=== block 1 ===
$ cat config.mk
export PLATFORM = sky130hd
export DESIGN_NAME = spgd_meas_seq
export DESIGN_NICKNAME = d
export VERILOG_FILES = /design/src/rtl/spgd_meas_seq.sv
export SDC_FILE = /design/constraint.sdc
export NUM_CORES = 1
export LEC_CHECK = 0
export ABC_AREA = 0
export CORE_AREA = 4 4 181 183
export CTS_CLUSTER_SIZE = 12
export DETAILED_ROUTE_END_ITERATION = 7
export DIE_AREA = 0 0 185 187
export PLACE_DENSITY = 0.68
export SYNTH_ARGS = -nofsm -noshare
export SYNTH_HDL_FRONTEND = slang
export SYNTH_SLANG_ARGS = --single-unit
$ cat constraint.sdc
create_clock -name ADC_CLK -period 5.05 [get_ports ADC_CLK]
set_input_delay 1.01 -clock ADC_CLK [delete_from_list [all_inputs] [get_ports ADC_CLK]]
set_output_delay 1.01 -clock ADC_CLK [all_outputs]
set_load 0.02 [all_outputs]
$ cat src/rtl/spgd_meas_seq.sv
// spgd_meas_seq: sequences one SPGD measurement iteration.
// Applies +delta, settles, acquires J+, then the same for -delta and J-,
// and reports DELTA_J = J+ - J- with a one-cycle RESULT_VALID pulse.
// A single down-counter is shared between the settle and timeout intervals.
module spgd_meas_seq #(
    parameter int FP_WIDTH       = 64,
    parameter int SETTLE_CYCLES  = 256,
    parameter int TIMEOUT_CYCLES = 65535,
    parameter int CNT_WIDTH      = 16
) (
    input  logic                ADC_CLK,
    input  logic                RST_N,
    input  logic                START,
    output logic                BUSY,
    output logic [1:0]          PERTURB_SEL,
    output logic                ADC_EN,
    input  logic                ADC_VALID,
    input  logic [FP_WIDTH-1:0] ADC_DATA,
    output logic [FP_WIDTH-1:0] J_PLUS,
    output logic [FP_WIDTH-1:0] J_MINUS,
    output logic [FP_WIDTH-1:0] DELTA_J,
    output logic                RESULT_VALID,
    output logic                TIMEOUT_ERR
);

    localparam logic [CNT_WIDTH-1:0] SETTLE_LD  = CNT_WIDTH'(SETTLE_CYCLES - 1);
    localparam logic [CNT_WIDTH-1:0] TIMEOUT_LD = CNT_WIDTH'(TIMEOUT_CYCLES - 1);
    localparam logic [CNT_WIDTH-1:0] CNT_ONE    = CNT_WIDTH'(1);

    typedef enum logic [2:0] {
        S_IDLE, S_SETTLE_P, S_MEAS_P, S_SETTLE_M, S_MEAS_M, S_CALC
    } state_t;

    state_t                state_q, state_d;
    logic [CNT_WIDTH-1:0]  cnt_q, cnt_d;
    logic [FP_WIDTH-1:0]   j_plus_q, j_plus_d;
    logic [FP_WIDTH-1:0]   j_minus_q, j_minus_d;
    logic [FP_WIDTH-1:0]   delta_j_q, delta_j_d;
    logic                  busy_q, busy_d;
    logic [1:0]            psel_q, psel_d;
    logic                  adc_en_q, adc_en_d;
    logic                  rv_q, rv_d;
    logic                  terr_q, terr_d;

    // Next-state, counter and capture logic; control outputs are decoded from
    // the next state so they change in the same cycle as the state itself.
    always_comb begin
        state_d   = state_q;
        cnt_d     = cnt_q;
        j_plus_d  = j_plus_q;
        j_minus_d = j_minus_q;
        delta_j_d = delta_j_q;
        terr_d    = terr_q;
        rv_d      = 1'b0;

        case (state_q)
            S_IDLE: begin
                if (START) begin
                    state_d = S_SETTLE_P;
                    cnt_d   = SETTLE_LD;
                    terr_d  = 1'b0;
                end
            end
            S_SETTLE_P, S_SETTLE_M: begin
                if (cnt_q == '0) begin
                    state_d = (state_q == S_SETTLE_P) ? S_MEAS_P : S_MEAS_M;
                    cnt_d   = TIMEOUT_LD;
                end else begin
                    cnt_d = cnt_q - CNT_ONE;
                end
            end
            S_MEAS_P, S_MEAS_M: begin
                // A strobe on the last allowed cycle still counts as a capture.
                if (ADC_VALID) begin
                    if (state_q == S_MEAS_P) begin
                        j_plus_d = ADC_DATA;
                        state_d  = S_SETTLE_M;
                        cnt_d    = SETTLE_LD;
                    end else begin
                        j_minus_d = ADC_DATA;
                        state_d   = S_CALC;
                        cnt_d     = '0;
                    end
                end else if (cnt_q == '0) begin
                    state_d = S_IDLE;
                    terr_d  = 1'b1;
                end else begin
                    cnt_d = cnt_q - CNT_ONE;
                end
            end
            S_CALC: begin
                // Plain wrap-around subtraction; no saturation.
                delta_j_d = j_plus_q - j_minus_q;
                rv_d      = 1'b1;
                state_d   = S_IDLE;
            end
            default: state_d = S_IDLE;
        endcase

        busy_d   = (state_d != S_IDLE);
        adc_en_d = (state_d == S_MEAS_P) || (state_d == S_MEAS_M);
        if ((state_d == S_SETTLE_P) || (state_d == S_MEAS_P))
            psel_d = 2'b01;
        else if ((state_d == S_SETTLE_M) || (state_d == S_MEAS_M))
            psel_d = 2'b10;
        else
            psel_d = 2'b00;
    end

    // State and registered outputs; reset clears everything immediately.
    always_ff @(posedge ADC_CLK or negedge RST_N) begin
        if (!RST_N) begin
            state_q   <= S_IDLE;
            cnt_q     <= '0;
            j_plus_q  <= '0;
            j_minus_q <= '0;
            delta_j_q <= '0;
            busy_q    <= 1'b0;
            psel_q    <= 2'b00;
            adc_en_q  <= 1'b0;
            rv_q      <= 1'b0;
            terr_q    <= 1'b0;
        end else begin
            state_q   <= state_d;
            cnt_q     <= cnt_d;
            j_plus_q  <= j_plus_d;
            j_minus_q <= j_minus_d;
            delta_j_q <= delta_j_d;
            busy_q    <= busy_d;
            psel_q    <= psel_d;
            adc_en_q  <= adc_en_d;
            rv_q      <= rv_d;
            terr_q    <= terr_d;
        end
    end

    assign BUSY         = busy_q;
    assign PERTURB_SEL  = psel_q;
    assign ADC_EN       = adc_en_q;
    assign J_PLUS       = j_plus_q;
    assign J_MINUS      = j_minus_q;
    assign DELTA_J      = delta_j_q;
    assign RESULT_VALID = rv_q;
    assign TIMEOUT_ERR  = terr_q;

endmodule

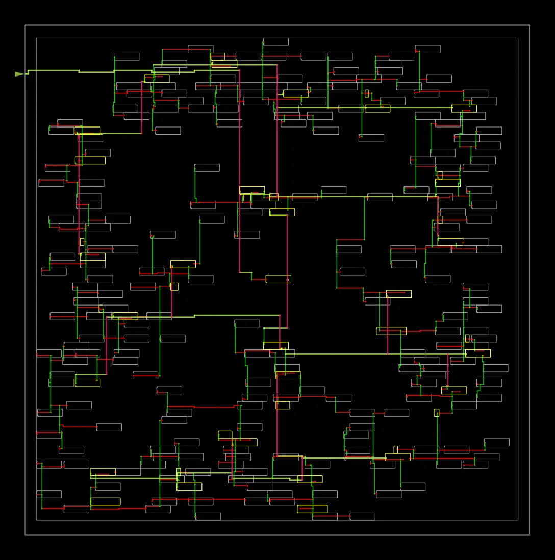
Block 1: clock routing
skew final: 0.0178 ns
CTS buffer count: 25
clk sinks: 217
Late-Pin Clk Latency: 0.53 ns
clk pwr: 1.90 mW

==> flow_summary_export.csv <==
group,metric,value,unit
status,status,"finished, final reports clean",
pwr,power_frac_comb,0.292,
placed_design,dp_hpwl,27.1,mm
route,final_antenna_net_count,0,
pwr,switchingPower,1.93,mW
setup_path,r2r_end,"DELTA_J[61]$_DFFE_PN0P_",
route,avgViaCountPerCell,5.24,
min_path,hp-class,"flip-flop to flip-flop",
route,via_count,11100,
final_layout,layout_top_cells,"nand2_1, clkdlybuf4s50_1, dfrtp_1",
floorplanning,row_count,65,
synth,yosysTopAreaCell,"dfrtp_1",
final_layout,diodes,0,
final_timing,rsz0062_at_grt,"false",
synth,netlist_area,12400,µm²
final_timing,fin_crit_sh,0.742,
synth,yosysUniqueCellTypes,75,
final_layout,seq_area_frac,0.335,
pwr,power.share.switching,0.337,
setup_path,cp_cell_sequence,"inv_1 > ha_1 > nor2b_1 > o2111ai_1 > a21boi_1 > a31oi_1 > o31ai_2 > a21oi_1 > a31oi_1 > a31oi_1 > o21a_1 > o311ai_0",
setup_path,timing.rr.start,"J_MINUS[1]$_DFFE_PN0P_",
pwr,seqPwrFrac,0.377,
route,drc,0,
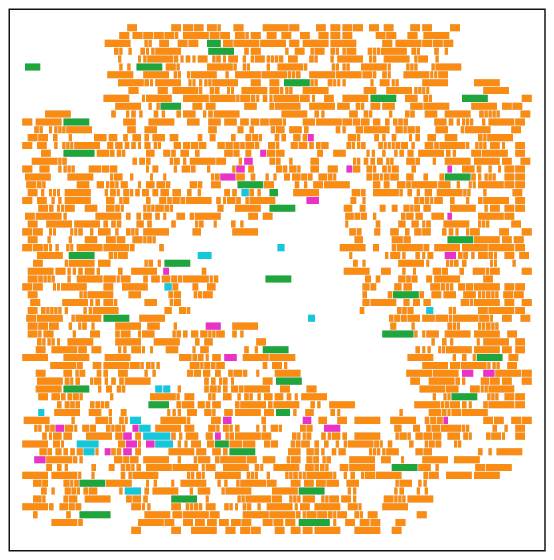
Block 1: cell sizes after repair
| size | color | cells | share | most used |
|---|---|---|---|---|
| x2 | magenta | 28 | 1.6% | or2_2 |
| x1 and smaller | orange | 1637 | 95% | nand2_1 |
| x3 and x4 | cyan | 16 | 0.93% | buf_4 |
| x6 and larger | green | 36 | 2.1% | clkbuf_16 |
Finished Cell Area: 16200 µm²
Layout Area Growth over Synthesis: 30.8%
Non-clk bufs: 272
Worst Slack Setup Final: 1.30 ns

[critical path: cells and delay by family (launching register included)]
family	cells	cell delay, ns
flops	1	0.39
fa+ha+maj	1	0.26
buf+inv	1	0.07
compound gates	9	2.73
simple gates	1	0.15
[how the worst min path moves through the flow]
stage,end
6_report,DELTA_J[34]$_DFFE_PN0P_
5_1_grt,DELTA_J[23]$_DFFE_PN0P_
4_1_cts,DELTA_J[42]$_DFFE_PN0P_
3_5_place_dp,DELTA_J[42]$_DFFE_PN0P_
3_3_place_gp,DELTA_J[16]$_DFFE_PN0P_
2_1_floorplan,cnt_q[15]$_DFFE_PN0P_
[cell families (layout without fill, tap and decap cells)]
family / after synthesis / count (layout) / synth area share
AND/OR/NAND/NOR: 561 / 561 / 0.197
AND-OR/OR-AND: 412 / 412 / 0.204
flip-flops: 217 / 217 / 0.439
buffers and inverters: 157 / 400 / 0.0495
adder cells (fa/ha/maj): 66 / 66 / 0.0673
XOR/XNOR: 58 / 58 / 0.0410
multiplexers: 3 / 3 / 0.00273
[metrics by stage]
step	cell area [µm²]	utilization
global placement	15300	0.492
detailed placement	15300	0.492
finish	16200	0.519
global route	16200	0.519
floorplan	12400	-
CTS	16200	0.519

=== block 2 ===
Block 2, selected gate families:
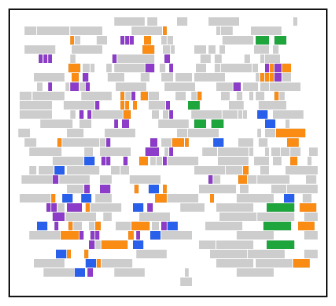
Block 2, signal wires on met2:
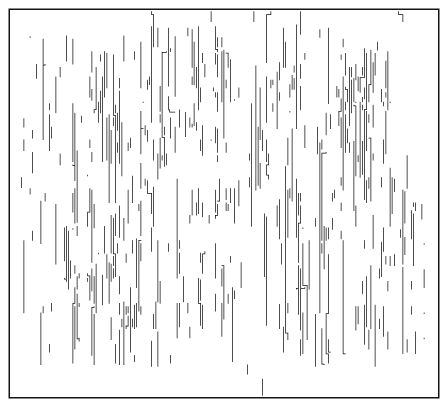
**src/rtl/key_scan_ctrl.sv**
```systemverilog
// -----------------------------------------------------------------------------
// key_scan_ctrl
//   Debounces N_KEYS active-low raw keys, turns debounced level changes into
//   press/release events and queues them in a 4-deep show-ahead FIFO. Events
//   waiting for FIFO space are held per key and granted round-robin.
//
// Ports
//   clk        system clock, all state on the rising edge
//   clr        asynchronous active-high reset
//   key_n      raw asynchronous keys, 0 = pressed
//   key_state  debounced level per key, 1 = pressed
//   evt_valid  FIFO head valid
//   evt_ready  consumer accepts the head (pop on evt_valid & evt_ready)
//   evt_key    key index of the head event (0 when empty)
//   evt_rel    head event is a release (0 when empty)
//   evt_long   head event is a long press (0 when empty)
//   ovf        sticky flag: a pending event was overwritten before queueing
//   ovf_clr    synchronous clear of ovf
//
// Build option
//   KEY_SCAN_LONG_PRESS_EN  when defined, per-key hold counters generate one
//                           long-press event after LONG_TICKS ticks held.
//                           When undefined, no hold counters exist and
//                           evt_long is tied to 0.
// -----------------------------------------------------------------------------
module key_scan_ctrl #(
  parameter int unsigned N_KEYS     = 4,
  parameter int unsigned TICK_DIV   = 50000,
  parameter int unsigned LONG_TICKS = 1000
) (
  input  logic                      clk,
  input  logic                      clr,
  input  logic [N_KEYS-1:0]         key_n,
  output logic [N_KEYS-1:0]         key_state,
  output logic                      evt_valid,
  input  logic                      evt_ready,
  output logic [$clog2(N_KEYS)-1:0] evt_key,
  output logic                      evt_rel,
  output logic                      evt_long,
  output logic                      ovf,
  input  logic                      ovf_clr
);

  localparam int unsigned KEY_W = $clog2(N_KEYS);
  localparam int unsigned CNT_W = $clog2(TICK_DIV);

  if (N_KEYS < 2 || N_KEYS > 16 || TICK_DIV < 8 || LONG_TICKS < 1) begin : g_param_check
    $error("key_scan_ctrl: parameter out of range");
  end

  typedef enum logic [1:0] {
    EVT_PRESS   = 2'd0,
    EVT_RELEASE = 2'd1,
    EVT_LONG    = 2'd2
  } evt_type_e;

  typedef struct packed {
    logic [KEY_W-1:0] key;
    evt_type_e        etype;
  } evt_entry_t;

  // Synchronizer, prescaler, debounce
  logic [N_KEYS-1:0] sync1_q, sync2_q, pressed;
  logic [CNT_W-1:0]  cnt_q, cnt_d;
  logic              tick;
  logic [2:0]        hist_q [N_KEYS];
  logic [2:0]        hist_d [N_KEYS];
  logic [N_KEYS-1:0] key_state_q, key_state_d;

  // Pending events and arbiter
  logic [N_KEYS-1:0] new_evt, pending_q, pending_d;
  evt_type_e         new_type [N_KEYS];
  evt_type_e         ptype_q  [N_KEYS];
  evt_type_e         ptype_d  [N_KEYS];
  logic [KEY_W-1:0]  rr_q, rr_d, grant_idx, scan_idx;
  logic              grant_vld, lost;
  logic              ovf_q, ovf_d;

  // FIFO
  evt_entry_t        fifo_mem_q [4];
  evt_entry_t        push_entry, head;
  logic [1:0]        wr_ptr_q, wr_ptr_d, rd_ptr_q, rd_ptr_d;
  logic [2:0]        count_q, count_d;
  logic              push, pop, full;

  assign pressed = ~sync2_q;

  always_comb begin
    // NOTE: combinational blocks use blocking '=' so later statements see the
    // values computed above them; only clocked blocks use '<='.
    tick  = (cnt_q == CNT_W'(TICK_DIV - 1));
    cnt_d = tick ? '0 : cnt_q + 1'b1;

    // NOTE: every signal written here gets a default first, so no path leaves
    // it unassigned and no latch is inferred.
    key_state_d = key_state_q;
    for (int i = 0; i < N_KEYS; i++) begin
      hist_d[i] = hist_q[i];
      if (tick) begin
        hist_d[i] = {hist_q[i][1:0], pressed[i]};
        // The freshly shifted history decides, so three agreeing samples
        // change the level on the third tick.
        if (hist_d[i] == 3'b111)      key_state_d[i] = 1'b1;
        else if (hist_d[i] == 3'b000) key_state_d[i] = 1'b0;
      end
    end
  end

  always_comb begin
    for (int i = 0; i < N_KEYS; i++) begin
      new_evt[i]  = (key_state_d[i] != key_state_q[i]);
      new_type[i] = key_state_d[i] ? EVT_PRESS : EVT_RELEASE;
    end
  end

`ifdef KEY_SCAN_LONG_PRESS_EN
  localparam int unsigned HOLD_W = $clog2(LONG_TICKS + 1);

  logic [HOLD_W-1:0] hold_q [N_KEYS];
  logic [HOLD_W-1:0] hold_d [N_KEYS];
  logic [N_KEYS-1:0] long_evt;

  always_comb begin
    long_evt = '0;
    for (int i = 0; i < N_KEYS; i++) begin
      hold_d[i] = hold_q[i];
      if (!key_state_q[i]) begin
        hold_d[i] = '0;
      end else if (tick && hold_q[i] != HOLD_W'(LONG_TICKS)) begin
        hold_d[i] = hold_q[i] + 1'b1;
        // Saturation at LONG_TICKS makes this fire once per press; a release
        // on the same tick takes precedence.
        long_evt[i] = (hold_d[i] == HOLD_W'(LONG_TICKS)) && key_state_d[i];
      end
    end
  end

  always_ff @(posedge clk or posedge clr) begin
    if (clr) begin
      for (int i = 0; i < N_KEYS; i++) hold_q[i] <= '0;
    end else begin
      hold_q <= hold_d;
    end
  end
`endif

  // Round-robin grant: scan from rr_q upward; descending loop lets the
  // closest pending index win.
  always_comb begin
    grant_vld = 1'b0;
    grant_idx = '0;
    scan_idx  = '0;
    for (int k = N_KEYS - 1; k >= 0; k--) begin
      scan_idx = KEY_W'((int'(rr_q) + k) % N_KEYS);
      if (pending_q[scan_idx]) begin
        grant_vld = 1'b1;
        grant_idx = scan_idx;
      end
    end
  end

  assign full = (count_q == 3'd4);
  assign pop  = evt_valid & evt_ready;
  assign push = grant_vld & (~full | pop);

  always_comb begin
    rr_d = rr_q;
    if (push) rr_d = (grant_idx == KEY_W'(N_KEYS - 1)) ? '0 : grant_idx + 1'b1;

    push_entry.key   = grant_idx;
    push_entry.etype = ptype_q[grant_idx];

    wr_ptr_d = wr_ptr_q + 2'(push);
    rd_ptr_d = rd_ptr_q + 2'(pop);
    count_d  = count_q + 3'(push) - 3'(pop);
  end

  always_comb begin
    pending_d = pending_q;
    ptype_d   = ptype_q;
    lost      = 1'b0;
    // Clear the granted bit first so an event arriving in the grant cycle is
    // kept rather than counted as lost.
    if (push) pending_d[grant_idx] = 1'b0;
    for (int i = 0; i < N_KEYS; i++) begin
      if (new_evt[i]) begin
        lost         = lost | pending_d[i];
        pending_d[i] = 1'b1;
        ptype_d[i]   = new_type[i];
      end
`ifdef KEY_SCAN_LONG_PRESS_EN
      if (long_evt[i]) begin
        lost         = lost | pending_d[i];
        pending_d[i] = 1'b1;
        ptype_d[i]   = EVT_LONG;
      end
`endif
    end
    ovf_d = ovf_q;
    if (ovf_clr) ovf_d = 1'b0;
    if (lost)    ovf_d = 1'b1;
  end

  always_ff @(posedge clk or posedge clr) begin
    if (clr) begin
      sync1_q     <= '1;
      sync2_q     <= '1;
      cnt_q       <= '0;
      key_state_q <= '0;
      pending_q   <= '0;
      rr_q        <= '0;
      wr_ptr_q    <= '0;
      rd_ptr_q    <= '0;
      count_q     <= '0;
      ovf_q       <= 1'b0;
      for (int i = 0; i < N_KEYS; i++) begin
        hist_q[i]  <= '0;
        ptype_q[i] <= EVT_PRESS;
      end
    end else begin
      sync1_q     <= key_n;
      sync2_q     <= sync1_q;
      cnt_q       <= cnt_d;
      hist_q      <= hist_d;
      key_state_q <= key_state_d;
      pending_q   <= pending_d;
      ptype_q     <= ptype_d;
      rr_q        <= rr_d;
      wr_ptr_q    <= wr_ptr_d;
      rd_ptr_q    <= rd_ptr_d;
      count_q     <= count_d;
      ovf_q       <= ovf_d;
    end
  end

  // NOTE: the FIFO storage is not reset; count_q gates every read, so stale
  // contents never reach the outputs and the array stays plain RAM.
  always_ff @(posedge clk) begin
    if (push) fifo_mem_q[wr_ptr_q] <= push_entry;
  end

  assign head      = fifo_mem_q[rd_ptr_q];
  assign evt_valid = (count_q != 3'd0);
  assign evt_key   = evt_valid ? head.key : '0;
  assign evt_rel   = evt_valid && (head.etype == EVT_RELEASE);
`ifdef KEY_SCAN_LONG_PRESS_EN
  assign evt_long  = evt_valid && (head.etype == EVT_LONG);
`else
  assign evt_long  = 1'b0;
`endif
  assign key_state = key_state_q;
  assign ovf       = ovf_q;

endmodule

```
**config.mk**
```make
export PLATFORM = sky130hd
export DESIGN_NAME = key_scan_ctrl
export DESIGN_NICKNAME = d
export VERILOG_FILES = /design/src/rtl/key_scan_ctrl.sv
export SDC_FILE = /design/constraint.sdc
export NUM_CORES = 1
export LEC_CHECK = 0
export CAP_MARGIN = 20
export CELL_PAD_IN_SITES_DETAIL_PLACEMENT = 0
export CELL_PAD_IN_SITES_GLOBAL_PLACEMENT = 1
export CORE_ASPECT_RATIO = 0.9
export CORE_MARGIN = 2
export CORE_UTILIZATION = 43
export DETAILED_ROUTE_END_ITERATION = 6
export PLACE_DENSITY_LB_ADDON = 0.1
export SETUP_SLACK_MARGIN = 0.1
export SYNTH_ARGS = -nofsm -noshare
export SYNTH_HDL_FRONTEND = slang
export SYNTH_SLANG_ARGS = --single-unit
```
**constraint.sdc**
```tcl
create_clock -name clk -period 2.5 [get_ports clk]
set_clock_uncertainty 0.1 [all_clocks]
set_input_delay 0.75 -clock clk [delete_from_list [all_inputs] [get_ports clk]]
set_output_delay 0.75 -clock clk [all_outputs]
set_load 0.05 [all_outputs]
```
==> flow_summary_export.csv <==
group,metric,value,unit
pwr,peakVddDrop,346,µV
final_timing,hold_viol,0,
run,max_cap_viol_count,0,
synth,ys_cells,264,
final_layout,diodes,0,
pwr,powerDensity,775,nW/µm²
setup_path,worstPathArrival,1.56,ns
setup_path,reg2reg_depth,10,
synth,netlist_area,3030,µm²
floorplanning,row_count,29,
synth,flop_cell,"dfrtp_1",
final_layout,nNetsFinal,320,
final_layout,final_layout_top_logic_cell,"dfrtp_1",
final_layout,layout_top_cells,"dfrtp_1, nand2_1, nor2_1",
pwr,seqPwrFrac,0.430,
clock_tree,cts_buffers,9,
setup_path,worst-setup-path-type,"flip-flop to output port",
synth,yosysTopAreaCell,"dfrtp_1",
final_layout,nNonClkBuffers,32,
final_layout,layout-drive-gt1-share,0.212,
floorplanning,nWellTaps,93,
final_timing,rsz0062_at_grt,"true",
floorplanning,die-area,7730,µm²
clock_tree,htree_num_levels,3,
status,status,"finished, final reports clean",
final_layout,finalNonFillerCells,400,
synth,synth-seq-area-share,0.568,
clock_tree,postCtsSetupBuffers,0,
About 'selected gate families' of block 2:
| family | color | cells |
|---|---|---|
| xor and xnor cells | blue | 17 |
| nand cells | purple | 51 |
| nor cells | orange | 46 |
| mux cells | green | 8 |

About 'signal wires on met2' of block 2:
wire length on this layer: 2510 µm
share of all routed wire: 47%
longest straight run: 36.7 µm
nets with wire on the layer: 258

metrics by stage:
stage,power (mW),worst slack [ns],utilization
after floorplan,1.58,-0.00945,-
after global placement,1.72,-0.402,0.491
after detailed placement,1.73,-0.437,0.491
after CTS,2.89,0.0696,0.531
after global routing,3.00,0.0282,0.533
final,2.86,0.0917,0.533
power by group through the flow:
stage	Combinational (mW)	Clock (mW)	Sequential, mW
2_1_floorplan	0.348	0	1.24
3_3_place_gp	0.464	0	1.25
3_5_place_dp	0.474	0	1.25
4_1_cts	0.544	1.11	1.24
5_1_grt	0.602	1.15	1.24
6_report	0.558	1.08	1.23
routing by layer:
| layer | wire length, µm | vias up | share of wire | global-route usage |
|---|---|---|---|---|
| li1 | - | 996 | - | - |
| met4 | 82 | 0 | 0.015 | 0.0611 |
| met3 | 156 | 9 | 0.029 | 0.0379 |
| met2 | 2510 | 32 | 0.47 | 0.240 |
| met5 | 0 | - | 0 | 0 |
| met1 | 2580 | 978 | 0.48 | 0.199 |
critical path, stage by stage (launching register included):
cell	delay (ns)
dfrtp_2	0.42
mux4_2	0.51
nor2b_4	0.14
buf_6	0.14

=== block 3 ===
File: config.mk
export PLATFORM = sky130hd
export DESIGN_NAME = uart_tx
export DESIGN_NICKNAME = d
export VERILOG_FILES = /design/src/rtl/uart_tx.sv
export SDC_FILE = /design/constraint.sdc
export NUM_CORES = 1
export LEC_CHECK = 0
export CAP_MARGIN = 20
export CELL_PAD_IN_SITES_DETAIL_PLACEMENT = 1
export CELL_PAD_IN_SITES_GLOBAL_PLACEMENT = 1
export CORE_MARGIN = 4
export CORE_UTILIZATION = 48
export CTS_CLUSTER_SIZE = 16
export DETAILED_ROUTE_END_ITERATION = 16
export GPL_TIMING_DRIVEN = 0
export HOLD_SLACK_MARGIN = 0.05
export PLACE_DENSITY_LB_ADDON = 0.05
export SLEW_MARGIN = 20
export SYNTH_ARGS = -nofsm -noshare
export SYNTH_HDL_FRONTEND = slang
export SYNTH_SLANG_ARGS = --single-unit
File: constraint.sdc
create_clock -name clk -period 5 [get_ports clk]
set_input_delay 1.5 -clock clk [delete_from_list [all_inputs] [get_ports clk]]
set_output_delay 1.5 -clock clk [all_outputs]
set_load 0.03 [all_outputs]
File: src/rtl/uart_tx.sv
// UART transmitter: start bit, PAYLOAD_BITS data bits LSB first, STOP_BITS stop bits.
// A valid/busy handshake on the user side; the serial line is registered and idles high.
module uart_tx #(
    parameter int BIT_RATE     = 9600,
    parameter int CLK_MHZ      = 50,
    parameter int PAYLOAD_BITS = 8,
    parameter int STOP_BITS    = 1
) (
    input  logic                    clk,
    input  logic                    resetn,
    input  logic                    uart_tx_en,
    input  logic [PAYLOAD_BITS-1:0] uart_tx_data,
    output logic                    uart_txd,
    output logic                    uart_tx_busy,
    output logic                    uart_tx_done
);

    localparam int BIT_P          = 1_000_000_000 / BIT_RATE;
    localparam int CLK_P          = 1000 / CLK_MHZ;
    localparam int CYCLES_PER_BIT = BIT_P / CLK_P;

    localparam logic [15:0] CPB_LAST  = 16'(CYCLES_PER_BIT - 1);
    localparam logic [3:0]  DATA_LAST = 4'(PAYLOAD_BITS - 1);
    localparam logic [3:0]  STOP_LAST = 4'(STOP_BITS - 1);

    typedef enum logic [1:0] {IDLE, START, SEND, STOP} state_t;

    state_t                  state, state_nxt;
    logic [15:0]             cycle_counter, cycle_counter_nxt;
    logic [3:0]              bit_counter, bit_counter_nxt;
    logic [PAYLOAD_BITS-1:0] shift, shift_nxt;
    logic                    txd_nxt;
    logic                    done_nxt;
    logic                    bit_end;

    assign bit_end      = (cycle_counter == CPB_LAST);
    assign uart_tx_busy = (state != IDLE);

    always_ff @(posedge clk or negedge resetn) begin
        if (!resetn) begin
            state         <= IDLE;
            cycle_counter <= '0;
            bit_counter   <= '0;
            shift         <= '0;
            uart_txd      <= 1'b1;
            uart_tx_done  <= 1'b0;
        end else begin
            state         <= state_nxt;
            cycle_counter <= cycle_counter_nxt;
            bit_counter   <= bit_counter_nxt;
            shift         <= shift_nxt;
            uart_txd      <= txd_nxt;
            uart_tx_done  <= done_nxt;
        end
    end

    // txd is computed one edge ahead so the line changes exactly on bit boundaries.
    always_comb begin
        state_nxt         = state;
        cycle_counter_nxt = cycle_counter + 16'd1;
        bit_counter_nxt   = bit_counter;
        shift_nxt         = shift;
        txd_nxt           = uart_txd;
        done_nxt          = 1'b0;
        case (state)
            IDLE: begin
                cycle_counter_nxt = '0;
                bit_counter_nxt   = '0;
                txd_nxt           = 1'b1;
                if (uart_tx_en) begin
                    shift_nxt = uart_tx_data;
                    state_nxt = START;
                    txd_nxt   = 1'b0;
                end
            end
            START: begin
                if (bit_end) begin
                    cycle_counter_nxt = '0;
                    state_nxt         = SEND;
                    txd_nxt           = shift[0];
                end
            end
            SEND: begin
                if (bit_end) begin
                    cycle_counter_nxt = '0;
                    if (bit_counter == DATA_LAST) begin
                        bit_counter_nxt = '0;
                        state_nxt       = STOP;
                        txd_nxt         = 1'b1;
                    end else begin
                        bit_counter_nxt = bit_counter + 4'd1;
                        shift_nxt       = shift >> 1;
                        txd_nxt         = shift_nxt[0];
                    end
                end
            end
            STOP: begin
                txd_nxt = 1'b1;
                // bit_counter is reused to count stop bits so cycle_counter never exceeds one bit.
                if (bit_end) begin
                    cycle_counter_nxt = '0;
                    if (bit_counter == STOP_LAST) begin
                        bit_counter_nxt = '0;
                        state_nxt       = IDLE;
                        done_nxt        = 1'b1;
                    end else begin
                        bit_counter_nxt = bit_counter + 4'd1;
                    end
                end
            end
            default: begin
                state_nxt = IDLE;
                txd_nxt   = 1'b1;
            end
        endcase
    end

endmodule

==> flow_summary_export.csv <==
group,metric,value,unit
status,status,"finished, final reports clean",
pwr,switchingPower,109,µW
synth,synth-seq-area-share,0.432,
global_routing,antenna_found_initial,0,
route,highest_layer,"met4",
min_path,hp-class,"flip-flop to flip-flop",
final_layout,final_cell_area,2180,µm²
placed_design,dp_hpwl,3.26,mm
global_routing,grt_pass1_wl,8.54,mm
setup_path,worst-setup-path-type,"flip-flop to output port",
global_routing,global_route.peak_usage_layer,"met2",
route,dr.pass1.iters,6,
final_timing,slew_headroom,0.515,
route,wl_met2,2.66,mm
final_timing,tightest_slew,0.727,ns
final_timing,fin_tns_setup,0,ns
setup_path,crit_path_start,"state[1]$_DFFE_PN0P_",
final_timing,skew,0.00788,ns
min_path,min_path_cells,1,
setup_path,r2r_end,"state[1]$_DFFE_PN0P_",
route,avgViaCountPerCell,6.09,
final_layout,nNonClkBuffers,21,
final_timing,hold_viol,0,
final_timing,fin_ws,1.02,ns
clock_tree,cts_buffers,5,
-- synthesized netlist by cell type (3+ instances only) --
| cell | instances | area, µm² |
|---|---|---|
| dfrtp_1 | 31 | 776 |
| nor2_1 | 20 | 75.1 |
| nand4_1 | 11 | 68.8 |
| xnor2_1 | 10 | 87.6 |
| and3_1 | 9 | 56.3 |
| nand3_1 | 9 | 45.0 |
| a21o_1 | 8 | 60.1 |
| a21oi_1 | 8 | 40.0 |
| ha_1 | 8 | 100 |
| inv_1 | 8 | 30.0 |
| o22ai_1 | 8 | 50.1 |
| clkbuf_1 | 5 | 18.8 |
| nand2_1 | 5 | 18.8 |
| nor4_1 | 5 | 31.3 |
| nor3_1 | 4 | 20.0 |
| o211ai_1 | 4 | 30.0 |
| o21ai_0 | 4 | 20.0 |
| mux2_2 | 3 | 33.8 |
| nand2b_1 | 3 | 18.8 |
| xor2_1 | 3 | 26.3 |
-- sequential cells by signal (all words and copies together) (netlist names) --
| signal | count |
|---|---|
| shift | 8 |
| uart_txd | 1 |
| cycle_counter | 16 |
| bit_counter | 4 |
| state | 2 |
| uart_tx_done | 1 |
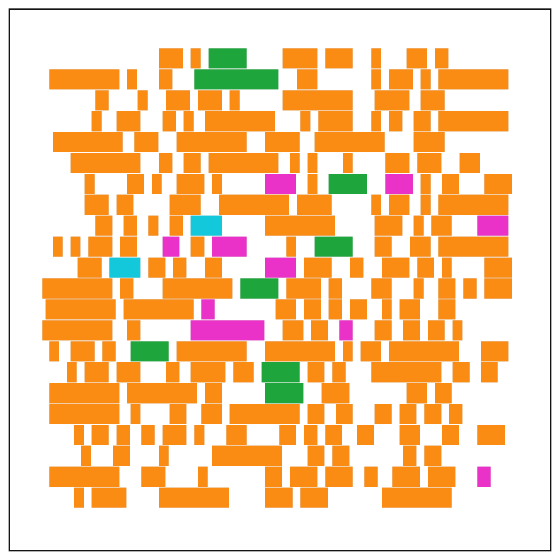
Block 3: cell sizes after repair
| size | color | cells | share |
|---|---|---|---|
| x1 and smaller | orange | 196 | 91% |
| x6 and larger | green | 8 | 3.7% |
| x2 | magenta | 10 | 4.6% |
| x3 and x4 | cyan | 2 | 0.93% |

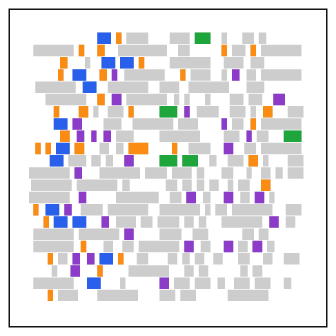
Block 3: selected gate families
| family | color | cells |
|---|---|---|
| xor and xnor cells | blue | 13 |
| nand cells | purple | 29 |
| nor cells | orange | 31 |
| mux cells | green | 5 |

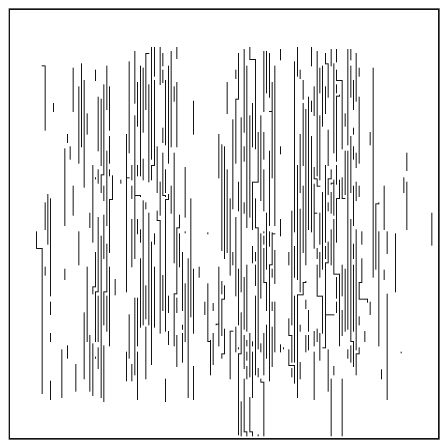
Block 3: signal wires on met2
wire length on this layer: 2660 µm
share of all routed wire: 54%


=== block 4 ===
Block 4, cell sizes after repair:
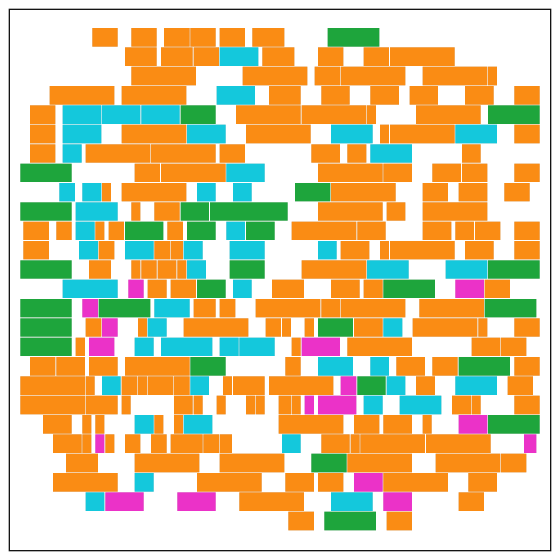
<file path="src/rtl/conv_stream_driver_if.sv">
// rtl/conv_stream_driver_if.sv - pixel FIFO and convolution controller signal bundle
interface conv_stream_driver_if #(
  parameter int DATA_W = 8
);
  logic              pix_valid;
  logic [DATA_W-1:0] pix_data;
  logic              pix_ready;
  logic              modwait;
  logic              coeff_load_en;
  logic              sample_load_en;
  logic              new_row;
  logic [DATA_W-1:0] coeff_data;
  logic [DATA_W-1:0] sample_data;

  modport master (
    input  pix_valid, pix_data, modwait,
    output pix_ready, coeff_load_en, sample_load_en, new_row, coeff_data, sample_data
  );

  modport slave (
    output pix_valid, pix_data, modwait,
    input  pix_ready, coeff_load_en, sample_load_en, new_row, coeff_data, sample_data
  );
endinterface

</file>
<file path="src/rtl/conv_stream_driver.sv">
// rtl/conv_stream_driver.sv - producer-side strobe sequencer feeding the convolution controller
module conv_stream_driver #(
  parameter int DATA_W = 8,
  parameter int WIDTH  = 8,
  parameter int HEIGHT = 8
) (
  input  logic                 clk,
  input  logic                 n_rst,
  input  logic                 start,
  input  logic [DATA_W-1:0]    coeff0,
  input  logic [DATA_W-1:0]    coeff1,
  input  logic [DATA_W-1:0]    coeff2,
  conv_stream_driver_if.master sif,
  output logic                 busy,
  output logic                 frame_done
);
  localparam int CW = (WIDTH > 1) ? $clog2(WIDTH) : 1;
  localparam int RW = (HEIGHT > 1) ? $clog2(HEIGHT) : 1;
  localparam logic [CW-1:0] COL_LAST = CW'(WIDTH - 1);
  localparam logic [RW-1:0] ROW_LAST = RW'(HEIGHT - 1);

  typedef enum logic [3:0] {
    IDLE, CF_REQ, CF_DATA, SMP_WAIT, SMP_ISSUE, SMP_HOLD, END_WAIT, END_ISSUE, DONE
  } state_t;

  state_t            state, state_nxt;
  logic [1:0]        idx;
  logic [CW-1:0]     col;
  logic [RW-1:0]     row;
  logic              last_pix;
  logic [DATA_W-1:0] cf0, cf1, cf2;
  logic [DATA_W-1:0] sample_q;

  logic              pop;
  logic              cle;
  logic              sle;
  logic              nr;
  logic [DATA_W-1:0] cdata;

  // State register; reset abandons any frame in flight.
  always_ff @(posedge clk or negedge n_rst) begin
    if (!n_rst) state <= IDLE;
    else        state <= state_nxt;
  end

  // Next-state decode and all strobes, decoded straight from state so reset clears them at once.
  always_comb begin
    state_nxt = state;
    pop       = 1'b0;
    cle       = 1'b0;
    sle       = 1'b0;
    nr        = 1'b0;
    cdata     = '0;
    case (state)
      IDLE: begin
        if (start) state_nxt = CF_REQ;
      end
      CF_REQ: begin
        cle       = 1'b1;
        state_nxt = CF_DATA;
      end
      CF_DATA: begin
        case (idx)
          2'd0:    cdata = cf0;
          2'd1:    cdata = cf1;
          default: cdata = cf2;
        endcase
        if (idx == 2'd2) state_nxt = SMP_WAIT;
      end
      SMP_WAIT: begin
        if (!sif.modwait && sif.pix_valid) begin
          pop       = 1'b1;
          state_nxt = SMP_ISSUE;
        end
      end
      SMP_ISSUE: begin
        // First pixel of every row after the first is announced as a row start only.
        if (row != '0 && col == '0) nr  = 1'b1;
        else                        sle = 1'b1;
        state_nxt = SMP_HOLD;
      end
      SMP_HOLD: begin
        state_nxt = last_pix ? END_WAIT : SMP_WAIT;
      end
      END_WAIT: begin
        if (!sif.modwait) state_nxt = END_ISSUE;
      end
      END_ISSUE: begin
        sle       = 1'b1;
        nr        = 1'b1;
        state_nxt = DONE;
      end
      DONE: begin
        state_nxt = IDLE;
      end
      default: state_nxt = IDLE;
    endcase
  end

  // Coefficient latches, sample register and row/column bookkeeping.
  always_ff @(posedge clk or negedge n_rst) begin
    if (!n_rst) begin
      idx      <= '0;
      col      <= '0;
      row      <= '0;
      last_pix <= 1'b0;
      cf0      <= '0;
      cf1      <= '0;
      cf2      <= '0;
      sample_q <= '0;
    end else begin
      case (state)
        IDLE: begin
          if (start) begin
            cf0      <= coeff0;
            cf1      <= coeff1;
            cf2      <= coeff2;
            idx      <= '0;
            col      <= '0;
            row      <= '0;
            last_pix <= 1'b0;
          end
        end
        CF_DATA: idx <= idx + 2'd1;
        SMP_WAIT: begin
          if (pop) sample_q <= sif.pix_data;
        end
        SMP_ISSUE: begin
          // Flag kept separately so the row counter may wrap without losing end-of-frame.
          last_pix <= (row == ROW_LAST) && (col == COL_LAST);
          if (col == COL_LAST) begin
            col <= '0;
            row <= row + 1'b1;
          end else begin
            col <= col + 1'b1;
          end
        end
        default: ;
      endcase
    end
  end

  assign sif.pix_ready      = pop;
  assign sif.coeff_load_en  = cle;
  assign sif.sample_load_en = sle;
  assign sif.new_row        = nr;
  assign sif.coeff_data     = cdata;
  assign sif.sample_data    = sample_q;
  assign busy               = (state != IDLE);
  assign frame_done         = (state == DONE);
endmodule

</file>
<file path="src/flat_wrapper.sv">
// flat-port wrapper written by rule: the top's interface ports become plain ports
module conv_stream_driver_flat 
#(
  parameter int DATA_W = 8,
  parameter int WIDTH  = 8,
  parameter int HEIGHT = 8
)
  (clk, n_rst, start, coeff0, coeff1, coeff2, busy, frame_done, sif_pix_valid, sif_pix_data, sif_modwait, sif_pix_ready, sif_coeff_load_en, sif_sample_load_en, sif_new_row, sif_coeff_data, sif_sample_data);
  conv_stream_driver_if #(.DATA_W(DATA_W)) sif_i ();
  input  logic clk;
  input  logic n_rst;
  input  logic start;
  input  logic [DATA_W-1:0] coeff0;
  input  logic [DATA_W-1:0] coeff1;
  input  logic [DATA_W-1:0] coeff2;
  output logic busy;
  output logic frame_done;
  input wire logic [$bits(sif_i.pix_valid)-1:0] sif_pix_valid;
  input wire logic [$bits(sif_i.pix_data)-1:0] sif_pix_data;
  input wire logic [$bits(sif_i.modwait)-1:0] sif_modwait;
  output wire logic [$bits(sif_i.pix_ready)-1:0] sif_pix_ready;
  output wire logic [$bits(sif_i.coeff_load_en)-1:0] sif_coeff_load_en;
  output wire logic [$bits(sif_i.sample_load_en)-1:0] sif_sample_load_en;
  output wire logic [$bits(sif_i.new_row)-1:0] sif_new_row;
  output wire logic [$bits(sif_i.coeff_data)-1:0] sif_coeff_data;
  output wire logic [$bits(sif_i.sample_data)-1:0] sif_sample_data;
  assign sif_i.pix_valid = sif_pix_valid;
  assign sif_i.pix_data = sif_pix_data;
  assign sif_i.modwait = sif_modwait;
  assign sif_pix_ready = sif_i.pix_ready;
  assign sif_coeff_load_en = sif_i.coeff_load_en;
  assign sif_sample_load_en = sif_i.sample_load_en;
  assign sif_new_row = sif_i.new_row;
  assign sif_coeff_data = sif_i.coeff_data;
  assign sif_sample_data = sif_i.sample_data;
  conv_stream_driver #(.DATA_W(DATA_W), .WIDTH(WIDTH), .HEIGHT(HEIGHT)) u_core (.clk(clk), .n_rst(n_rst), .start(start), .coeff0(coeff0), .coeff1(coeff1), .coeff2(coeff2), .sif(sif_i), .busy(busy), .frame_done(frame_done));
endmodule
</file>
<file path="config.mk">
export PLATFORM = sky130hd
export DESIGN_NAME = conv_stream_driver_flat
export DESIGN_NICKNAME = d
export VERILOG_FILES = /design/src/rtl/conv_stream_driver_if.sv /design/src/rtl/conv_stream_driver.sv /design/src/flat_wrapper.sv
export SDC_FILE = /design/constraint.sdc
export NUM_CORES = 1
export LEC_CHECK = 0
export CORE_UTILIZATION = 41
export CTS_CLUSTER_SIZE = 16
export DETAILED_ROUTE_END_ITERATION = 10
export GPL_ROUTABILITY_DRIVEN = 0
export PLACE_DENSITY = 0.74
export SLEW_MARGIN = 20
export SYNTH_ARGS = -nofsm -noshare
export SYNTH_HDL_FRONTEND = slang
export SYNTH_SLANG_ARGS = --single-unit
</file>
<file path="constraint.sdc">
create_clock -name clk -period 2 [get_ports clk]
set_clock_uncertainty 0.1 [all_clocks]
set_input_delay 0.4 -clock clk [delete_from_list [all_inputs] [get_ports clk]]
set_output_delay 0.4 -clock clk [all_outputs]
set_load 0.05 [all_outputs]
</file>
==> flow_summary_export.csv <==
group,metric,value,unit
status,status,"complete, but fails checks",
status,violations,"setup timing",
clock_tree,hold_buffers,1,
final_layout,layout_top_cells,"dfrtp_1, clkdlybuf4s50_1, mux2_1",
route,drc,0,
synth,flop_cell,"dfrtp_1",
synth,mux_share,0.194,
setup_path,reg2reg_depth,5,
route,first_iter_violations,83,
min_path,min_path_cells,1,
route,wl,5.16,mm
clock_tree,clk_path_buf_depth,2,
synth,logic_family,"multiplexers",
setup_path,worst-setup-path-type,"flip-flop to output port",
synth,syn-num-nets,240,
floorplanning,row_count,26,
final_timing,fin_ws,-0.242,ns
global_routing,grt_max_degree,31,
synth,synth.avg_cell_area,11.6,µm²
global_routing,grt_pass1_wl,8.42,mm
route,via_count,1755,
setup_path,timing.rr.start,"u_core.state[1]$_DFFE_PN0P_",
placed_design,dp_slack,-0.159,ns
min_path,hp-start,"u_core.cf0[0]$_DFFE_PN0P_",
setup_path,cp_cell_sequence,"or4b_4 > a21oi_4 > buf_12",
final_layout,n_fill_cell,384,
setup_path,crit_path_start,"u_core.state[0]$_DFFE_PN0P_",
route,final_antenna_net_count,0,
setup_path,r2r_slack,0.10,ns
clock_tree,cts_resized,10,
final_timing,finalSetupViolCount,11,
route,dr.pass1.iters,4,
synth,netlist_area,2240,µm²
final_timing,fmax,0.446,GHz
## Picture notes: 'cell sizes after repair' of block 4
| size | color | cells | share |
|---|---|---|---|
| x1 and smaller | orange | 185 | 66% |
| x6 and larger | green | 28 | 10% |
| x2 | magenta | 16 | 5.7% |
| x3 and x4 | cyan | 50 | 18% |
Layout Area Growth over Synthesis: 59.4%
Finished Cell Area: 3570 µm²

-- state kept, by name, indices dropped and copies added, names as in the netlist --
name,cells
u_core.last_pix,1
u_core.row,3
u_core.state,4
u_core.cf2,8
u_core.sif.sample_data,8
u_core.idx,2
u_core.cf0,8
u_core.col,3
u_core.cf1,8
-- cell type report --
type,instances,area [µm²],share of cell area
Sequential cell,45,1130,0.315
Timing Repair Buffer,88,992,0.278
Clock buffer,6,82.6,0.0231
Tap cell,70,87.6,0.0245
Clock inverter,2,37.5,0.0105
Multi-Input combinational cell,124,1190,0.333
Inverter,14,55.1,0.0154
-- metrics by stage --
stage | util | instances
global route | 0.690 | 349
CTS | 0.664 | 340
floorplan | - | 194
detailed placement | 0.626 | 327
finish | 0.690 | 349
global placement | 0.626 | 327
-- layer usage --
layer,wire length (µm),GRT usage
met1,2310,0.234
met2,2590,0.311
met3,216,0.0422
met4,40,0.0577
met5,0,0
-- power by group --
group	switching, mW	internal (mW)	total, mW
registers	0.245	1.33	1.58
logic	1.79	1.61	3.40
clock network	0.305	0.406	0.711

=== block 5 ===
Block 5, selected gate families:
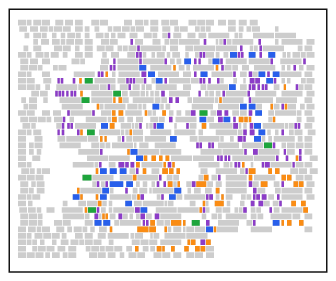
**config.mk**
```make
export PLATFORM = sky130hd
export DESIGN_NAME = uop_replay_sequencer_flat
export DESIGN_NICKNAME = d
export VERILOG_FILES = /design/src/rtl/uop_cache_pkg.sv /design/src/rtl/uop_replay_sequencer_if.sv /design/src/rtl/uop_replay_addr_gen.sv /design/src/rtl/uop_replay_sequencer.sv /design/src/flat_wrapper.sv
export SDC_FILE = /design/constraint.sdc
export NUM_CORES = 1
export LEC_CHECK = 0
export CAP_MARGIN = 20
export CORE_AREA = 3 3 130 107
export DETAILED_ROUTE_END_ITERATION = 12
export DIE_AREA = 0 0 133 110
export PLACE_DENSITY = 0.85
export SLEW_MARGIN = 5
export SYNTH_ARGS = -nofsm -noshare
export SYNTH_HDL_FRONTEND = slang
export SYNTH_SLANG_ARGS = --single-unit
```
**constraint.sdc**
```tcl
create_clock -name clk -period 6.2 [get_ports clk]
set_input_delay 1.24 -clock clk [delete_from_list [all_inputs] [get_ports clk]]
set_output_delay 1.24 -clock clk [all_outputs]
set_load 0.03 [all_outputs]
```
**src/rtl/uop_cache_pkg.sv**
```systemverilog
// Shared definitions for the uop-cache controllers: sizes, FSM state encoding,
// control-transfer opcodes used by the loop detector, and a PC helper.
package uop_cache_pkg;

  localparam int DEPTH = 64;
  localparam int AW    = 6;
  localparam int LW    = AW + 1;
  localparam int XLEN  = 32;
  localparam int ITERW = 16;

  localparam logic [6:0] OPC_JAL   = 7'b1101111;
  localparam logic [6:0] OPC_BTYPE = 7'b1100011;
  localparam logic [6:0] OPC_JALR  = 7'b1100111;

  typedef enum logic [1:0] {
    ST_IDLE   = 2'd0,
    ST_FILL   = 2'd1,
    ST_REPLAY = 2'd2
  } seq_state_t;

  // PC of loop entry idx: base + 4*idx, wrapping at XLEN bits
  function automatic logic [XLEN-1:0] entry_pc(input logic [XLEN-1:0] base,
                                               input logic [AW-1:0]   idx);
    return base + {{(XLEN-AW-2){1'b0}}, idx, 2'b00};
  endfunction

  // True for any control-transfer instruction (JAL, JALR, conditional branch)
  function automatic logic is_ctrl_xfer(input logic [XLEN-1:0] instr);
    return (instr[6:0] == OPC_JAL) || (instr[6:0] == OPC_BTYPE) ||
           (instr[6:0] == OPC_JALR);
  endfunction

endpackage

```
**src/rtl/uop_replay_sequencer_if.sv**
```systemverilog
// Bundle of the sequencer's front-end, decode and uop-cache BRAM signals.
// master = surrounding pipeline / BRAM side, slave = the sequencer itself.
interface uop_replay_sequencer_if;
  import uop_cache_pkg::*;

  logic            fill_valid;
  logic [XLEN-1:0] fill_instr;
  logic            fill_done;
  logic            fill_abort;
  logic [XLEN-1:0] start_pc;
  logic            mispredict;
  logic            replay_stall;
  logic [XLEN-1:0] bram_rdata;

  logic            bram_we;
  logic [AW-1:0]   bram_waddr;
  logic [XLEN-1:0] bram_wdata;
  logic            bram_re;
  logic [AW-1:0]   bram_raddr;
  logic            out_valid;
  logic [XLEN-1:0] out_instr;
  logic [XLEN-1:0] out_pc;
  logic            fetch_block;
  logic            flush;
  logic [ITERW-1:0] iter_count;

  modport master (
    output fill_valid, fill_instr, fill_done, fill_abort, start_pc,
           mispredict, replay_stall, bram_rdata,
    input  bram_we, bram_waddr, bram_wdata, bram_re, bram_raddr,
           out_valid, out_instr, out_pc, fetch_block, flush, iter_count
  );

  modport slave (
    input  fill_valid, fill_instr, fill_done, fill_abort, start_pc,
           mispredict, replay_stall, bram_rdata,
    output bram_we, bram_waddr, bram_wdata, bram_re, bram_raddr,
           out_valid, out_instr, out_pc, fetch_block, flush, iter_count
  );

endinterface

```
**src/rtl/uop_replay_addr_gen.sv**
```systemverilog
// Replay read-address generator: walks 0..len-1 and wraps, counting completed
// iterations (saturating). A stalled cycle simply does not advance.
module uop_replay_addr_gen
  import uop_cache_pkg::*;
(
  input  logic             clk,
  input  logic             reset,
  input  logic             clear_i,
  input  logic             advance_i,
  input  logic             clear_iter_i,
  input  logic [LW-1:0]    len_i,
  output logic [AW-1:0]    raddr_o,
  output logic [ITERW-1:0] iter_count_o
);

  logic [AW-1:0]    raddr_q, raddr_d;
  logic [ITERW-1:0] iter_q, iter_d;
  logic             wrap;

  // Next address and iteration count; the last entry of the body wraps to 0
  always_comb begin
    wrap    = advance_i && (({1'b0, raddr_q} + LW'(1)) == len_i);
    raddr_d = raddr_q;
    iter_d  = iter_q;
    if (clear_i) begin
      raddr_d = '0;
    end else if (advance_i) begin
      raddr_d = wrap ? '0 : raddr_q + AW'(1);
    end
    if (clear_iter_i) begin
      iter_d = '0;
    end else if (wrap && (iter_q != '1)) begin
      iter_d = iter_q + ITERW'(1);
    end
  end

  // Address and iteration registers
  always_ff @(posedge clk or posedge reset) begin
    if (reset) begin
      raddr_q <= '0;
      iter_q  <= '0;
    end else begin
      raddr_q <= raddr_d;
      iter_q  <= iter_d;
    end
  end

  assign raddr_o      = raddr_q;
  assign iter_count_o = iter_q;

endmodule

```
**src/rtl/uop_replay_sequencer.sv**
```systemverilog
// Uop-cache controller: captures one loop body into BRAM, then replays it into
// decode with fetch blocked until a mispredict ends the loop.
module uop_replay_sequencer
  import uop_cache_pkg::*;
(
  input  logic                  clk,
  input  logic                  reset,
  uop_replay_sequencer_if.slave bus
);

  seq_state_t       state_q, state_d;
  logic [AW-1:0]    waddr_q, waddr_d;
  logic [LW-1:0]    len_q, len_d;
  logic [XLEN-1:0]  start_pc_q, start_pc_d;
  logic             out_valid_q, out_valid_d;
  logic [XLEN-1:0]  out_pc_q, out_pc_d;
  logic             flush_q, flush_d;

  logic             kill;
  logic             in_replay;
  logic             at_last;
  logic             fill_start;
  logic             wr_en;
  logic             rd_issue;
  logic             valid_now;
  logic [AW-1:0]    raddr;
  logic [ITERW-1:0] iter_cnt;

  assign kill       = bus.mispredict || bus.fill_abort;
  assign in_replay  = (state_q == ST_REPLAY);
  assign at_last    = (waddr_q == AW'(DEPTH - 1));
  assign fill_start = (state_q == ST_IDLE) && bus.fill_valid && !kill;
  assign wr_en      = fill_start ||
                      ((state_q == ST_FILL) && bus.fill_valid && !kill &&
                       (bus.fill_done || !at_last));
  assign rd_issue   = in_replay && !bus.mispredict && !bus.replay_stall;
  assign valid_now  = out_valid_q && in_replay && !bus.mispredict;

  uop_replay_addr_gen u_addr_gen (
    .clk          (clk),
    .reset        (reset),
    .clear_i      (!in_replay || bus.mispredict),
    .advance_i    (rd_issue),
    .clear_iter_i (fill_start),
    .len_i        (len_q),
    .raddr_o      (raddr),
    .iter_count_o (iter_cnt)
  );

  // FSM state register
  always_ff @(posedge clk or posedge reset) begin
    if (reset) state_q <= ST_IDLE;
    else       state_q <= state_d;
  end

  // Next state: mispredict beats abort beats fill_done; overflow falls back to IDLE
  always_comb begin
    state_d = state_q;
    case (state_q)
      ST_IDLE: begin
        if (fill_start) state_d = bus.fill_done ? ST_REPLAY : ST_FILL;
      end
      ST_FILL: begin
        if (kill) begin
          state_d = ST_IDLE;
        end else if (bus.fill_valid) begin
          if (bus.fill_done)  state_d = ST_REPLAY;
          else if (at_last)   state_d = ST_IDLE;
        end
      end
      ST_REPLAY: begin
        if (bus.mispredict) state_d = ST_IDLE;
      end
      default: state_d = ST_IDLE;
    endcase
  end

  // Datapath next values: write pointer, loop length, base PC, output pipeline, flush
  always_comb begin
    waddr_d     = waddr_q;
    len_d       = len_q;
    start_pc_d  = start_pc_q;
    out_valid_d = out_valid_q;
    out_pc_d    = out_pc_q;
    flush_d     = in_replay && bus.mispredict;
    if (fill_start) start_pc_d = bus.start_pc;
    if (wr_en && bus.fill_done) len_d = {1'b0, waddr_q} + LW'(1);
    if (state_d == ST_FILL) begin
      if (wr_en) waddr_d = waddr_q + AW'(1);
    end else begin
      waddr_d = '0;
    end
    if (!in_replay || bus.mispredict) begin
      out_valid_d = 1'b0;
      out_pc_d    = '0;
    end else if (rd_issue) begin
      out_valid_d = 1'b1;
      out_pc_d    = entry_pc(start_pc_q, raddr);
    end
  end

  // Datapath registers
  always_ff @(posedge clk or posedge reset) begin
    if (reset) begin
      waddr_q     <= '0;
      len_q       <= '0;
      start_pc_q  <= '0;
      out_valid_q <= 1'b0;
      out_pc_q    <= '0;
      flush_q     <= 1'b0;
    end else begin
      waddr_q     <= waddr_d;
      len_q       <= len_d;
      start_pc_q  <= start_pc_d;
      out_valid_q <= out_valid_d;
      out_pc_q    <= out_pc_d;
      flush_q     <= flush_d;
    end
  end

  // Outputs: forced to zero while reset is held so they drop before the next edge
  always_comb begin
    bus.bram_we     = 1'b0;
    bus.bram_waddr  = '0;
    bus.bram_wdata  = '0;
    bus.bram_re     = 1'b0;
    bus.bram_raddr  = '0;
    bus.out_valid   = 1'b0;
    bus.out_instr   = '0;
    bus.out_pc      = '0;
    bus.fetch_block = 1'b0;
    bus.flush       = 1'b0;
    bus.iter_count  = '0;
    if (!reset) begin
      bus.bram_we     = wr_en;
      bus.bram_waddr  = wr_en ? waddr_q : '0;
      bus.bram_wdata  = wr_en ? bus.fill_instr : '0;
      bus.bram_re     = rd_issue;
      bus.bram_raddr  = in_replay ? raddr : '0;
      bus.out_valid   = valid_now;
      bus.out_instr   = valid_now ? bus.bram_rdata : '0;
      bus.out_pc      = valid_now ? out_pc_q : '0;
      bus.fetch_block = in_replay && !bus.mispredict;
      bus.flush       = flush_q;
      bus.iter_count  = iter_cnt;
    end
  end

endmodule
```
**src/flat_wrapper.sv**
```systemverilog
// flat-port wrapper written by rule: the top's interface ports become plain ports
module uop_replay_sequencer_flat import uop_cache_pkg::*;
  (clk, reset, bus_fill_valid, bus_fill_instr, bus_fill_done, bus_fill_abort, bus_start_pc, bus_mispredict, bus_replay_stall, bus_bram_rdata, bus_bram_we, bus_bram_waddr, bus_bram_wdata, bus_bram_re, bus_bram_raddr, bus_out_valid, bus_out_instr, bus_out_pc, bus_fetch_block, bus_flush, bus_iter_count);
  uop_replay_sequencer_if bus_i ();
  input  logic clk;
  input  logic reset;
  input wire logic [$bits(bus_i.fill_valid)-1:0] bus_fill_valid;
  input wire logic [$bits(bus_i.fill_instr)-1:0] bus_fill_instr;
  input wire logic [$bits(bus_i.fill_done)-1:0] bus_fill_done;
  input wire logic [$bits(bus_i.fill_abort)-1:0] bus_fill_abort;
  input wire logic [$bits(bus_i.start_pc)-1:0] bus_start_pc;
  input wire logic [$bits(bus_i.mispredict)-1:0] bus_mispredict;
  input wire logic [$bits(bus_i.replay_stall)-1:0] bus_replay_stall;
  input wire logic [$bits(bus_i.bram_rdata)-1:0] bus_bram_rdata;
  output wire logic [$bits(bus_i.bram_we)-1:0] bus_bram_we;
  output wire logic [$bits(bus_i.bram_waddr)-1:0] bus_bram_waddr;
  output wire logic [$bits(bus_i.bram_wdata)-1:0] bus_bram_wdata;
  output wire logic [$bits(bus_i.bram_re)-1:0] bus_bram_re;
  output wire logic [$bits(bus_i.bram_raddr)-1:0] bus_bram_raddr;
  output wire logic [$bits(bus_i.out_valid)-1:0] bus_out_valid;
  output wire logic [$bits(bus_i.out_instr)-1:0] bus_out_instr;
  output wire logic [$bits(bus_i.out_pc)-1:0] bus_out_pc;
  output wire logic [$bits(bus_i.fetch_block)-1:0] bus_fetch_block;
  output wire logic [$bits(bus_i.flush)-1:0] bus_flush;
  output wire logic [$bits(bus_i.iter_count)-1:0] bus_iter_count;
  assign bus_i.fill_valid = bus_fill_valid;
  assign bus_i.fill_instr = bus_fill_instr;
  assign bus_i.fill_done = bus_fill_done;
  assign bus_i.fill_abort = bus_fill_abort;
  assign bus_i.start_pc = bus_start_pc;
  assign bus_i.mispredict = bus_mispredict;
  assign bus_i.replay_stall = bus_replay_stall;
  assign bus_i.bram_rdata = bus_bram_rdata;
  assign bus_bram_we = bus_i.bram_we;
  assign bus_bram_waddr = bus_i.bram_waddr;
  assign bus_bram_wdata = bus_i.bram_wdata;
  assign bus_bram_re = bus_i.bram_re;
  assign bus_bram_raddr = bus_i.bram_raddr;
  assign bus_out_valid = bus_i.out_valid;
  assign bus_out_instr = bus_i.out_instr;
  assign bus_out_pc = bus_i.out_pc;
  assign bus_fetch_block = bus_i.fetch_block;
  assign bus_flush = bus_i.flush;
  assign bus_iter_count = bus_i.iter_count;
  uop_replay_sequencer u_core (.clk(clk), .reset(reset), .bus(bus_i));
endmodule
```
==> flow_summary_export.csv <==
group,metric,value,unit
status,status,"finished, final reports clean",
final_timing,tightest_slew,0.776,ns
final_layout,n_clock_buffer,10,
placed_design,dp_slack,0.866,ns
final_layout,clock_cell_area_share,0.0317,
final_layout,logic_gates,571,
placed_design,dp.cells,1107,
final_timing,fin_tns_setup,0,ns
min_path,min_path_cells,2,
clock_tree,htree_num_levels,3,
setup_path,crit_family,"buffers and inverters",
pwr,pwr-share-clk,0.349,
synth,ys_sh_adder,0.0215,
route,drc,0,
setup_path,reg2reg_depth,10,
setup_path,r2r_slack,3.35,ns
pwr,powerClk,545,µW
synth,synth_flops,103,
route,wl,17.6,mm
setup_path,timing.rr.start,"u_core.u_addr_gen.raddr_o[0]$_DFFE_PP0P_",
pwr,totalPowerFinal,1.56,mW
synth,ys_area,6160,µm²
placed_design,place.gp.congestion,0.845,
synth,edf_count,0,
synth,flop_cell,"dfrtp_1",
## Picture notes: 'selected gate families' of block 5
| family | color | cells |
|---|---|---|
| xor and xnor cells | blue | 43 |
| mux cells | green | 9 |
| nor cells | orange | 93 |
| nand cells | purple | 165 |
most numerous logic cell after layout: clkdlybuf4s50_1
final non-filler cell total: 1124
logic share of the area: 0.377

worst max-delay path by stage:
stage | slack [ns] | cells after the start | endpoint | from
4_1_cts | 0.90 | 7 | bus_bram_wdata[28] | bus_mispredict
2_1_floorplan | 1.98 | 5 | bus_bram_waddr[0] | bus_mispredict
3_3_place_gp | 0.96 | 7 | bus_bram_wdata[12] | bus_mispredict
6_report | 0.87 | 7 | bus_bram_wdata[28] | bus_mispredict
5_1_grt | 0.56 | 7 | bus_bram_wdata[21] | bus_mispredict
3_5_place_dp | 0.87 | 7 | bus_bram_wdata[28] | bus_mispredict
flip-flops by register name (all words and copies together) (netlist names), 2 cells and up:
name / cells
u_core.len_q: 7
u_core.out_pc_q: 32
u_core.start_pc_q: 32
u_core.state_q: 2
u_core.u_addr_gen.iter_count_o: 16
u_core.u_addr_gen.raddr_o: 6
u_core.waddr_q: 6
layer usage:
| layer | up-vias | global-route usage | part of all wire |
|---|---|---|---|
| met5 | - | 0 | 0 |
| met4 | 0 | 0.0579 | 0.012 |
| met3 | 19 | 0.0485 | 0.067 |
| met2 | 219 | 0.388 | 0.48 |
| met1 | 2770 | 0.320 | 0.44 |
| li1 | 2901 | - | - |

=== block 6 ===
==> src/rtl/e203_sim_run_ctrl.sv <==
// e203_sim_run_ctrl
// Run controller for the E203 simulation / FPGA test harness. It loads the
// ITCM from a byte stream, keeps the core in reset while loading, releases it,
// counts cycles and retired instructions, watches for tohost stores, runs a
// watchdog and reports pass/fail from x3. It also divides clk down to lfextclk.
//
// Ports:
//   clk, rst_n            clock, asynchronous active-low reset
//   start                 one-cycle pulse that starts (or restarts) a run
//   ld_valid/ld_ready     byte-stream handshake; ld_byte data, ld_last = final byte
//   itcm_we/addr/wdata/wem  one-cycle ITCM word write (byte k in bits [8k+7:8k])
//   load_ovf              sticky: the image was larger than the ITCM
//   core_rst_n            SoC reset, held low until the image is loaded
//   lfextclk              clk / 2^(LFDIV_BIT+1)
//   cmt_valid, cmt_pc     ALU commit, compared against TOHOST_PC
//   ir_valid, ir_ready    EXU issue handshake (retired-instruction count)
//   x3                    regfile x3, sampled when the run completes
//   done/pass/timeout     run result
//   cycle_count, instr_count, end_cycle, tohost_cnt  run statistics
module e203_sim_run_ctrl #(
  parameter int              ITCM_AW     = 16,
  parameter int              PC_W        = 32,
  parameter logic [PC_W-1:0] TOHOST_PC   = 32'h80000086,
  parameter int              TOHOST_HITS = 8,
  parameter int              WDOG_BIT    = 20,
  parameter int              LFDIV_BIT   = 5
) (
  input  logic               clk,
  input  logic               rst_n,
  input  logic               start,
  input  logic               ld_valid,
  output logic               ld_ready,
  input  logic [7:0]         ld_byte,
  input  logic               ld_last,
  output logic               itcm_we,
  output logic [ITCM_AW-1:0] itcm_addr,
  output logic [63:0]        itcm_wdata,
  output logic [7:0]         itcm_wem,
  output logic               load_ovf,
  output logic               core_rst_n,
  output logic               lfextclk,
  input  logic               cmt_valid,
  input  logic [PC_W-1:0]    cmt_pc,
  input  logic               ir_valid,
  input  logic               ir_ready,
  input  logic [31:0]        x3,
  output logic               done,
  output logic               pass,
  output logic               timeout,
  output logic [31:0]        cycle_count,
  output logic [31:0]        instr_count,
  output logic [31:0]        end_cycle,
  output logic [31:0]        tohost_cnt
);

  typedef enum logic [2:0] {
    S_IDLE, S_LOAD, S_FLUSH, S_RUN, S_DONE, S_TOUT
  } state_t;

  state_t state_q, state_d;

  // Word assembly buffer, separate from the write register so bytes can
  // stream in at one per cycle while the previous word is being written.
  logic [2:0]         lane_q;
  logic [63:0]        asm_data_q;
  logic [7:0]         asm_mask_q;
  logic [ITCM_AW-1:0] waddr_q;
  logic               full_q;      // last ITCM word has been written
  logic               first_hit_q; // first tohost commit already seen
  logic [LFDIV_BIT:0] div_q;

  logic        accept;
  logic        word_done;
  logic [63:0] merged_data;
  logic [7:0]  merged_mask;
  logic        tohost_hit;
  logic        last_hit;
  logic        wdog_fire;

  assign accept      = ld_valid & ld_ready;
  assign word_done   = accept & ((lane_q == 3'd7) | ld_last);
  assign merged_data = asm_data_q | (64'(ld_byte) << {lane_q, 3'b000});
  assign merged_mask = asm_mask_q | (8'b1 << lane_q);
  assign tohost_hit  = cmt_valid & (cmt_pc == TOHOST_PC);
  assign last_hit    = tohost_hit & (tohost_cnt == 32'(TOHOST_HITS - 1));
  assign wdog_fire   = cycle_count[WDOG_BIT];
  assign lfextclk    = div_q[LFDIV_BIT];

  // NOTE: every signal written in always_comb gets a default first; a path
  // that leaves one unassigned would infer a latch.
  always_comb begin
    state_d  = state_q;
    ld_ready = 1'b0;
    case (state_q)
      S_IDLE:  if (start) state_d = S_LOAD;
      S_LOAD: begin
        ld_ready = 1'b1;
        if (accept && ld_last) state_d = S_FLUSH;
      end
      S_FLUSH: state_d = S_RUN;
      S_RUN: begin
        // A completing hit takes priority over the watchdog.
        if (last_hit)       state_d = S_DONE;
        else if (wdog_fire) state_d = S_TOUT;
      end
      S_DONE, S_TOUT: if (start) state_d = S_LOAD;
      default: state_d = S_IDLE;
    endcase
  end

  // NOTE: sequential state uses non-blocking assignments so every register
  // samples the pre-edge values, independent of statement order.
  always_ff @(posedge clk or negedge rst_n) begin
    if (!rst_n) state_q <= S_IDLE;
    else        state_q <= state_d;
  end

  // Free-running divider, independent of the run state.
  always_ff @(posedge clk or negedge rst_n) begin
    if (!rst_n) div_q <= '0;
    else        div_q <= div_q + (LFDIV_BIT+1)'(1);
  end

  // NOTE: the assembly data is reset and cleared after each word along with
  // its mask, because bytes are OR-merged in and unfilled lanes must read 0.
  always_ff @(posedge clk or negedge rst_n) begin
    if (!rst_n) begin
      lane_q      <= '0;
      asm_data_q  <= '0;
      asm_mask_q  <= '0;
      waddr_q     <= '0;
      full_q      <= 1'b0;
      first_hit_q <= 1'b0;
      itcm_we     <= 1'b0;
      itcm_addr   <= '0;
      itcm_wdata  <= '0;
      itcm_wem    <= '0;
      load_ovf    <= 1'b0;
      core_rst_n  <= 1'b0;
      done        <= 1'b0;
      pass        <= 1'b0;
      timeout     <= 1'b0;
      cycle_count <= '0;
      instr_count <= '0;
      end_cycle   <= '0;
      tohost_cnt  <= '0;
    end else begin
      itcm_we <= 1'b0;
      case (state_q)
        S_IDLE, S_DONE, S_TOUT: begin
          if (start) begin
            lane_q      <= '0;
            asm_data_q  <= '0;
            asm_mask_q  <= '0;
            waddr_q     <= '0;
            full_q      <= 1'b0;
            first_hit_q <= 1'b0;
            load_ovf    <= 1'b0;
            core_rst_n  <= 1'b0;
            done        <= 1'b0;
            pass        <= 1'b0;
            timeout     <= 1'b0;
            cycle_count <= '0;
            instr_count <= '0;
            end_cycle   <= '0;
            tohost_cnt  <= '0;
          end
        end
        S_LOAD: begin
          if (accept) begin
            if (full_q) begin
              // Past the end of the ITCM: accept and drop, no address wrap.
              load_ovf <= 1'b1;
            end else if (word_done) begin
              itcm_we    <= 1'b1;
              itcm_addr  <= waddr_q;
              itcm_wdata <= merged_data;
              itcm_wem   <= merged_mask;
              lane_q     <= '0;
              asm_data_q <= '0;
              asm_mask_q <= '0;
              if (&waddr_q) full_q  <= 1'b1;
              else          waddr_q <= waddr_q + ITCM_AW'(1);
            end else begin
              asm_data_q <= merged_data;
              asm_mask_q <= merged_mask;
              lane_q     <= lane_q + 3'd1;
            end
          end
        end
        S_FLUSH: core_rst_n <= 1'b1;
        S_RUN: begin
          cycle_count <= cycle_count + 32'd1;
          if (ir_valid && ir_ready && !first_hit_q)
            instr_count <= instr_count + 32'd1;
          if (tohost_hit) begin
            tohost_cnt <= tohost_cnt + 32'd1;
            if (!first_hit_q) begin
              end_cycle   <= cycle_count;
              first_hit_q <= 1'b1;
            end
          end
          if (last_hit) begin
            done <= 1'b1;
            pass <= (x3 == 32'd1);
          end else if (wdog_fire) begin
            done    <= 1'b1;
            timeout <= 1'b1;
          end
        end
        default: ;
      endcase
    end
  end

endmodule

==> config.mk <==
export PLATFORM = sky130hd
export DESIGN_NAME = e203_sim_run_ctrl
export DESIGN_NICKNAME = d
export VERILOG_FILES = /design/src/rtl/e203_sim_run_ctrl.sv
export SDC_FILE = /design/constraint.sdc
export NUM_CORES = 1
export LEC_CHECK = 0
export CORE_AREA = 8 8 221 159
export DETAILED_ROUTE_END_ITERATION = 16
export DIE_AREA = 0 0 229 167
export PLACE_DENSITY_LB_ADDON = 0.05
export RECOVER_POWER = 100
export SLEW_MARGIN = 20
export SYNTH_ARGS = -nofsm -noshare
export SYNTH_HDL_FRONTEND = slang
export SYNTH_SLANG_ARGS = --single-unit
==> constraint.sdc <==
create_clock -name clk -period 2.2 [get_ports clk]
set_clock_uncertainty 0.2 [all_clocks]
set_input_delay 0.66 -clock clk [delete_from_list [all_inputs] [get_ports clk]]
set_output_delay 0.66 -clock clk [all_outputs]
set_load 0.01 [all_outputs]
==> flow_summary_export.csv <==
group,metric,value,unit
pwr,power_frac_comb,0.070,
final_timing,finalMaxSlewViolations,0,
clock_tree,postCtsSetupBuffers,25,
final_timing,fmax,0.426,GHz
placed_design,io_buffers,303,
synth,yosysTopAreaCell,"dfrtp_1",
final_timing,fin_ws,-0.149,ns
min_path,worstHoldEndpoint,"div_q[0]$_DFF_PN0_",
final_timing,finalSetupViolCount,109,
status,status,"complete, but fails checks",
setup_path,start_kind,"flip-flop",
final_layout,seq_area_frac,0.355,
final_layout,synthToLayoutAreaGrowth,55.8,%
synth,netlist_area,14700,µm²
final_layout,comb_area,7520,µm²
final_layout,final_cell_area,22900,µm²
global_routing,grt_pass1_vias,13300,
pwr,switchingPower,3.04,mW
pwr,intPower,10.4,mW
global_routing,grt_overflow_total,0,
setup_path,endpoint_kind,"flip-flop",
setup_path,cp_cell_sequence,"and2b_4 > buf_6 > buf_6 > mux2_4 > buf_6 > and2_4 > buf_12 > buf_16 > a21oi_1 > nor2_1",
final_layout,diodes,0,
status,violations,"setup timing",
clock_tree,htree_num_levels,2,
final_layout,nNonClkBuffers,547,
final_layout,dominant_cells,"registers",
final_timing,fin_tns_setup,-7.05,ns
-- state kept, by name, summed over array words and instances, names as in the netlist, 3 cells and up --
| name | cells |
|---|---|
| itcm_wdata | 64 |
| cycle_count | 32 |
| instr_count | 32 |
| asm_mask_q | 8 |
| div_q | 6 |
| asm_data_q | 64 |
| tohost_cnt | 32 |
| waddr_q | 16 |
| itcm_addr | 16 |
| end_cycle | 32 |
| itcm_wem | 8 |
| lane_q | 3 |
| state_q | 3 |
-- placed cells by master, fill, tap and decap left out, drive strengths merged, types with 11 or more instances in the layout --
cell / n
o211ai: 36
or4: 25
buf: 218
clkdlybuf4s15: 29
nor3: 32
nand3: 67
or3: 23
nor4: 23
o21ai: 69
a31oi: 77
nand4: 27
nor2: 182
dlygate4sd2: 203
ha: 11
and4: 13
and3: 13
clkdlybuf4s50: 49
o31ai: 36
mux2: 19
dfrtp: 324
clkbuf: 95
a21oi: 197
inv: 39
nand2: 80
mux2i: 20
xnor2: 13
-- layer usage --
metal,global-route usage,share of wire,vias to the layer above,wire length [µm]
li1,-,-,6494,-
met1,0.355,0.43,7175,22800
met2,0.369,0.47,516,24600
met3,0.0492,0.073,107,3870
met4,0.0725,0.028,0,1490
met5,0,0,-,0
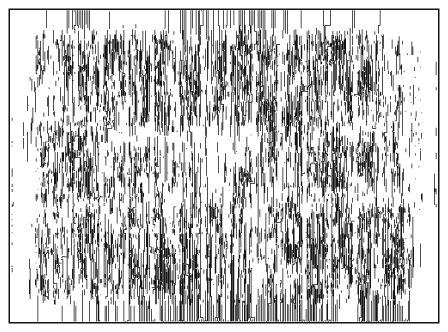
Block 6: signal wires on met2
longest straight run: 56.8 µm
nets with wire on the layer: 1828
wire length on this layer: 24.6 mm
share of all routed wire: 47%
Vias: 14300
GRT met2 Usage: 0.369
WL final: 52.7 mm

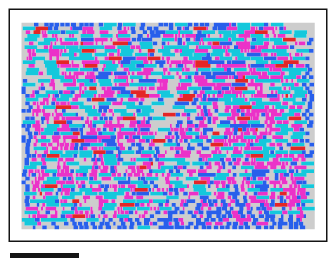
Block 6: cells colored by class
Scale bar: 50 µm. Fill, decap, tap and diode cells in gray.
| class | color | cells | share of their area |
|---|---|---|---|
| remaining logic cells | magenta | 1073 | 34% |
| remaining buffers and delay cells | blue | 547 | 24% |
| clock drivers and dummy loads | red | 59 | 5.5% |
| registers | cyan | 324 | 36% |

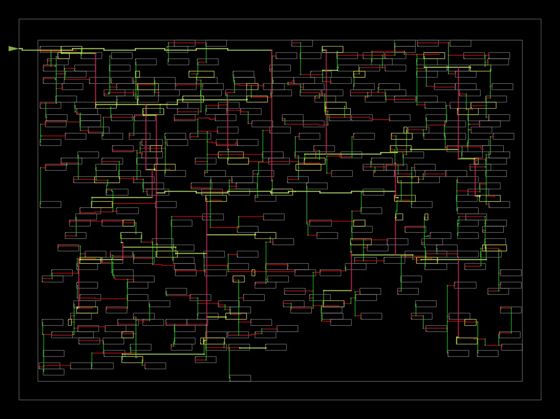
Block 6: clock routing
CTS buffer count: 34
Late-Pin Clk Latency: 0.52 ns
seq_cells: 324
clock buffers: 50
clk sinks: 324


=== block 7 ===
$ cat src/rtl/spi_main.sv
// SPI main controller: serialises a parallel word MSB-first on sdi while capturing sdo,
// then issues one cs-high sclk pulse so the subordinate can clear its bit counters.
module spi_main #(
   parameter int DATA_WIDTH = 128,
   parameter int CLK_DIV    = 4
) (
   input  logic                  clk,
   input  logic                  reset,
   input  logic                  start,
   input  logic [DATA_WIDTH-1:0] tx_data,
   output logic                  busy,
   output logic                  done,
   output logic [DATA_WIDTH-1:0] rx_data,
   output logic                  cs,
   output logic                  sclk,
   output logic                  sdi,
   input  logic                  sdo
);

   localparam int DIV_W = (CLK_DIV > 1) ? $clog2(CLK_DIV) : 1;
   localparam int BIT_W = (DATA_WIDTH > 1) ? $clog2(DATA_WIDTH) : 1;
   localparam logic [DIV_W-1:0] DIV_MAX = DIV_W'(CLK_DIV - 1);
   localparam logic [BIT_W-1:0] BIT_MAX = BIT_W'(DATA_WIDTH - 1);

   typedef enum logic [2:0] {IDLE, SETUP, HIGH, LOW, HOLD, FLUSH} state_t;

   state_t                state_q, state_d;
   logic [DIV_W-1:0]      div_q, div_d;
   logic [BIT_W-1:0]      bit_q, bit_d;
   logic [DATA_WIDTH-1:0] tx_q, tx_d;
   logic [DATA_WIDTH-1:0] rx_q, rx_d;
   logic [DATA_WIDTH-1:0] rx_data_q, rx_data_d;
   logic                  sdi_q, sdi_d;
   logic                  done_q, done_d;
   logic                  div_last;

   assign div_last = (div_q == DIV_MAX);

   // Reset lands in FLUSH so a dummy pulse always follows reset release.
   always_ff @(posedge clk or posedge reset) begin
      if (reset) begin
         state_q   <= FLUSH;
         div_q     <= '0;
         bit_q     <= '0;
         tx_q      <= '0;
         rx_q      <= '0;
         rx_data_q <= '0;
         sdi_q     <= 1'b0;
         done_q    <= 1'b0;
      end else begin
         state_q   <= state_d;
         div_q     <= div_d;
         bit_q     <= bit_d;
         tx_q      <= tx_d;
         rx_q      <= rx_d;
         rx_data_q <= rx_data_d;
         sdi_q     <= sdi_d;
         done_q    <= done_d;
      end
   end

   always_comb begin
      state_d   = state_q;
      div_d     = div_q;
      bit_d     = bit_q;
      tx_d      = tx_q;
      rx_d      = rx_q;
      rx_data_d = rx_data_q;
      sdi_d     = sdi_q;
      done_d    = 1'b0;
      case (state_q)
         IDLE: begin
            sdi_d = 1'b0;
            if (start) begin
               tx_d    = tx_data;
               rx_d    = '0;
               div_d   = '0;
               bit_d   = '0;
               state_d = SETUP;
            end
         end
         SETUP: begin
            if (div_last) begin
               div_d   = '0;
               sdi_d   = tx_q[DATA_WIDTH-1];
               tx_d    = tx_q << 1;
               state_d = HIGH;
            end else begin
               div_d = div_q + DIV_W'(1);
            end
         end
         HIGH: begin
            // The falling-edge capture happens on the transition into LOW.
            if (div_last) begin
               div_d   = '0;
               rx_d    = {rx_q[DATA_WIDTH-2:0], sdo};
               state_d = LOW;
            end else begin
               div_d = div_q + DIV_W'(1);
            end
         end
         LOW: begin
            if (div_last) begin
               div_d = '0;
               if (bit_q == BIT_MAX) begin
                  bit_d   = '0;
                  sdi_d   = 1'b0;
                  state_d = HOLD;
               end else begin
                  bit_d   = bit_q + BIT_W'(1);
                  sdi_d   = tx_q[DATA_WIDTH-1];
                  tx_d    = tx_q << 1;
                  state_d = HIGH;
               end
            end else begin
               div_d = div_q + DIV_W'(1);
            end
         end
         HOLD: begin
            if (div_last) begin
               div_d     = '0;
               bit_d     = '0;
               rx_data_d = rx_q;
               done_d    = 1'b1;
               state_d   = FLUSH;
            end else begin
               div_d = div_q + DIV_W'(1);
            end
         end
         FLUSH: begin
            // bit_q doubles as the flush phase: 0 = sclk high half, 1 = low half.
            sdi_d = 1'b0;
            if (div_last) begin
               div_d = '0;
               if (bit_q == '0) begin
                  bit_d = BIT_W'(1);
               end else begin
                  bit_d   = '0;
                  state_d = IDLE;
               end
            end else begin
               div_d = div_q + DIV_W'(1);
            end
         end
         default: state_d = FLUSH;
      endcase
   end

   assign busy    = (state_q != IDLE);
   assign cs      = (state_q == IDLE) || (state_q == FLUSH);
   assign sclk    = ~reset & ((state_q == HIGH) || ((state_q == FLUSH) && (bit_q == '0)));
   assign sdi     = sdi_q;
   assign done    = done_q;
   assign rx_data = rx_data_q;

endmodule
$ cat config.mk
export PLATFORM = sky130hd
export DESIGN_NAME = spi_main
export DESIGN_NICKNAME = d
export VERILOG_FILES = /design/src/rtl/spi_main.sv
export SDC_FILE = /design/constraint.sdc
export NUM_CORES = 1
export LEC_CHECK = 0
export CAP_MARGIN = 20
export CELL_PAD_IN_SITES_DETAIL_PLACEMENT = 1
export CELL_PAD_IN_SITES_GLOBAL_PLACEMENT = 1
export CORE_MARGIN = 5
export CORE_UTILIZATION = 51
export DETAILED_ROUTE_END_ITERATION = 8
export DONT_BUFFER_PORTS = 1
export PLACE_DENSITY = 0.84
export SLEW_MARGIN = 20
export SYNTH_ARGS = -nofsm -noshare
export SYNTH_HDL_FRONTEND = slang
export SYNTH_SLANG_ARGS = --single-unit
$ cat constraint.sdc
create_clock -name clk -period 16.5 [get_ports clk]
set_input_delay 2.475 -clock clk [delete_from_list [all_inputs] [get_ports clk]]
set_output_delay 2.475 -clock clk [all_outputs]
set_load 0.01 [all_outputs]
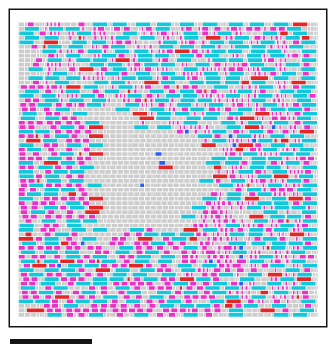
Block 7: cells colored by class
Scale bar: 50 µm. Fill, decap, tap and diode cells in gray.
| class | color | cells | share of their area |
|---|---|---|---|
| clock drivers and dummy loads | red | 77 | 7.9% |
| registers | cyan | 398 | 55% |
| remaining logic cells | magenta | 855 | 36% |
| remaining buffers and delay cells | blue | 14 | 0.63% |

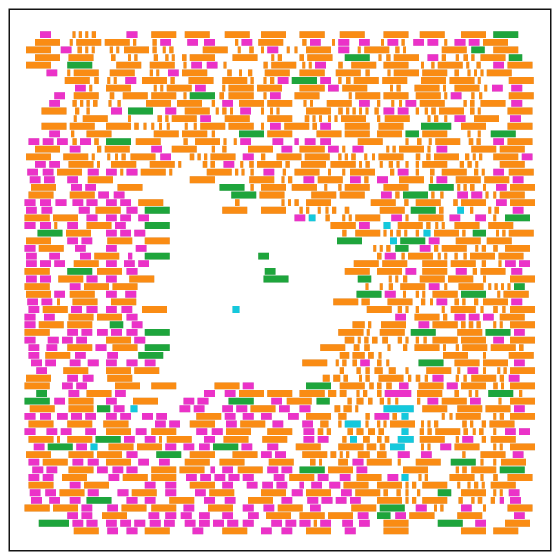
Block 7: cell sizes after repair
| size | color | cells | share | most used |
|---|---|---|---|---|
| x2 | magenta | 392 | 29% | mux2_2 |
| x3 and x4 | cyan | 16 | 1.2% | buf_4 |
| x6 and larger | green | 62 | 4.6% | clkbuf_16 |
| x1 and smaller | orange | 874 | 65% | dfrtp_1 |

==> flow_summary_export.csv <==
group,metric,value,unit
placed_design,dp_hpwl,24.4,mm
synth,ys_cells,1344,
setup_path,cp_max_fo,2,
final_timing,skew,0.0246,ns
pwr,totalPowerFinal,2.02,mW
min_path,worstHoldEndpoint,"rx_q[127]$_DFFE_PP0P_",
pwr,p_leak,8.92,nW
global_routing,grt_usage,0.212,
pwr,intPower,1.60,mW
setup_path,worstPathRequired,14.03,ns
pwr,power_combinational,50.3,µW
setup_path,crit_family,"AND-OR/OR-AND gates",
setup_path,start_kind,"primary input",
placed_design,place.gp.congestion,0.718,
status,status,"finished, final reports clean",
synth,synth-seq-area-share,0.587,
pwr,switchingPower,422,µW
clock_tree,clkTransAtPathRegs,0.06,ns
floorplanning,die_h,192,µm
final_layout,logic_gates,850,
final_timing,tightest_slew,1.04,ns
final_layout,layout_top_cells,"dfrtp_1, mux2_2, nand2_1",
global_routing,met1_usage,0.254,
final_layout,nNetsFinal,1447,
synth,netlist_area,17000,µm²
global_routing,use_met2,0.365,
pwr,peakVddDrop,92.6,µV
final_timing,fin_worst_hold_slack,0.487,ns
pwr,powerClk,966,µW
placed_design,placed_cell_area,17100,µm²
clock_tree,hold_buffers,0,
floorplanning,die-area,37000,µm²
setup_path,r2r_slack,12.66,ns
Yosys cell counts (2+ instances only):
cell type  instances  share of area
buf_1             10         0.0022
buf_2             25         0.0074
dfstp_2            2         0.0031
buf_4              4         0.0018
a22o_1             3         0.0015
ha_1               3         0.0022
a31oi_1            2        0.00074
mux2_2           382           0.25
mux2i_1            3         0.0018
o22ai_1            2        0.00074
dfrtp_1          396           0.58
nand3_1          132          0.039
nor2b_1            2        0.00074
nand2b_1           3         0.0011
nor2_1             7         0.0015
nor3_1             5         0.0015
and3_1             2        0.00074
nand4b_1           2         0.0010
inv_1              5         0.0011
a21o_1             3         0.0013
o21ai_0           12         0.0035
a211oi_1           2        0.00088
nand2_1          267          0.059
nor3b_1            3         0.0013
buf_6             22          0.015
a21oi_1            5         0.0015
clkbuf_1          30         0.0066
logic make-up (layout without fill, tap and decap cells):
group	after synthesis	after routing	synth area share
flip-flops	398	398	0.587
AND-OR/OR-AND	34	34	0.0133
multiplexers	385	385	0.255
other	0	5	0
buffers and inverters	96	96	0.0337
AND/OR/NAND/NOR	428	428	0.108
adder cells (fa/ha/maj)	3	3	0.00221

=== block 8 ===
Block 8, cell sizes after repair:
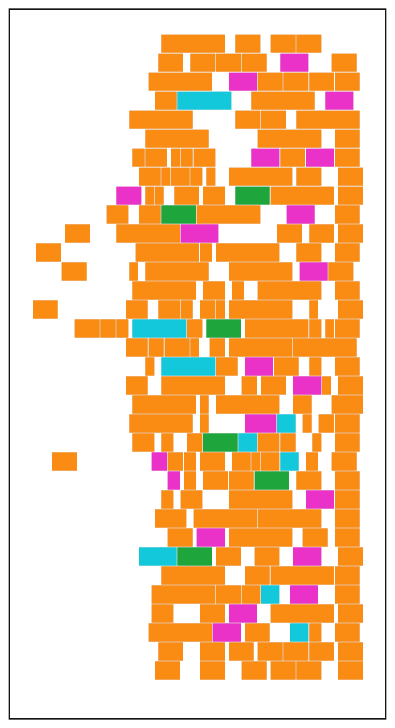
Block 8, clock routing:
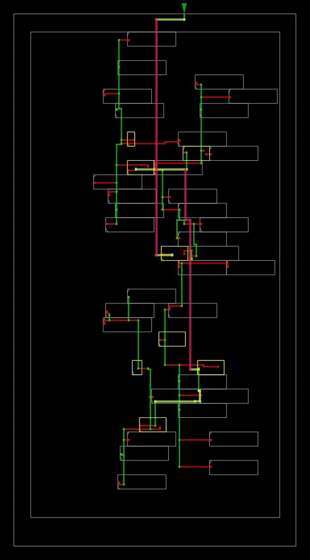
### config.mk
export PLATFORM = sky130hd
export DESIGN_NAME = fetch_sequencer
export DESIGN_NICKNAME = d
export VERILOG_FILES = /design/src/rtl/fetch_pkg.sv /design/src/rtl/branch_predecode.sv /design/src/rtl/fetch_sequencer.sv
export SDC_FILE = /design/constraint.sdc
export NUM_CORES = 1
export LEC_CHECK = 0
export ABC_CLOCK_PERIOD_IN_PS = 3100
export CAP_MARGIN = 20
export CORE_ASPECT_RATIO = 2
export CORE_MARGIN = 3
export CORE_UTILIZATION = 40
export DETAILED_ROUTE_END_ITERATION = 8
export GPL_ROUTABILITY_DRIVEN = 0
export PLACE_DENSITY = 0.86
export SYNTH_ARGS = -nofsm -noshare
export SYNTH_HDL_FRONTEND = slang
export SYNTH_SLANG_ARGS = --single-unit
### constraint.sdc
create_clock -name clk_pi -period 3.1 [get_ports clk_pi]
set_input_delay 0.775 -clock clk_pi [delete_from_list [all_inputs] [get_ports clk_pi]]
set_output_delay 0.775 -clock clk_pi [all_outputs]
set_load 0.01 [all_outputs]
### src/rtl/fetch_pkg.sv
// Purpose: shared opcodes, FSM state encoding and flag indices for the fetch path.
// Latency: n/a (definitions only).
// Backpressure: n/a.
package fetch_pkg;

    localparam logic [3:0] OP_BR   = 4'hD;
    localparam logic [3:0] OP_JMP  = 4'hE;
    localparam logic [3:0] OP_HALT = 4'hF;

    // Bit positions inside the {N,Z,C} condition flag vector
    localparam int FLAG_N = 2;
    localparam int FLAG_Z = 1;
    localparam int FLAG_C = 0;

    typedef enum logic [1:0] {
        FETCH   = 2'd0,
        DELIVER = 2'd1,
        HALTED  = 2'd2
    } state_t;

endpackage

### src/rtl/branch_predecode.sv
// Purpose: combinational pre-decode of branch/jump/halt from an instruction word and ALU flags.
// Latency: 0 cycles (pure combinational).
// Backpressure: none; caller qualifies the outputs with its own handshake.
module branch_predecode
    import fetch_pkg::*;
(
    input  logic [15:0] instr_i,
    input  logic [2:0]  flags_i,
    output logic        branch_taken_o,
    output logic        jump_taken_o,
    output logic [5:0]  branch_imm_o,
    output logic [11:0] jump_imm_o,
    output logic        is_halt_o
);

    logic [3:0] opcode;
    logic [2:0] cond;

    assign opcode = instr_i[15:12];
    assign cond   = instr_i[8:6];

    // Branch is taken when any condition bit selects a set flag; cond 000 can never match
    always_comb begin
        branch_taken_o = (opcode == OP_BR) && (|(cond & flags_i));
        jump_taken_o   = (opcode == OP_JMP);
        is_halt_o      = (opcode == OP_HALT);
        branch_imm_o   = instr_i[5:0];
        jump_imm_o     = instr_i[11:0];
    end

endmodule

### src/rtl/fetch_sequencer.sv
// Purpose: fetch instruction at PC over req/ack, hold it for decode, and drive PC advance on acceptance.
// Latency: min 2 cycles per instruction (1 in FETCH with same-cycle ack, 1 in DELIVER with ready).
// Backpressure: request held until ack; instruction held with valid until decode_ready; halt stops fetching.
module fetch_sequencer
    import fetch_pkg::*;
#(
    parameter int ADDR_W = 16,
    parameter int CNT_W  = 16
) (
    input  logic              clk_pi,
    input  logic              reset_n_pi,
    input  logic [ADDR_W-1:0] pc_pi,
    output logic              imem_req_po,
    output logic [ADDR_W-1:0] imem_addr_po,
    input  logic              imem_ack_pi,
    input  logic [15:0]       imem_rdata_pi,
    output logic              instr_valid_po,
    output logic [15:0]       instr_po,
    input  logic              decode_ready_pi,
    input  logic [2:0]        flags_pi,
    output logic              pc_clk_en_po,
    output logic              branch_taken_po,
    output logic [5:0]        branch_immediate_po,
    output logic              jump_taken_po,
    output logic [11:0]       jump_immediate_po,
    output logic              halted_po,
    output logic [CNT_W-1:0]  retired_count_po
);

    state_t             state_q, state_d;
    logic [15:0]        instr_q, instr_d;
    logic [CNT_W-1:0]   retired_q, retired_d;
    logic               handshake;

    logic               pd_branch_taken;
    logic               pd_jump_taken;
    logic               pd_is_halt;
    logic [5:0]         pd_branch_imm;
    logic [11:0]        pd_jump_imm;

    branch_predecode u_predecode (
        .instr_i        (instr_q),
        .flags_i        (flags_pi),
        .branch_taken_o (pd_branch_taken),
        .jump_taken_o   (pd_jump_taken),
        .branch_imm_o   (pd_branch_imm),
        .jump_imm_o     (pd_jump_imm),
        .is_halt_o      (pd_is_halt)
    );

    // State, latched instruction and retired counter; reset aborts any in-flight fetch
    always_ff @(posedge clk_pi or negedge reset_n_pi) begin
        if (!reset_n_pi) begin
            state_q   <= FETCH;
            instr_q   <= '0;
            retired_q <= '0;
        end else begin
            state_q   <= state_d;
            instr_q   <= instr_d;
            retired_q <= retired_d;
        end
    end

    // Next-state, instruction capture, counter update and handshake detection
    always_comb begin
        state_d        = state_q;
        instr_d        = instr_q;
        retired_d      = retired_q;
        imem_req_po    = 1'b0;
        instr_valid_po = 1'b0;
        halted_po      = 1'b0;
        handshake      = 1'b0;
        case (state_q)
            FETCH: begin
                // No request while reset is held, even though state already reads FETCH
                imem_req_po = reset_n_pi;
                if (imem_ack_pi) begin
                    instr_d = imem_rdata_pi;
                    state_d = DELIVER;
                end
            end
            DELIVER: begin
                instr_valid_po = 1'b1;
                if (decode_ready_pi) begin
                    handshake = 1'b1;
                    if (retired_q != {CNT_W{1'b1}}) begin
                        retired_d = retired_q + CNT_W'(1);
                    end
                    state_d = pd_is_halt ? HALTED : FETCH;
                end
            end
            HALTED: begin
                halted_po = 1'b1;
            end
            default: begin
                state_d = FETCH;
            end
        endcase
    end

    // PC enable is forced during reset so the PC's synchronous reset can act
    assign pc_clk_en_po        = ~reset_n_pi | (handshake & ~pd_is_halt);
    assign branch_taken_po     = handshake & pd_branch_taken;
    assign jump_taken_po       = handshake & pd_jump_taken;
    assign branch_immediate_po = pd_branch_imm;
    assign jump_immediate_po   = pd_jump_imm;
    assign imem_addr_po        = pc_pi;
    assign instr_po            = instr_q;
    assign retired_count_po    = retired_q;

endmodule

==> flow_summary_export.csv <==
group,metric,value,unit
status,status,"finished, final reports clean",
final_layout,clock_cell_area_share,0.0360,
synth,synth.avg_cell_area,11.4,µm²
final_timing,rsz0062_at_grt,"false",
final_layout,nonClkBufAreaFrac,0.323,
synth,synth_top_area_share,0.468,
global_routing,grt_usage,0.161,
pwr,power_combinational,831,µW
placed_design,dp_slack,0.0523,ns
pwr,power.share.switching,0.321,
pwr,totalPowerFinal,1.87,mW
placed_design,io_buffers,78,
clock_tree,cts_tree,"done",
setup_path,worst-setup-path-type,"primary input to output port",
setup_path,slowest_delay,0.56,ns
final_timing,hold_viol,0,
clock_tree,clk_path_buf_depth,2,
synth,ys_warn_count,0,
final_timing,finalMaxSlewViolations,0,
pwr,power.group.top,"combinational cells",
route,final_antenna_net_count,0,
Notes on 'cell sizes after repair' of block 8 above:
| size | color | cells | share | most used |
|---|---|---|---|---|
| x6 and larger | green | 6 | 2.8% | clkbuf_8 |
| x2 | magenta | 20 | 9.3% | mux2_2 |
| x3 and x4 | cyan | 9 | 4.2% | buf_4 |
| x1 and smaller | orange | 179 | 84% | clkdlybuf4s50_1 |
Layout Area Growth over Synthesis: 39.5%
Non-clk bufs: 83
Finished Cell Area: 2540 µm²
Worst Slack Setup Final: 0.166 ns

Notes on 'clock routing' of block 8 above:
CTS buffer count: 5
clk sinks: 34

cells by family (layout without fill, tap and decap cells):
family                     count (synthesis)  in the layout
adders and majority gates                  1              1
buffers and inverters                     38             93
DFF                                       34             34
xor gates and xnor gates                  14             14
muxes                                     16             16
and+or+nand+nor                           47             47
AOI/OAI and AO/OA                          9              9
how the worst min path moves through the flow:
stage / from / end / cells after the start
6_report: retired_count_po[3]$_DFFE_PN0P_ / retired_count_po[3]$_DFFE_PN0P_ / 1
2_1_floorplan: reset_n_pi / instr_po[0]$_DFFE_PN0P_ / 0
4_1_cts: instr_po[10]$_DFFE_PN0P_ / instr_po[10]$_DFFE_PN0P_ / 1
3_5_place_dp: retired_count_po[10]$_DFFE_PN0P_ / retired_count_po[10]$_DFFE_PN0P_ / 1
5_1_grt: retired_count_po[10]$_DFFE_PN0P_ / retired_count_po[10]$_DFFE_PN0P_ / 1
3_3_place_gp: retired_count_po[10]$_DFFE_PN0P_ / retired_count_po[10]$_DFFE_PN0P_ / 1
sequential cells by signal, summed over array words and instances, names as in the netlist:
register	flops
state_q	2
instr_po	16
retired_count_po	16

=== block 9 ===
**src/rtl/pc_seq_unit.sv**
```systemverilog
// pc_seq_unit: parametrised program counter with stall, jump, signed branch and call/return stack.
// Define PC_RAS_EN to build the return-address stack; without it, call acts as jmp and ret is ignored.
module pc_seq_unit #(
  parameter int ADDR_W = 4,
  parameter logic [ADDR_W-1:0] RESET_ADDR = '0,
  parameter int RAS_DEPTH = 4
) (
  input  logic              clk,
  input  logic              pc_reset,
  input  logic              stop,
  input  logic              jmp,
  input  logic              ban,
  input  logic              call,
  input  logic              ret,
  input  logic [ADDR_W-1:0] addrJmp,
  output logic [ADDR_W-1:0] addr,
  output logic              ras_empty,
  output logic              ras_full,
  output logic              ras_err
);
  logic [ADDR_W-1:0] addr_inc;
  assign addr_inc = addr + ADDR_W'(1);
`ifdef PC_RAS_EN
  localparam int SP_W = $clog2(RAS_DEPTH) + 1;
  logic [ADDR_W-1:0] ras [RAS_DEPTH];
  logic [SP_W-1:0]   sp;
  logic [SP_W-2:0]   top;
  logic              push;
  assign top       = sp[SP_W-2:0] - 1'b1;
  assign ras_empty = sp == '0;
  assign ras_full  = sp == SP_W'(RAS_DEPTH);
  assign push      = !pc_reset && !stop && !ret && call && !ras_full;
  always_ff @(posedge clk)
    if (push) ras[sp[SP_W-2:0]] <= addr_inc;
  always_ff @(posedge clk) begin
    if (pc_reset) begin
      addr    <= RESET_ADDR;
      sp      <= '0;
      ras_err <= 1'b0;
    end else if (!stop) begin
      if (ret) begin
        addr    <= ras_empty ? addr_inc : ras[top];
        sp      <= ras_empty ? sp : sp - 1'b1;
        ras_err <= ras_err | ras_empty;
      end else if (call) begin
        addr    <= addrJmp;
        sp      <= ras_full ? sp : sp + 1'b1;
        ras_err <= ras_err | ras_full;
      end else begin
        addr <= jmp ? addrJmp : ban ? addr + addrJmp : addr_inc;
      end
    end
  end
`else
  logic unused_ras;
  assign unused_ras = ret ^ (RAS_DEPTH == 0);
  assign ras_empty  = 1'b1;
  assign ras_full   = 1'b0;
  assign ras_err    = 1'b0;
  always_ff @(posedge clk) begin
    if (pc_reset) addr <= RESET_ADDR;
    else if (!stop) addr <= (call || jmp) ? addrJmp : ban ? addr + addrJmp : addr_inc;
  end
`endif
endmodule

```
**config.mk**
```make
export PLATFORM = sky130hd
export DESIGN_NAME = pc_seq_unit
export DESIGN_NICKNAME = d
export VERILOG_FILES = /design/src/rtl/pc_seq_unit.sv
export SDC_FILE = /design/constraint.sdc
export NUM_CORES = 1
export LEC_CHECK = 0
export ABC_AREA = 1
export CAP_MARGIN = 20
export CORE_AREA = 8 8 45 47
export CTS_CLUSTER_SIZE = 28
export DETAILED_ROUTE_END_ITERATION = 10
export DIE_AREA = 0 0 53 55
export GPL_ROUTABILITY_DRIVEN = 0
export PLACE_DENSITY_LB_ADDON = 0.1
export SKIP_CTS_REPAIR_TIMING = 1
export SYNTH_ARGS = -nofsm -noshare
export SYNTH_HDL_FRONTEND = slang
export SYNTH_SLANG_ARGS = --single-unit
export TNS_END_PERCENT = 1
```
**constraint.sdc**
```tcl
create_clock -name clk -period 5 [get_ports clk]
set_clock_uncertainty 0.1 [all_clocks]
set_input_delay 1.25 -clock clk [delete_from_list [all_inputs] [get_ports clk]]
set_output_delay 1.25 -clock clk [all_outputs]
set_load 0.02 [all_outputs]
```
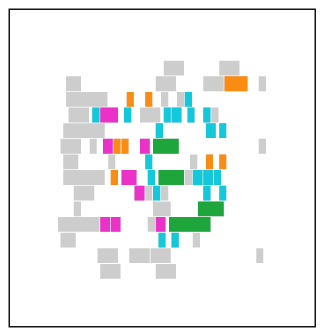
Block 9: selected gate families
| family | color | cells |
|---|---|---|
| aoi and oai cells | magenta | 8 |
| nor cells | orange | 8 |
| fa/ha/maj cells | green | 4 |
| nand cells | cyan | 20 |
most numerous logic cell after layout: nand2_1
logic share of the area: 0.448
final non-filler cell total: 92

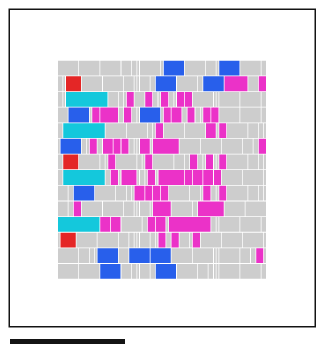
Block 9: cells colored by class
Scale bar: 20 µm. Fill, decap, tap and diode cells in gray.
| class | color | cells | share of their area |
|---|---|---|---|
| remaining logic cells | magenta | 56 | 55% |
| registers | cyan | 4 | 15% |
| clock-net drivers | red | 3 | 4.3% |
| remaining buffers and delay cells | blue | 13 | 25% |
final core occ: 0.390
Finished Cell Area: 539 µm²
row count: 14

==> flow_summary_export.csv <==
group,metric,value,unit
final_layout,flops,4,
setup_path,cp_max_fo,5,
final_layout,n_clock_buffer,3,
route,drt-wirelength-per-cell,9.78,µm
setup_path,slowest_delay,0.48,ns
min_path,hp-class,"flip-flop to flip-flop",
setup_path,path_depth,8,
setup_path,worstPathRequired,5.04,ns
synth,yosysTopAreaCell,"dfxtp_1",
final_layout,clock_cell_area_share,0.0418,
synth,ys_cells,62,
pwr,switchingPower,34.2,µW
setup_path,cp_common_cell,"nand2_1",
final_timing,fin_tns_setup,0,ns
floorplanning,nWellTaps,16,
pwr,powerDensity,212,nW/µm²
pwr,seqPwrFrac,0.323,
final_layout,synthToLayoutAreaGrowth,39.9,%
route,drc,0,
synth,synth_top_area_share,0.208,
pwr,power_frac_comb,0.343,
global_routing,grt_pass1_vias,356,
pwr,peakVddDrop,120,µV
setup_path,crit_path_start,"ban",
final_timing,hold_viol,0,
synth,flop_cell,"dfxtp_1",
status,status,"finished, final reports clean",
clock_tree,cts_tree,"done",
floorplanning,fp-utilization,0.278,
final_layout,regArea,80.1,µm²
route,via_count,388,
placed_design,dp.cells,89,
run,max_cap_viol_count,0,
setup_path,crit_path_end,"addr[2]$_SDFFE_PP0N_",
global_routing,grt_pass1_wl,1.45,mm
route,met1Wirelength,407,µm
logic make-up (layout without fill, tap and decap cells):
logic type,after synthesis,after routing,synth area share
and+or+nand+nor,28,28,0.305
buffers and inverters,15,28,0.175
AOI/OAI and AO/OA,8,8,0.120
adders and majority gates,4,4,0.149
DFF,4,4,0.208
other,2,3,0.0195
xor gates and xnor gates,1,1,0.0227
worst min-delay path by stage:
stage                               startpoint                   end  slack [ns]
final                     addr[3]$_SDFFE_PP0N_  addr[3]$_SDFFE_PP0N_        0.41
after global routing      addr[3]$_SDFFE_PP0N_  addr[3]$_SDFFE_PP0N_        0.43
after CTS                 addr[3]$_SDFFE_PP0N_  addr[3]$_SDFFE_PP0N_        0.41
after detailed placement  addr[3]$_SDFFE_PP0N_  addr[3]$_SDFFE_PP0N_        0.40
after global placement    addr[3]$_SDFFE_PP0N_  addr[3]$_SDFFE_PP0N_        0.40
after floorplan           addr[3]$_SDFFE_PP0N_  addr[3]$_SDFFE_PP0N_        0.46
tightest hold or removal path, stage by stage (launching register included):
cell,delay (ns)
dfxtp_1,0.33
nand2_1,0.08
a21oi_2,0.05

=== block 10 ===
[src/rtl/zigzag_pkg.sv]
// Shared state encoding and default widths for the zigzag bit-plane address generator.
// Purely declarative; no latency or flow control of its own.
package zigzag_pkg;

   localparam int BWADDR_DEF = 21;
   localparam int BPREC_DEF  = 4;
   localparam int BITER_DEF  = 8;

   typedef enum logic [1:0] {
      IDLE  = 2'd0,
      RUN   = 2'd1,
      DRAIN = 2'd2
   } state_t;

endpackage

[src/rtl/zigzag_walk.sv]
// Diagonal walker over a pw x pd plane grid: current (offw,offd), diagonal-end and walk-end flags.
// Advances one pair per adv pulse, holds otherwise; the owner decides when to advance.
module zigzag_walk #(
   parameter int BPREC = 4
) (
   input  logic             clk,
   input  logic             rst_n,
   input  logic             init,
   input  logic             adv,
   input  logic [BPREC-1:0] pw,
   input  logic [BPREC-1:0] pd,
   output logic [BPREC-1:0] offw,
   output logic [BPREC-1:0] offd,
   output logic             sh,
   output logic             wend,
   output logic             nxt_wend
);

   localparam int BS = BPREC + 1;

   logic [BS-1:0]    k;
   logic [BS-1:0]    pw1;
   logic [BS-1:0]    pd1;
   logic [BS-1:0]    offw_x;
   logic [BS-1:0]    offd_x;
   logic [BS-1:0]    k_inc;
   logic [BS-1:0]    nxt_k;
   logic [BS-1:0]    nxt_offd;
   logic [BPREC-1:0] nxt_offw;

   // Extra bit keeps pw+pd-2 representable at full precision.
   assign pw1    = {1'b0, pw} - BS'(1);
   assign pd1    = {1'b0, pd} - BS'(1);
   assign offw_x = {1'b0, offw};
   assign offd_x = k - offw_x;
   assign k_inc  = k + BS'(1);

   assign sh   = (offw == '0) || (offd_x == pd1);
   assign wend = (offw_x == pw1) && (offd_x == pd1);

   always_comb begin
      nxt_k    = k;
      nxt_offw = offw;
      if (wend) begin
         nxt_k    = '0;
         nxt_offw = '0;
      end else if (sh) begin
         nxt_k    = k_inc;
         nxt_offw = (k_inc > pw1) ? pw1[BPREC-1:0] : k_inc[BPREC-1:0];
      end else begin
         nxt_offw = offw - BPREC'(1);
      end
   end

   assign nxt_offd = nxt_k - {1'b0, nxt_offw};
   assign nxt_wend = ({1'b0, nxt_offw} == pw1) && (nxt_offd == pd1);

   always_ff @(posedge clk or negedge rst_n) begin
      if (!rst_n) begin
         k    <= '0;
         offw <= '0;
      end else if (init) begin
         k    <= '0;
         offw <= '0;
      end else if (adv) begin
         k    <= nxt_k;
         offw <= nxt_offw;
      end
   end

   assign offd = offd_x[BPREC-1:0];

endmodule

[src/rtl/zigzag_agu.sv]
// Zigzag bit-plane AGU: first pair one cycle after start, then one pair per cycle with no bubbles.
// Valid/ready output register; everything holds while out_valid && !out_ready.
module zigzag_agu
   import zigzag_pkg::*;
#(
   parameter int BWADDR = BWADDR_DEF,
   parameter int BPREC  = BPREC_DEF,
   parameter int BITER  = BITER_DEF
) (
   input  logic              clk,
   input  logic              rst_n,
   input  logic              clr,
   input  logic              start,
   output logic              start_rdy,
   input  logic [BPREC-1:0]  pw,
   input  logic [BPREC-1:0]  pd,
   input  logic [BWADDR-1:0] base_w,
   input  logic [BWADDR-1:0] base_d,
   input  logic [BWADDR-1:0] stride_w,
   input  logic [BWADDR-1:0] stride_d,
   input  logic [BWADDR-1:0] jump_w,
   input  logic [BWADDR-1:0] jump_d,
   input  logic [BITER-1:0]  niter,
   output logic              out_valid,
   input  logic              out_ready,
   output logic [BPREC-1:0]  offw,
   output logic [BPREC-1:0]  offd,
   output logic [BWADDR-1:0] addr_w,
   output logic [BWADDR-1:0] addr_d,
   output logic              sh,
   output logic              msbw,
   output logic              msbd,
   output logic              last,
   output logic              cfg_err
);

   state_t            state;
   logic [BPREC-1:0]  pw_r, pd_r;
   logic [BWADDR-1:0] stride_w_r, stride_d_r, jump_w_r, jump_d_r;
   logic [BWADDR-1:0] ibase_w, ibase_d;
   logic [BITER-1:0]  nm1, iter;
   logic [BITER:0]    iter_inc;
   logic              accept, legal, xfer, walk_adv, single;
   logic              wend, nxt_wend, sh_raw, final_it, nxt_final, load_last;

   assign accept    = (state == IDLE) && start && !clr;
   assign legal     = (pw != '0) && (pd != '0);
   assign xfer      = out_valid && out_ready;
   assign walk_adv  = (state == RUN) && xfer && !clr;
   assign single    = (pw == BPREC'(1)) && (pd == BPREC'(1)) && (niter <= BITER'(1));
   assign final_it  = (iter == nm1);
   assign iter_inc  = {1'b0, iter} + (BITER+1)'(1);
   // The pair about to be loaded is last if it closes the walk of the final iteration.
   assign nxt_final = wend ? (iter_inc == {1'b0, nm1}) : final_it;
   assign load_last = nxt_wend && nxt_final;

   zigzag_walk #(.BPREC(BPREC)) u_walk (
      .clk      (clk),
      .rst_n    (rst_n),
      .init     (accept && legal),
      .adv      (walk_adv),
      .pw       (pw_r),
      .pd       (pd_r),
      .offw     (offw),
      .offd     (offd),
      .sh       (sh_raw),
      .wend     (wend),
      .nxt_wend (nxt_wend)
   );

   always_ff @(posedge clk or negedge rst_n) begin
      if (!rst_n) begin
         state      <= IDLE;
         out_valid  <= 1'b0;
         cfg_err    <= 1'b0;
         pw_r       <= '0;
         pd_r       <= '0;
         stride_w_r <= '0;
         stride_d_r <= '0;
         jump_w_r   <= '0;
         jump_d_r   <= '0;
         ibase_w    <= '0;
         ibase_d    <= '0;
         nm1        <= '0;
         iter       <= '0;
      end else begin
         cfg_err <= accept && !legal;
         if (clr) begin
            state     <= IDLE;
            out_valid <= 1'b0;
         end else begin
            case (state)
               IDLE: begin
                  if (start && legal) begin
                     pw_r       <= pw;
                     pd_r       <= pd;
                     stride_w_r <= stride_w;
                     stride_d_r <= stride_d;
                     jump_w_r   <= jump_w;
                     jump_d_r   <= jump_d;
                     ibase_w    <= base_w;
                     ibase_d    <= base_d;
                     nm1        <= (niter == '0) ? '0 : niter - BITER'(1);
                     iter       <= '0;
                     out_valid  <= 1'b1;
                     state      <= single ? DRAIN : RUN;
                  end
               end
               RUN: begin
                  if (xfer) begin
                     if (wend) begin
                        iter    <= iter_inc[BITER-1:0];
                        ibase_w <= ibase_w + jump_w_r;
                        ibase_d <= ibase_d + jump_d_r;
                     end
                     if (load_last)
                        state <= DRAIN;
                  end
               end
               DRAIN: begin
                  if (xfer) begin
                     out_valid <= 1'b0;
                     state     <= IDLE;
                  end
               end
               default: state <= IDLE;
            endcase
         end
      end
   end

   assign start_rdy = (state == IDLE);
   assign addr_w    = ibase_w + stride_w_r * {{(BWADDR-BPREC){1'b0}}, offw};
   assign addr_d    = ibase_d + stride_d_r * {{(BWADDR-BPREC){1'b0}}, offd};
   assign sh        = out_valid && sh_raw;
   assign msbw      = out_valid && (offw == pw_r - BPREC'(1));
   assign msbd      = out_valid && (offd == pd_r - BPREC'(1));
   assign last      = out_valid && wend && final_it;

endmodule

[config.mk]
export PLATFORM = sky130hd
export DESIGN_NAME = zigzag_agu
export DESIGN_NICKNAME = d
export VERILOG_FILES = /design/src/rtl/zigzag_pkg.sv /design/src/rtl/zigzag_walk.sv /design/src/rtl/zigzag_agu.sv
export SDC_FILE = /design/constraint.sdc
export NUM_CORES = 1
export LEC_CHECK = 0
export ABC_AREA = 1
export CORE_MARGIN = 4
export CORE_UTILIZATION = 50
export DETAILED_ROUTE_END_ITERATION = 8
export GPL_TIMING_DRIVEN = 0
export PLACE_DENSITY = 0.8
export RECOVER_POWER = 50
export SETUP_SLACK_MARGIN = 0.02
export SLEW_MARGIN = 40
export SYNTH_ARGS = -nofsm -noshare
export SYNTH_HDL_FRONTEND = slang
export SYNTH_SLANG_ARGS = --single-unit
[constraint.sdc]
create_clock -name clk -period 8.67 [get_ports clk]
set_clock_uncertainty 0.05 [all_clocks]
set_input_delay 2.1675 -clock clk [delete_from_list [all_inputs] [get_ports clk]]
set_output_delay 2.1675 -clock clk [all_outputs]
set_load 0.01 [all_outputs]
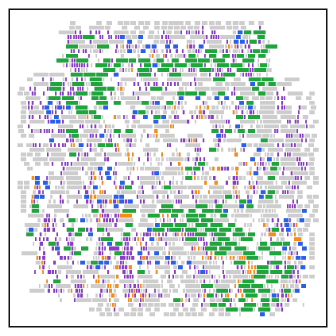
Block 10: selected gate families
| family | color | cells |
|---|---|---|
| nor cells | orange | 156 |
| xor and xnor cells | blue | 108 |
| nand cells | purple | 692 |
| fa/ha/maj cells | green | 219 |
most numerous logic cell after layout: nand2_1
final non-filler cell total: 2623
logic share of the area: 0.541

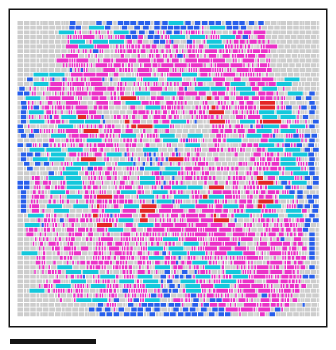
Block 10: cells colored by class
Scale bar: 50 µm. Fill, decap, tap and diode cells in gray.
| class | color | cells | share of their area |
|---|---|---|---|
| clock drivers and dummy loads | red | 32 | 3.2% |
| remaining buffers and delay cells | blue | 257 | 13% |
| registers | cyan | 163 | 23% |
| remaining logic cells | magenta | 1781 | 61% |

## critical path, cell delays in order, from the launching register on
cell,delay (ns)
dfrtp_1,0.50
inv_1,0.25
fa_2,0.72
buf_6,0.17
buf_4,0.18
nand2_1,0.06
inv_1,0.09
fa_1,0.41
fa_1,0.49
inv_1,0.05
fa_1,0.48
inv_1,0.04
ha_1,0.34
a21o_1,0.19
o21ai_0,0.19
o211ai_1,0.16
a31oi_2,0.27
o21ai_2,0.09
nand3_1,0.07
nand2_1,0.07
nand2_1,0.07
nand2_1,0.06
xor2_1,0.17
clkdlybuf4s50_1,0.56
## per-layer routing
layer,global-route usage,wire (µm),vias to the layer above
met2,0.442,21500,574
met5,0,0,-
li1,-,-,6840
met4,0.0810,1270,0
met3,0.0395,3230,81
met1,0.404,21200,6985
## cells by family after synthesis
family          share of synthesized area
buf+inv                            0.0843
flops                               0.267
simple gates                        0.228
compound gates                      0.127
fa+ha+maj                           0.233
xor+xnor                           0.0618
==> flow_summary_export.csv <==
group,metric,value,unit
route,drc,0,
final_layout,layout-drive-gt1-share,0.0502,
clock_tree,clkTransAtPathRegs,0.07,ns
global_routing,antenna_found_initial,0,
status,violations,"capacitance limit, slew limit",
setup_path,crit_path_start,"u_walk.offw[1]$_DFFE_PN0P_",
synth,async_flop_share,1.00,
min_path,min_path_cells,2,
synth,ys_cells,1995,
final_timing,finalSetupViolCount,0,
synth,synth_flops,163,
final_timing,slew_headroom,-0.982,
final_timing,fmax,0.119,GHz
setup_path,worst-setup-path-type,"flip-flop to output port",
placed_design,place.gp.congestion,0.962,
setup_path,r2r_slack,3.81,ns
status,status,"complete, but fails checks",
floorplanning,nWellTaps,390,
final_layout,dominant_cells,"multi-input combinational cells",
floorplanning,row_count,63,
final_layout,n_fill_cell,2689,
run,max_cap_viol_count,3,
setup_path,reg2reg_depth,32,
final_layout,flops,163,
route,avgViaCountPerCell,5.52,
final_timing,tightest_slew,2.97,ns
final_layout,num-nonclk-inverters,277,
placed_design,dp_slack,-0.290,ns
setup_path,start_kind,"flip-flop",
clock_tree,hold_buffers,0,
floorplanning,io_pins,204,
final_timing,finalMaxSlewViolations,168,
placed_design,placed_cell_area,17900,µm²

=== block 11 ===
Block 11, cell sizes after repair:
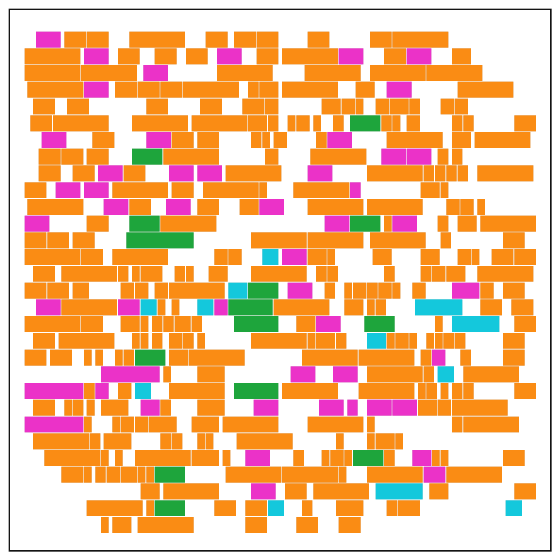
Block 11, selected gate families:
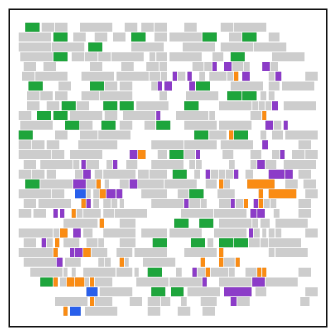
$ cat src/rtl/sram_access_seq.sv
// Serial-address SRAM access sequencer.
// Shifts in an address MSB first and loads it into an address counter. Single-byte
// reads and writes then run with fixed SETUP / STROBE / HOLD phases on ce_n/oe_n/we_n.
// All SRAM-facing strobes come straight from flops, so they cannot glitch.
module sram_access_seq #(
    parameter int unsigned ADDR_W     = 21,
    parameter int unsigned DATA_W     = 8,
    parameter int unsigned STROBE_CYC = 2
) (
    input  logic              clk,
    input  logic              rst_n,
    input  logic              si,
    input  logic              shift_en,
    input  logic [2:0]        cmd,
    input  logic              cmd_valid,
    input  logic [DATA_W-1:0] wdata,
    output logic [DATA_W-1:0] rdata,
    output logic              busy,
    output logic              done,
    output logic              cmd_drop,
    output logic [ADDR_W-1:0] sram_addr,
    output logic [DATA_W-1:0] sram_dout,
    output logic              sram_doe,
    input  logic [DATA_W-1:0] sram_din,
    output logic              sram_ce_n,
    output logic              sram_oe_n,
    output logic              sram_we_n
);

    localparam int unsigned CntW = 4;

    typedef enum logic [1:0] {StIdle, StSetup, StStrobe, StHold} state_e;

    state_e            state_q, state_d;
    logic [ADDR_W-1:0] sr_q, sr_d;
    logic [ADDR_W-1:0] addr_q, addr_d;
    logic [DATA_W-1:0] rdata_q, rdata_d;
    logic [DATA_W-1:0] dout_q, dout_d;
    logic [CntW-1:0]   cnt_q, cnt_d;
    logic              is_wr_q, is_wr_d;
    logic              inc_q, inc_d;
    logic              busy_q, busy_d;
    logic              done_q, done_d;
    logic              drop_q, drop_d;
    logic              doe_q, doe_d;
    logic              ce_n_q, ce_n_d;
    logic              oe_n_q, oe_n_d;
    logic              we_n_q, we_n_d;
    logic              accept;

    // A command is taken only when no access is running; done cycle counts as idle.
    assign accept = cmd_valid && !busy_q;

    // Next-state and next registered outputs for the access FSM.
    always_comb begin
        state_d = state_q;
        sr_d    = shift_en ? {sr_q[ADDR_W-2:0], si} : sr_q;
        addr_d  = addr_q;
        rdata_d = rdata_q;
        dout_d  = dout_q;
        cnt_d   = cnt_q;
        is_wr_d = is_wr_q;
        inc_d   = inc_q;
        busy_d  = busy_q;
        done_d  = 1'b0;
        drop_d  = drop_q | (cmd_valid & busy_q);
        doe_d   = doe_q;
        ce_n_d  = ce_n_q;
        oe_n_d  = oe_n_q;
        we_n_d  = we_n_q;

        unique case (state_q)
            StIdle: begin
                if (accept) begin
                    case (cmd)
                        3'd1: begin
                            // Uses the pre-shift register value.
                            addr_d = sr_q;
                            done_d = 1'b1;
                        end
                        3'd2, 3'd3, 3'd4, 3'd5: begin
                            state_d = StSetup;
                            is_wr_d = (cmd == 3'd3) || (cmd == 3'd5);
                            inc_d   = (cmd == 3'd4) || (cmd == 3'd5);
                            busy_d  = 1'b1;
                            ce_n_d  = 1'b0;
                            if ((cmd == 3'd3) || (cmd == 3'd5)) begin
                                doe_d  = 1'b1;
                                dout_d = wdata;
                            end
                        end
                        3'd6: begin
                            addr_d = addr_q + ADDR_W'(1);
                            done_d = 1'b1;
                        end
                        default: done_d = 1'b1;
                    endcase
                end
            end
            StSetup: begin
                state_d = StStrobe;
                cnt_d   = CntW'(STROBE_CYC - 1);
                oe_n_d  = is_wr_q;
                we_n_d  = !is_wr_q;
            end
            StStrobe: begin
                if (cnt_q == '0) begin
                    state_d = StHold;
                    oe_n_d  = 1'b1;
                    we_n_d  = 1'b1;
                    if (!is_wr_q) begin
                        rdata_d = sram_din;
                    end
                end else begin
                    cnt_d = cnt_q - CntW'(1);
                end
            end
            StHold: begin
                state_d = StIdle;
                ce_n_d  = 1'b1;
                doe_d   = 1'b0;
                busy_d  = 1'b0;
                done_d  = 1'b1;
                if (inc_q) begin
                    addr_d = addr_q + ADDR_W'(1);
                end
            end
            default: state_d = StIdle;
        endcase
    end

    // State and output registers; reset forces the SRAM bus inactive immediately.
    always_ff @(posedge clk or negedge rst_n) begin
        if (!rst_n) begin
            state_q <= StIdle;
            sr_q    <= '0;
            addr_q  <= '0;
            rdata_q <= '0;
            dout_q  <= '0;
            cnt_q   <= '0;
            is_wr_q <= 1'b0;
            inc_q   <= 1'b0;
            busy_q  <= 1'b0;
            done_q  <= 1'b0;
            drop_q  <= 1'b0;
            doe_q   <= 1'b0;
            ce_n_q  <= 1'b1;
            oe_n_q  <= 1'b1;
            we_n_q  <= 1'b1;
        end else begin
            state_q <= state_d;
            sr_q    <= sr_d;
            addr_q  <= addr_d;
            rdata_q <= rdata_d;
            dout_q  <= dout_d;
            cnt_q   <= cnt_d;
            is_wr_q <= is_wr_d;
            inc_q   <= inc_d;
            busy_q  <= busy_d;
            done_q  <= done_d;
            drop_q  <= drop_d;
            doe_q   <= doe_d;
            ce_n_q  <= ce_n_d;
            oe_n_q  <= oe_n_d;
            we_n_q  <= we_n_d;
        end
    end

    assign rdata     = rdata_q;
    assign busy      = busy_q;
    assign done      = done_q;
    assign cmd_drop  = drop_q;
    assign sram_addr = addr_q;
    assign sram_dout = dout_q;
    assign sram_doe  = doe_q;
    assign sram_ce_n = ce_n_q;
    assign sram_oe_n = oe_n_q;
    assign sram_we_n = we_n_q;

endmodule

$ cat config.mk
export PLATFORM = sky130hd
export DESIGN_NAME = sram_access_seq
export DESIGN_NICKNAME = d
export VERILOG_FILES = /design/src/rtl/sram_access_seq.sv
export SDC_FILE = /design/constraint.sdc
export NUM_CORES = 1
export LEC_CHECK = 0
export CORE_MARGIN = 2
export CORE_UTILIZATION = 50
export CTS_CLUSTER_SIZE = 25
export DETAILED_ROUTE_END_ITERATION = 16
export MAX_ROUTING_LAYER = met4
export PLACE_DENSITY_LB_ADDON = 0.1
export SYNTH_ARGS = -nofsm -noshare
export SYNTH_HDL_FRONTEND = slang
export SYNTH_SLANG_ARGS = --single-unit
$ cat constraint.sdc
create_clock -name clk -period 2.1 [get_ports clk]
set_input_delay 0.21 -clock clk [delete_from_list [all_inputs] [get_ports clk]]
set_output_delay 0.21 -clock clk [all_outputs]
set_load 0.02 [all_outputs]
==> flow_summary_export.csv <==
group,metric,value,unit
clock_tree,cts_buffers,9,
floorplanning,fp-utilization,0.516,
run,max_cap_viol_count,0,
setup_path,cp_cell_sequence,"inv_1 > ha_1 > a221oi_1 > and2_4 > o21ai_0 > mux2i_1",
final_layout,clock_cell_area_share,0.0430,
setup_path,crit_family,"AND-OR/OR-AND gates",
setup_path,worst-setup-path-type,"flip-flop to flip-flop",
pwr,power.group.top,"combinational cells",
placed_design,io_buffers,67,
synth,netlist_area,3510,µm²
synth,async_flop_share,1.00,
final_layout,n_clock_buffer,10,
floorplanning,chipWidth,87.8,µm
synth,logic_family,"AND-OR/OR-AND gates",
status,status,"finished, final reports clean",
pwr,totalPowerFinal,7.64,mW
setup_path,path_buffers,1,
final_timing,fin_tns_setup,0,ns
setup_path,critPathSlowestCell,"dfrtp_1",
pwr,p_leak,1.88,nW
route,avgViaCountPerCell,5.54,
final_timing,tightest_slew,0.545,ns
placed_design,dp_slack,0.143,ns
synth,ys_area,3510,µm²
pwr,peakVddDrop,816,µV
final_layout,regArea,1830,µm²
pwr,seqPwrFrac,0.352,
pwr,power_frac_comb,0.506,
final_layout,fin_util,0.663,
pwr,pwr-share-clk,0.142,
setup_path,cp_max_fo,21,
placed_design,dp_hpwl,5.15,mm
route,highest_layer,"met4",
final_layout,final_layout_top_logic_cell,"dfrtp_1",
global_routing,grt_usage,0.216,
floorplanning,io_pins,68,
final_layout,comb_area,1550,µm²
clock_tree,postCtsSetupBuffers,0,
route,wl_met3,405,µm
min_path,hp-class,"primary input to asynchronous set/reset pin",
pwr,intPower,4.55,mW
final_layout,dominant_cells,"registers",
## Picture notes: 'cell sizes after repair' of block 11
| size | color | cells | share | most used |
|---|---|---|---|---|
| x1 and smaller | orange | 315 | 81% | dfrtp_1 |
| x2 | magenta | 50 | 13% | mux2_2 |
| x3 and x4 | cyan | 12 | 3.1% | buf_4 |
| x6 and larger | green | 14 | 3.6% | clkbuf_8 |
Worst Slack Setup Final: 0.197 ns
Non-clk bufs: 76
Finished Cell Area: 4510 µm²
Layout Area Growth over Synthesis: 28.5%

## Picture notes: 'selected gate families' of block 11
| family | color | cells |
|---|---|---|
| nor cells | orange | 33 |
| nand cells | purple | 49 |
| xor and xnor cells | blue | 3 |
| mux cells | green | 39 |

## Yosys cell counts (all sizes together) (2+ instances only)
cell type   n
a21oi      31
a2bb2oi    12
a31o        2
a31oi       3
and4        2
buf         8
clkbuf      6
dfrtp      70
dfstp       3
ha          8
inv         9
mux2       37
mux2i       2
nand2      25
nand2b      4
nand3      10
nand4       9
nor2       26
nor2b       2
nor4        3
o21ai      13
o22a        3
o22ai      11
xnor2       3
## final timing paths
path                                            endpoint                   start  slack (ns)
worst min register to register        cmd_drop$_DFF_PN0_      cmd_drop$_DFF_PN0_        0.47
max in group asynchronous           sram_doe$_DFFE_PN0P_                   rst_n        1.13
worst min-delay path                sr_q[16]$_DFFE_PN0P_                   rst_n        0.39
worst max-delay path            sram_addr[0]$_DFFE_PN0P_  state_q[0]$_DFFE_PN0P_        0.20
worst max register to register  sram_addr[0]$_DFFE_PN0P_  state_q[0]$_DFFE_PN0P_        0.20
min in group clk                      cmd_drop$_DFF_PN0_      cmd_drop$_DFF_PN0_        0.47
## kinds of logic after synthesis
family                   after synthesis
AND/OR/NAND/NOR                       88
flip-flops                            73
buffers and inverters                 23
AND-OR/OR-AND                         80
adder cells (fa/ha/maj)                8
multiplexers                          39
XOR/XNOR                               3


==> gallery <==
Clock routing.
image #1
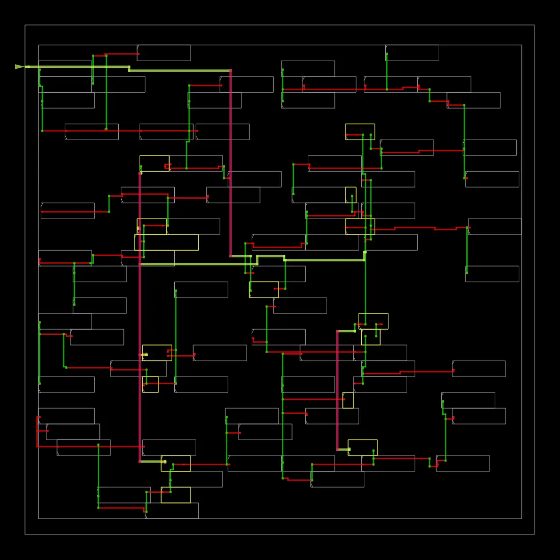
image #2
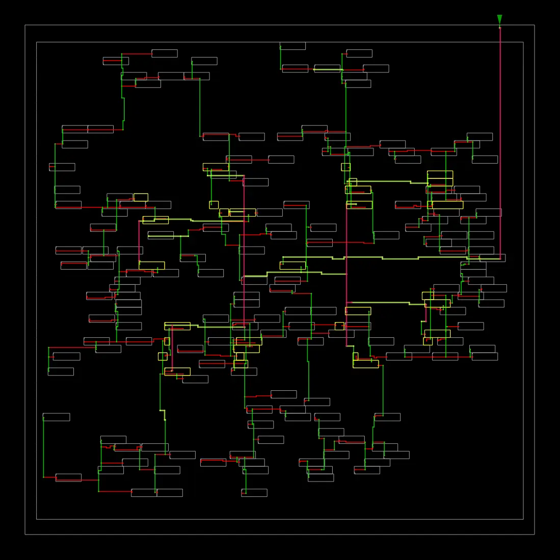
image #3
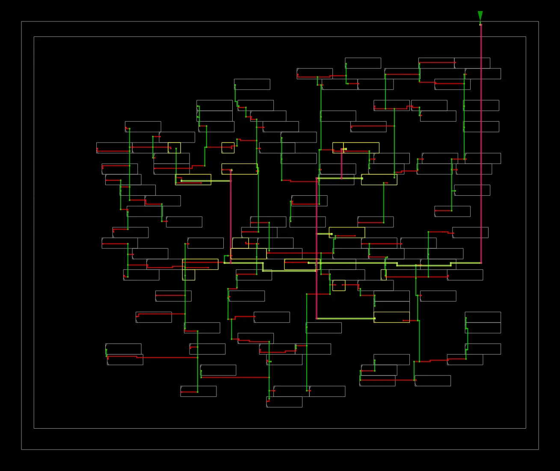
image #4
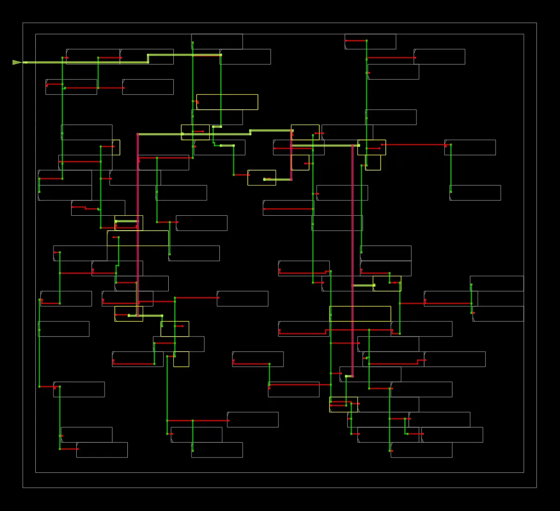
image #5
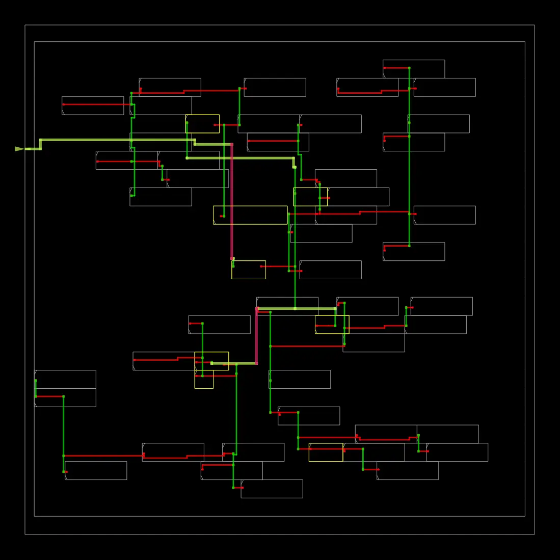
image #6
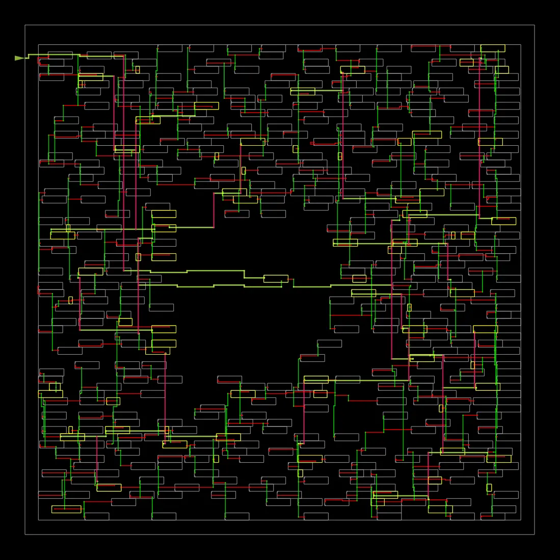
Block 7 is image #6.
Block 5 is image #3.
Block 4 is image #5.
Block 2 is image #4.
Block 10 is image #2.
Block 11 is image #1.


==> screenshots <==
Signal wires on met2.
picture 1
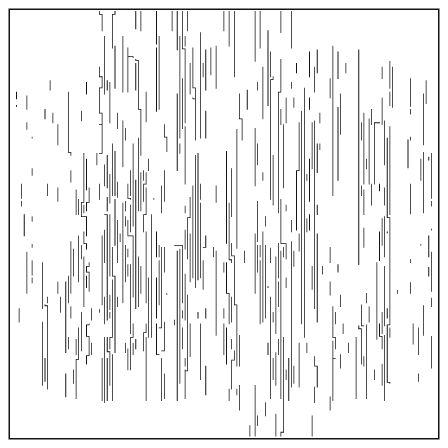
picture 2
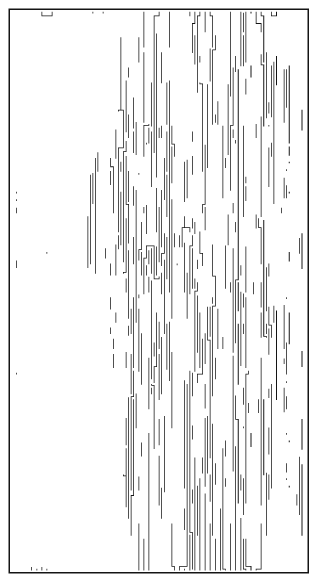
picture 3
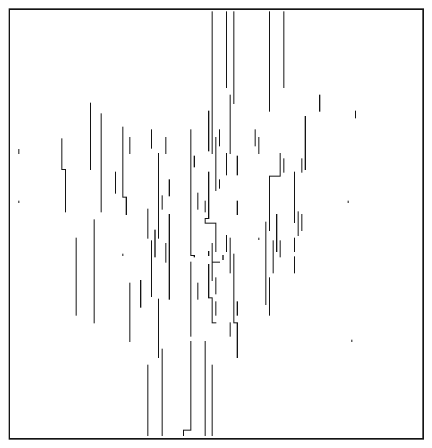
picture 4
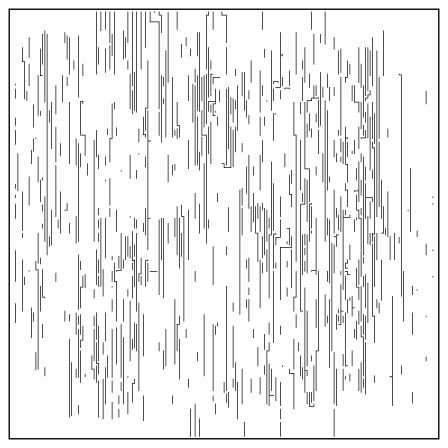
picture 5
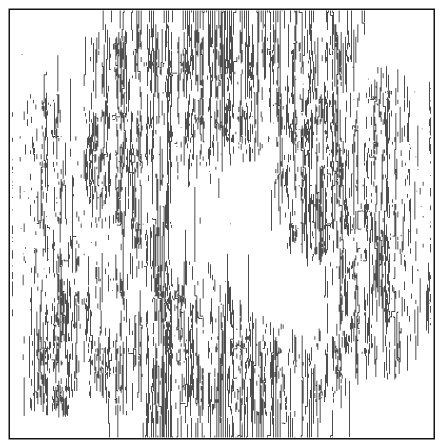
picture 6
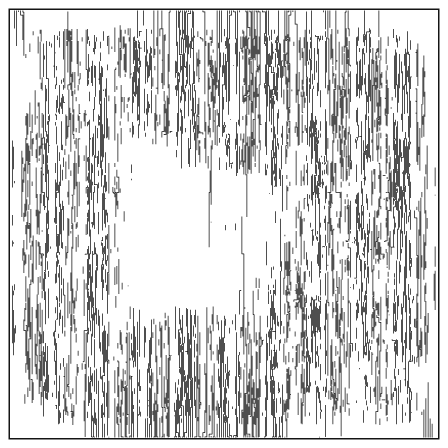
Block 1 is picture 5.
Block 9 is picture 3.
Block 11 is picture 4.
Block 8 is picture 2.
Block 4 is picture 1.
Block 7 is picture 6.

Power and IR drop assume default switching activity.
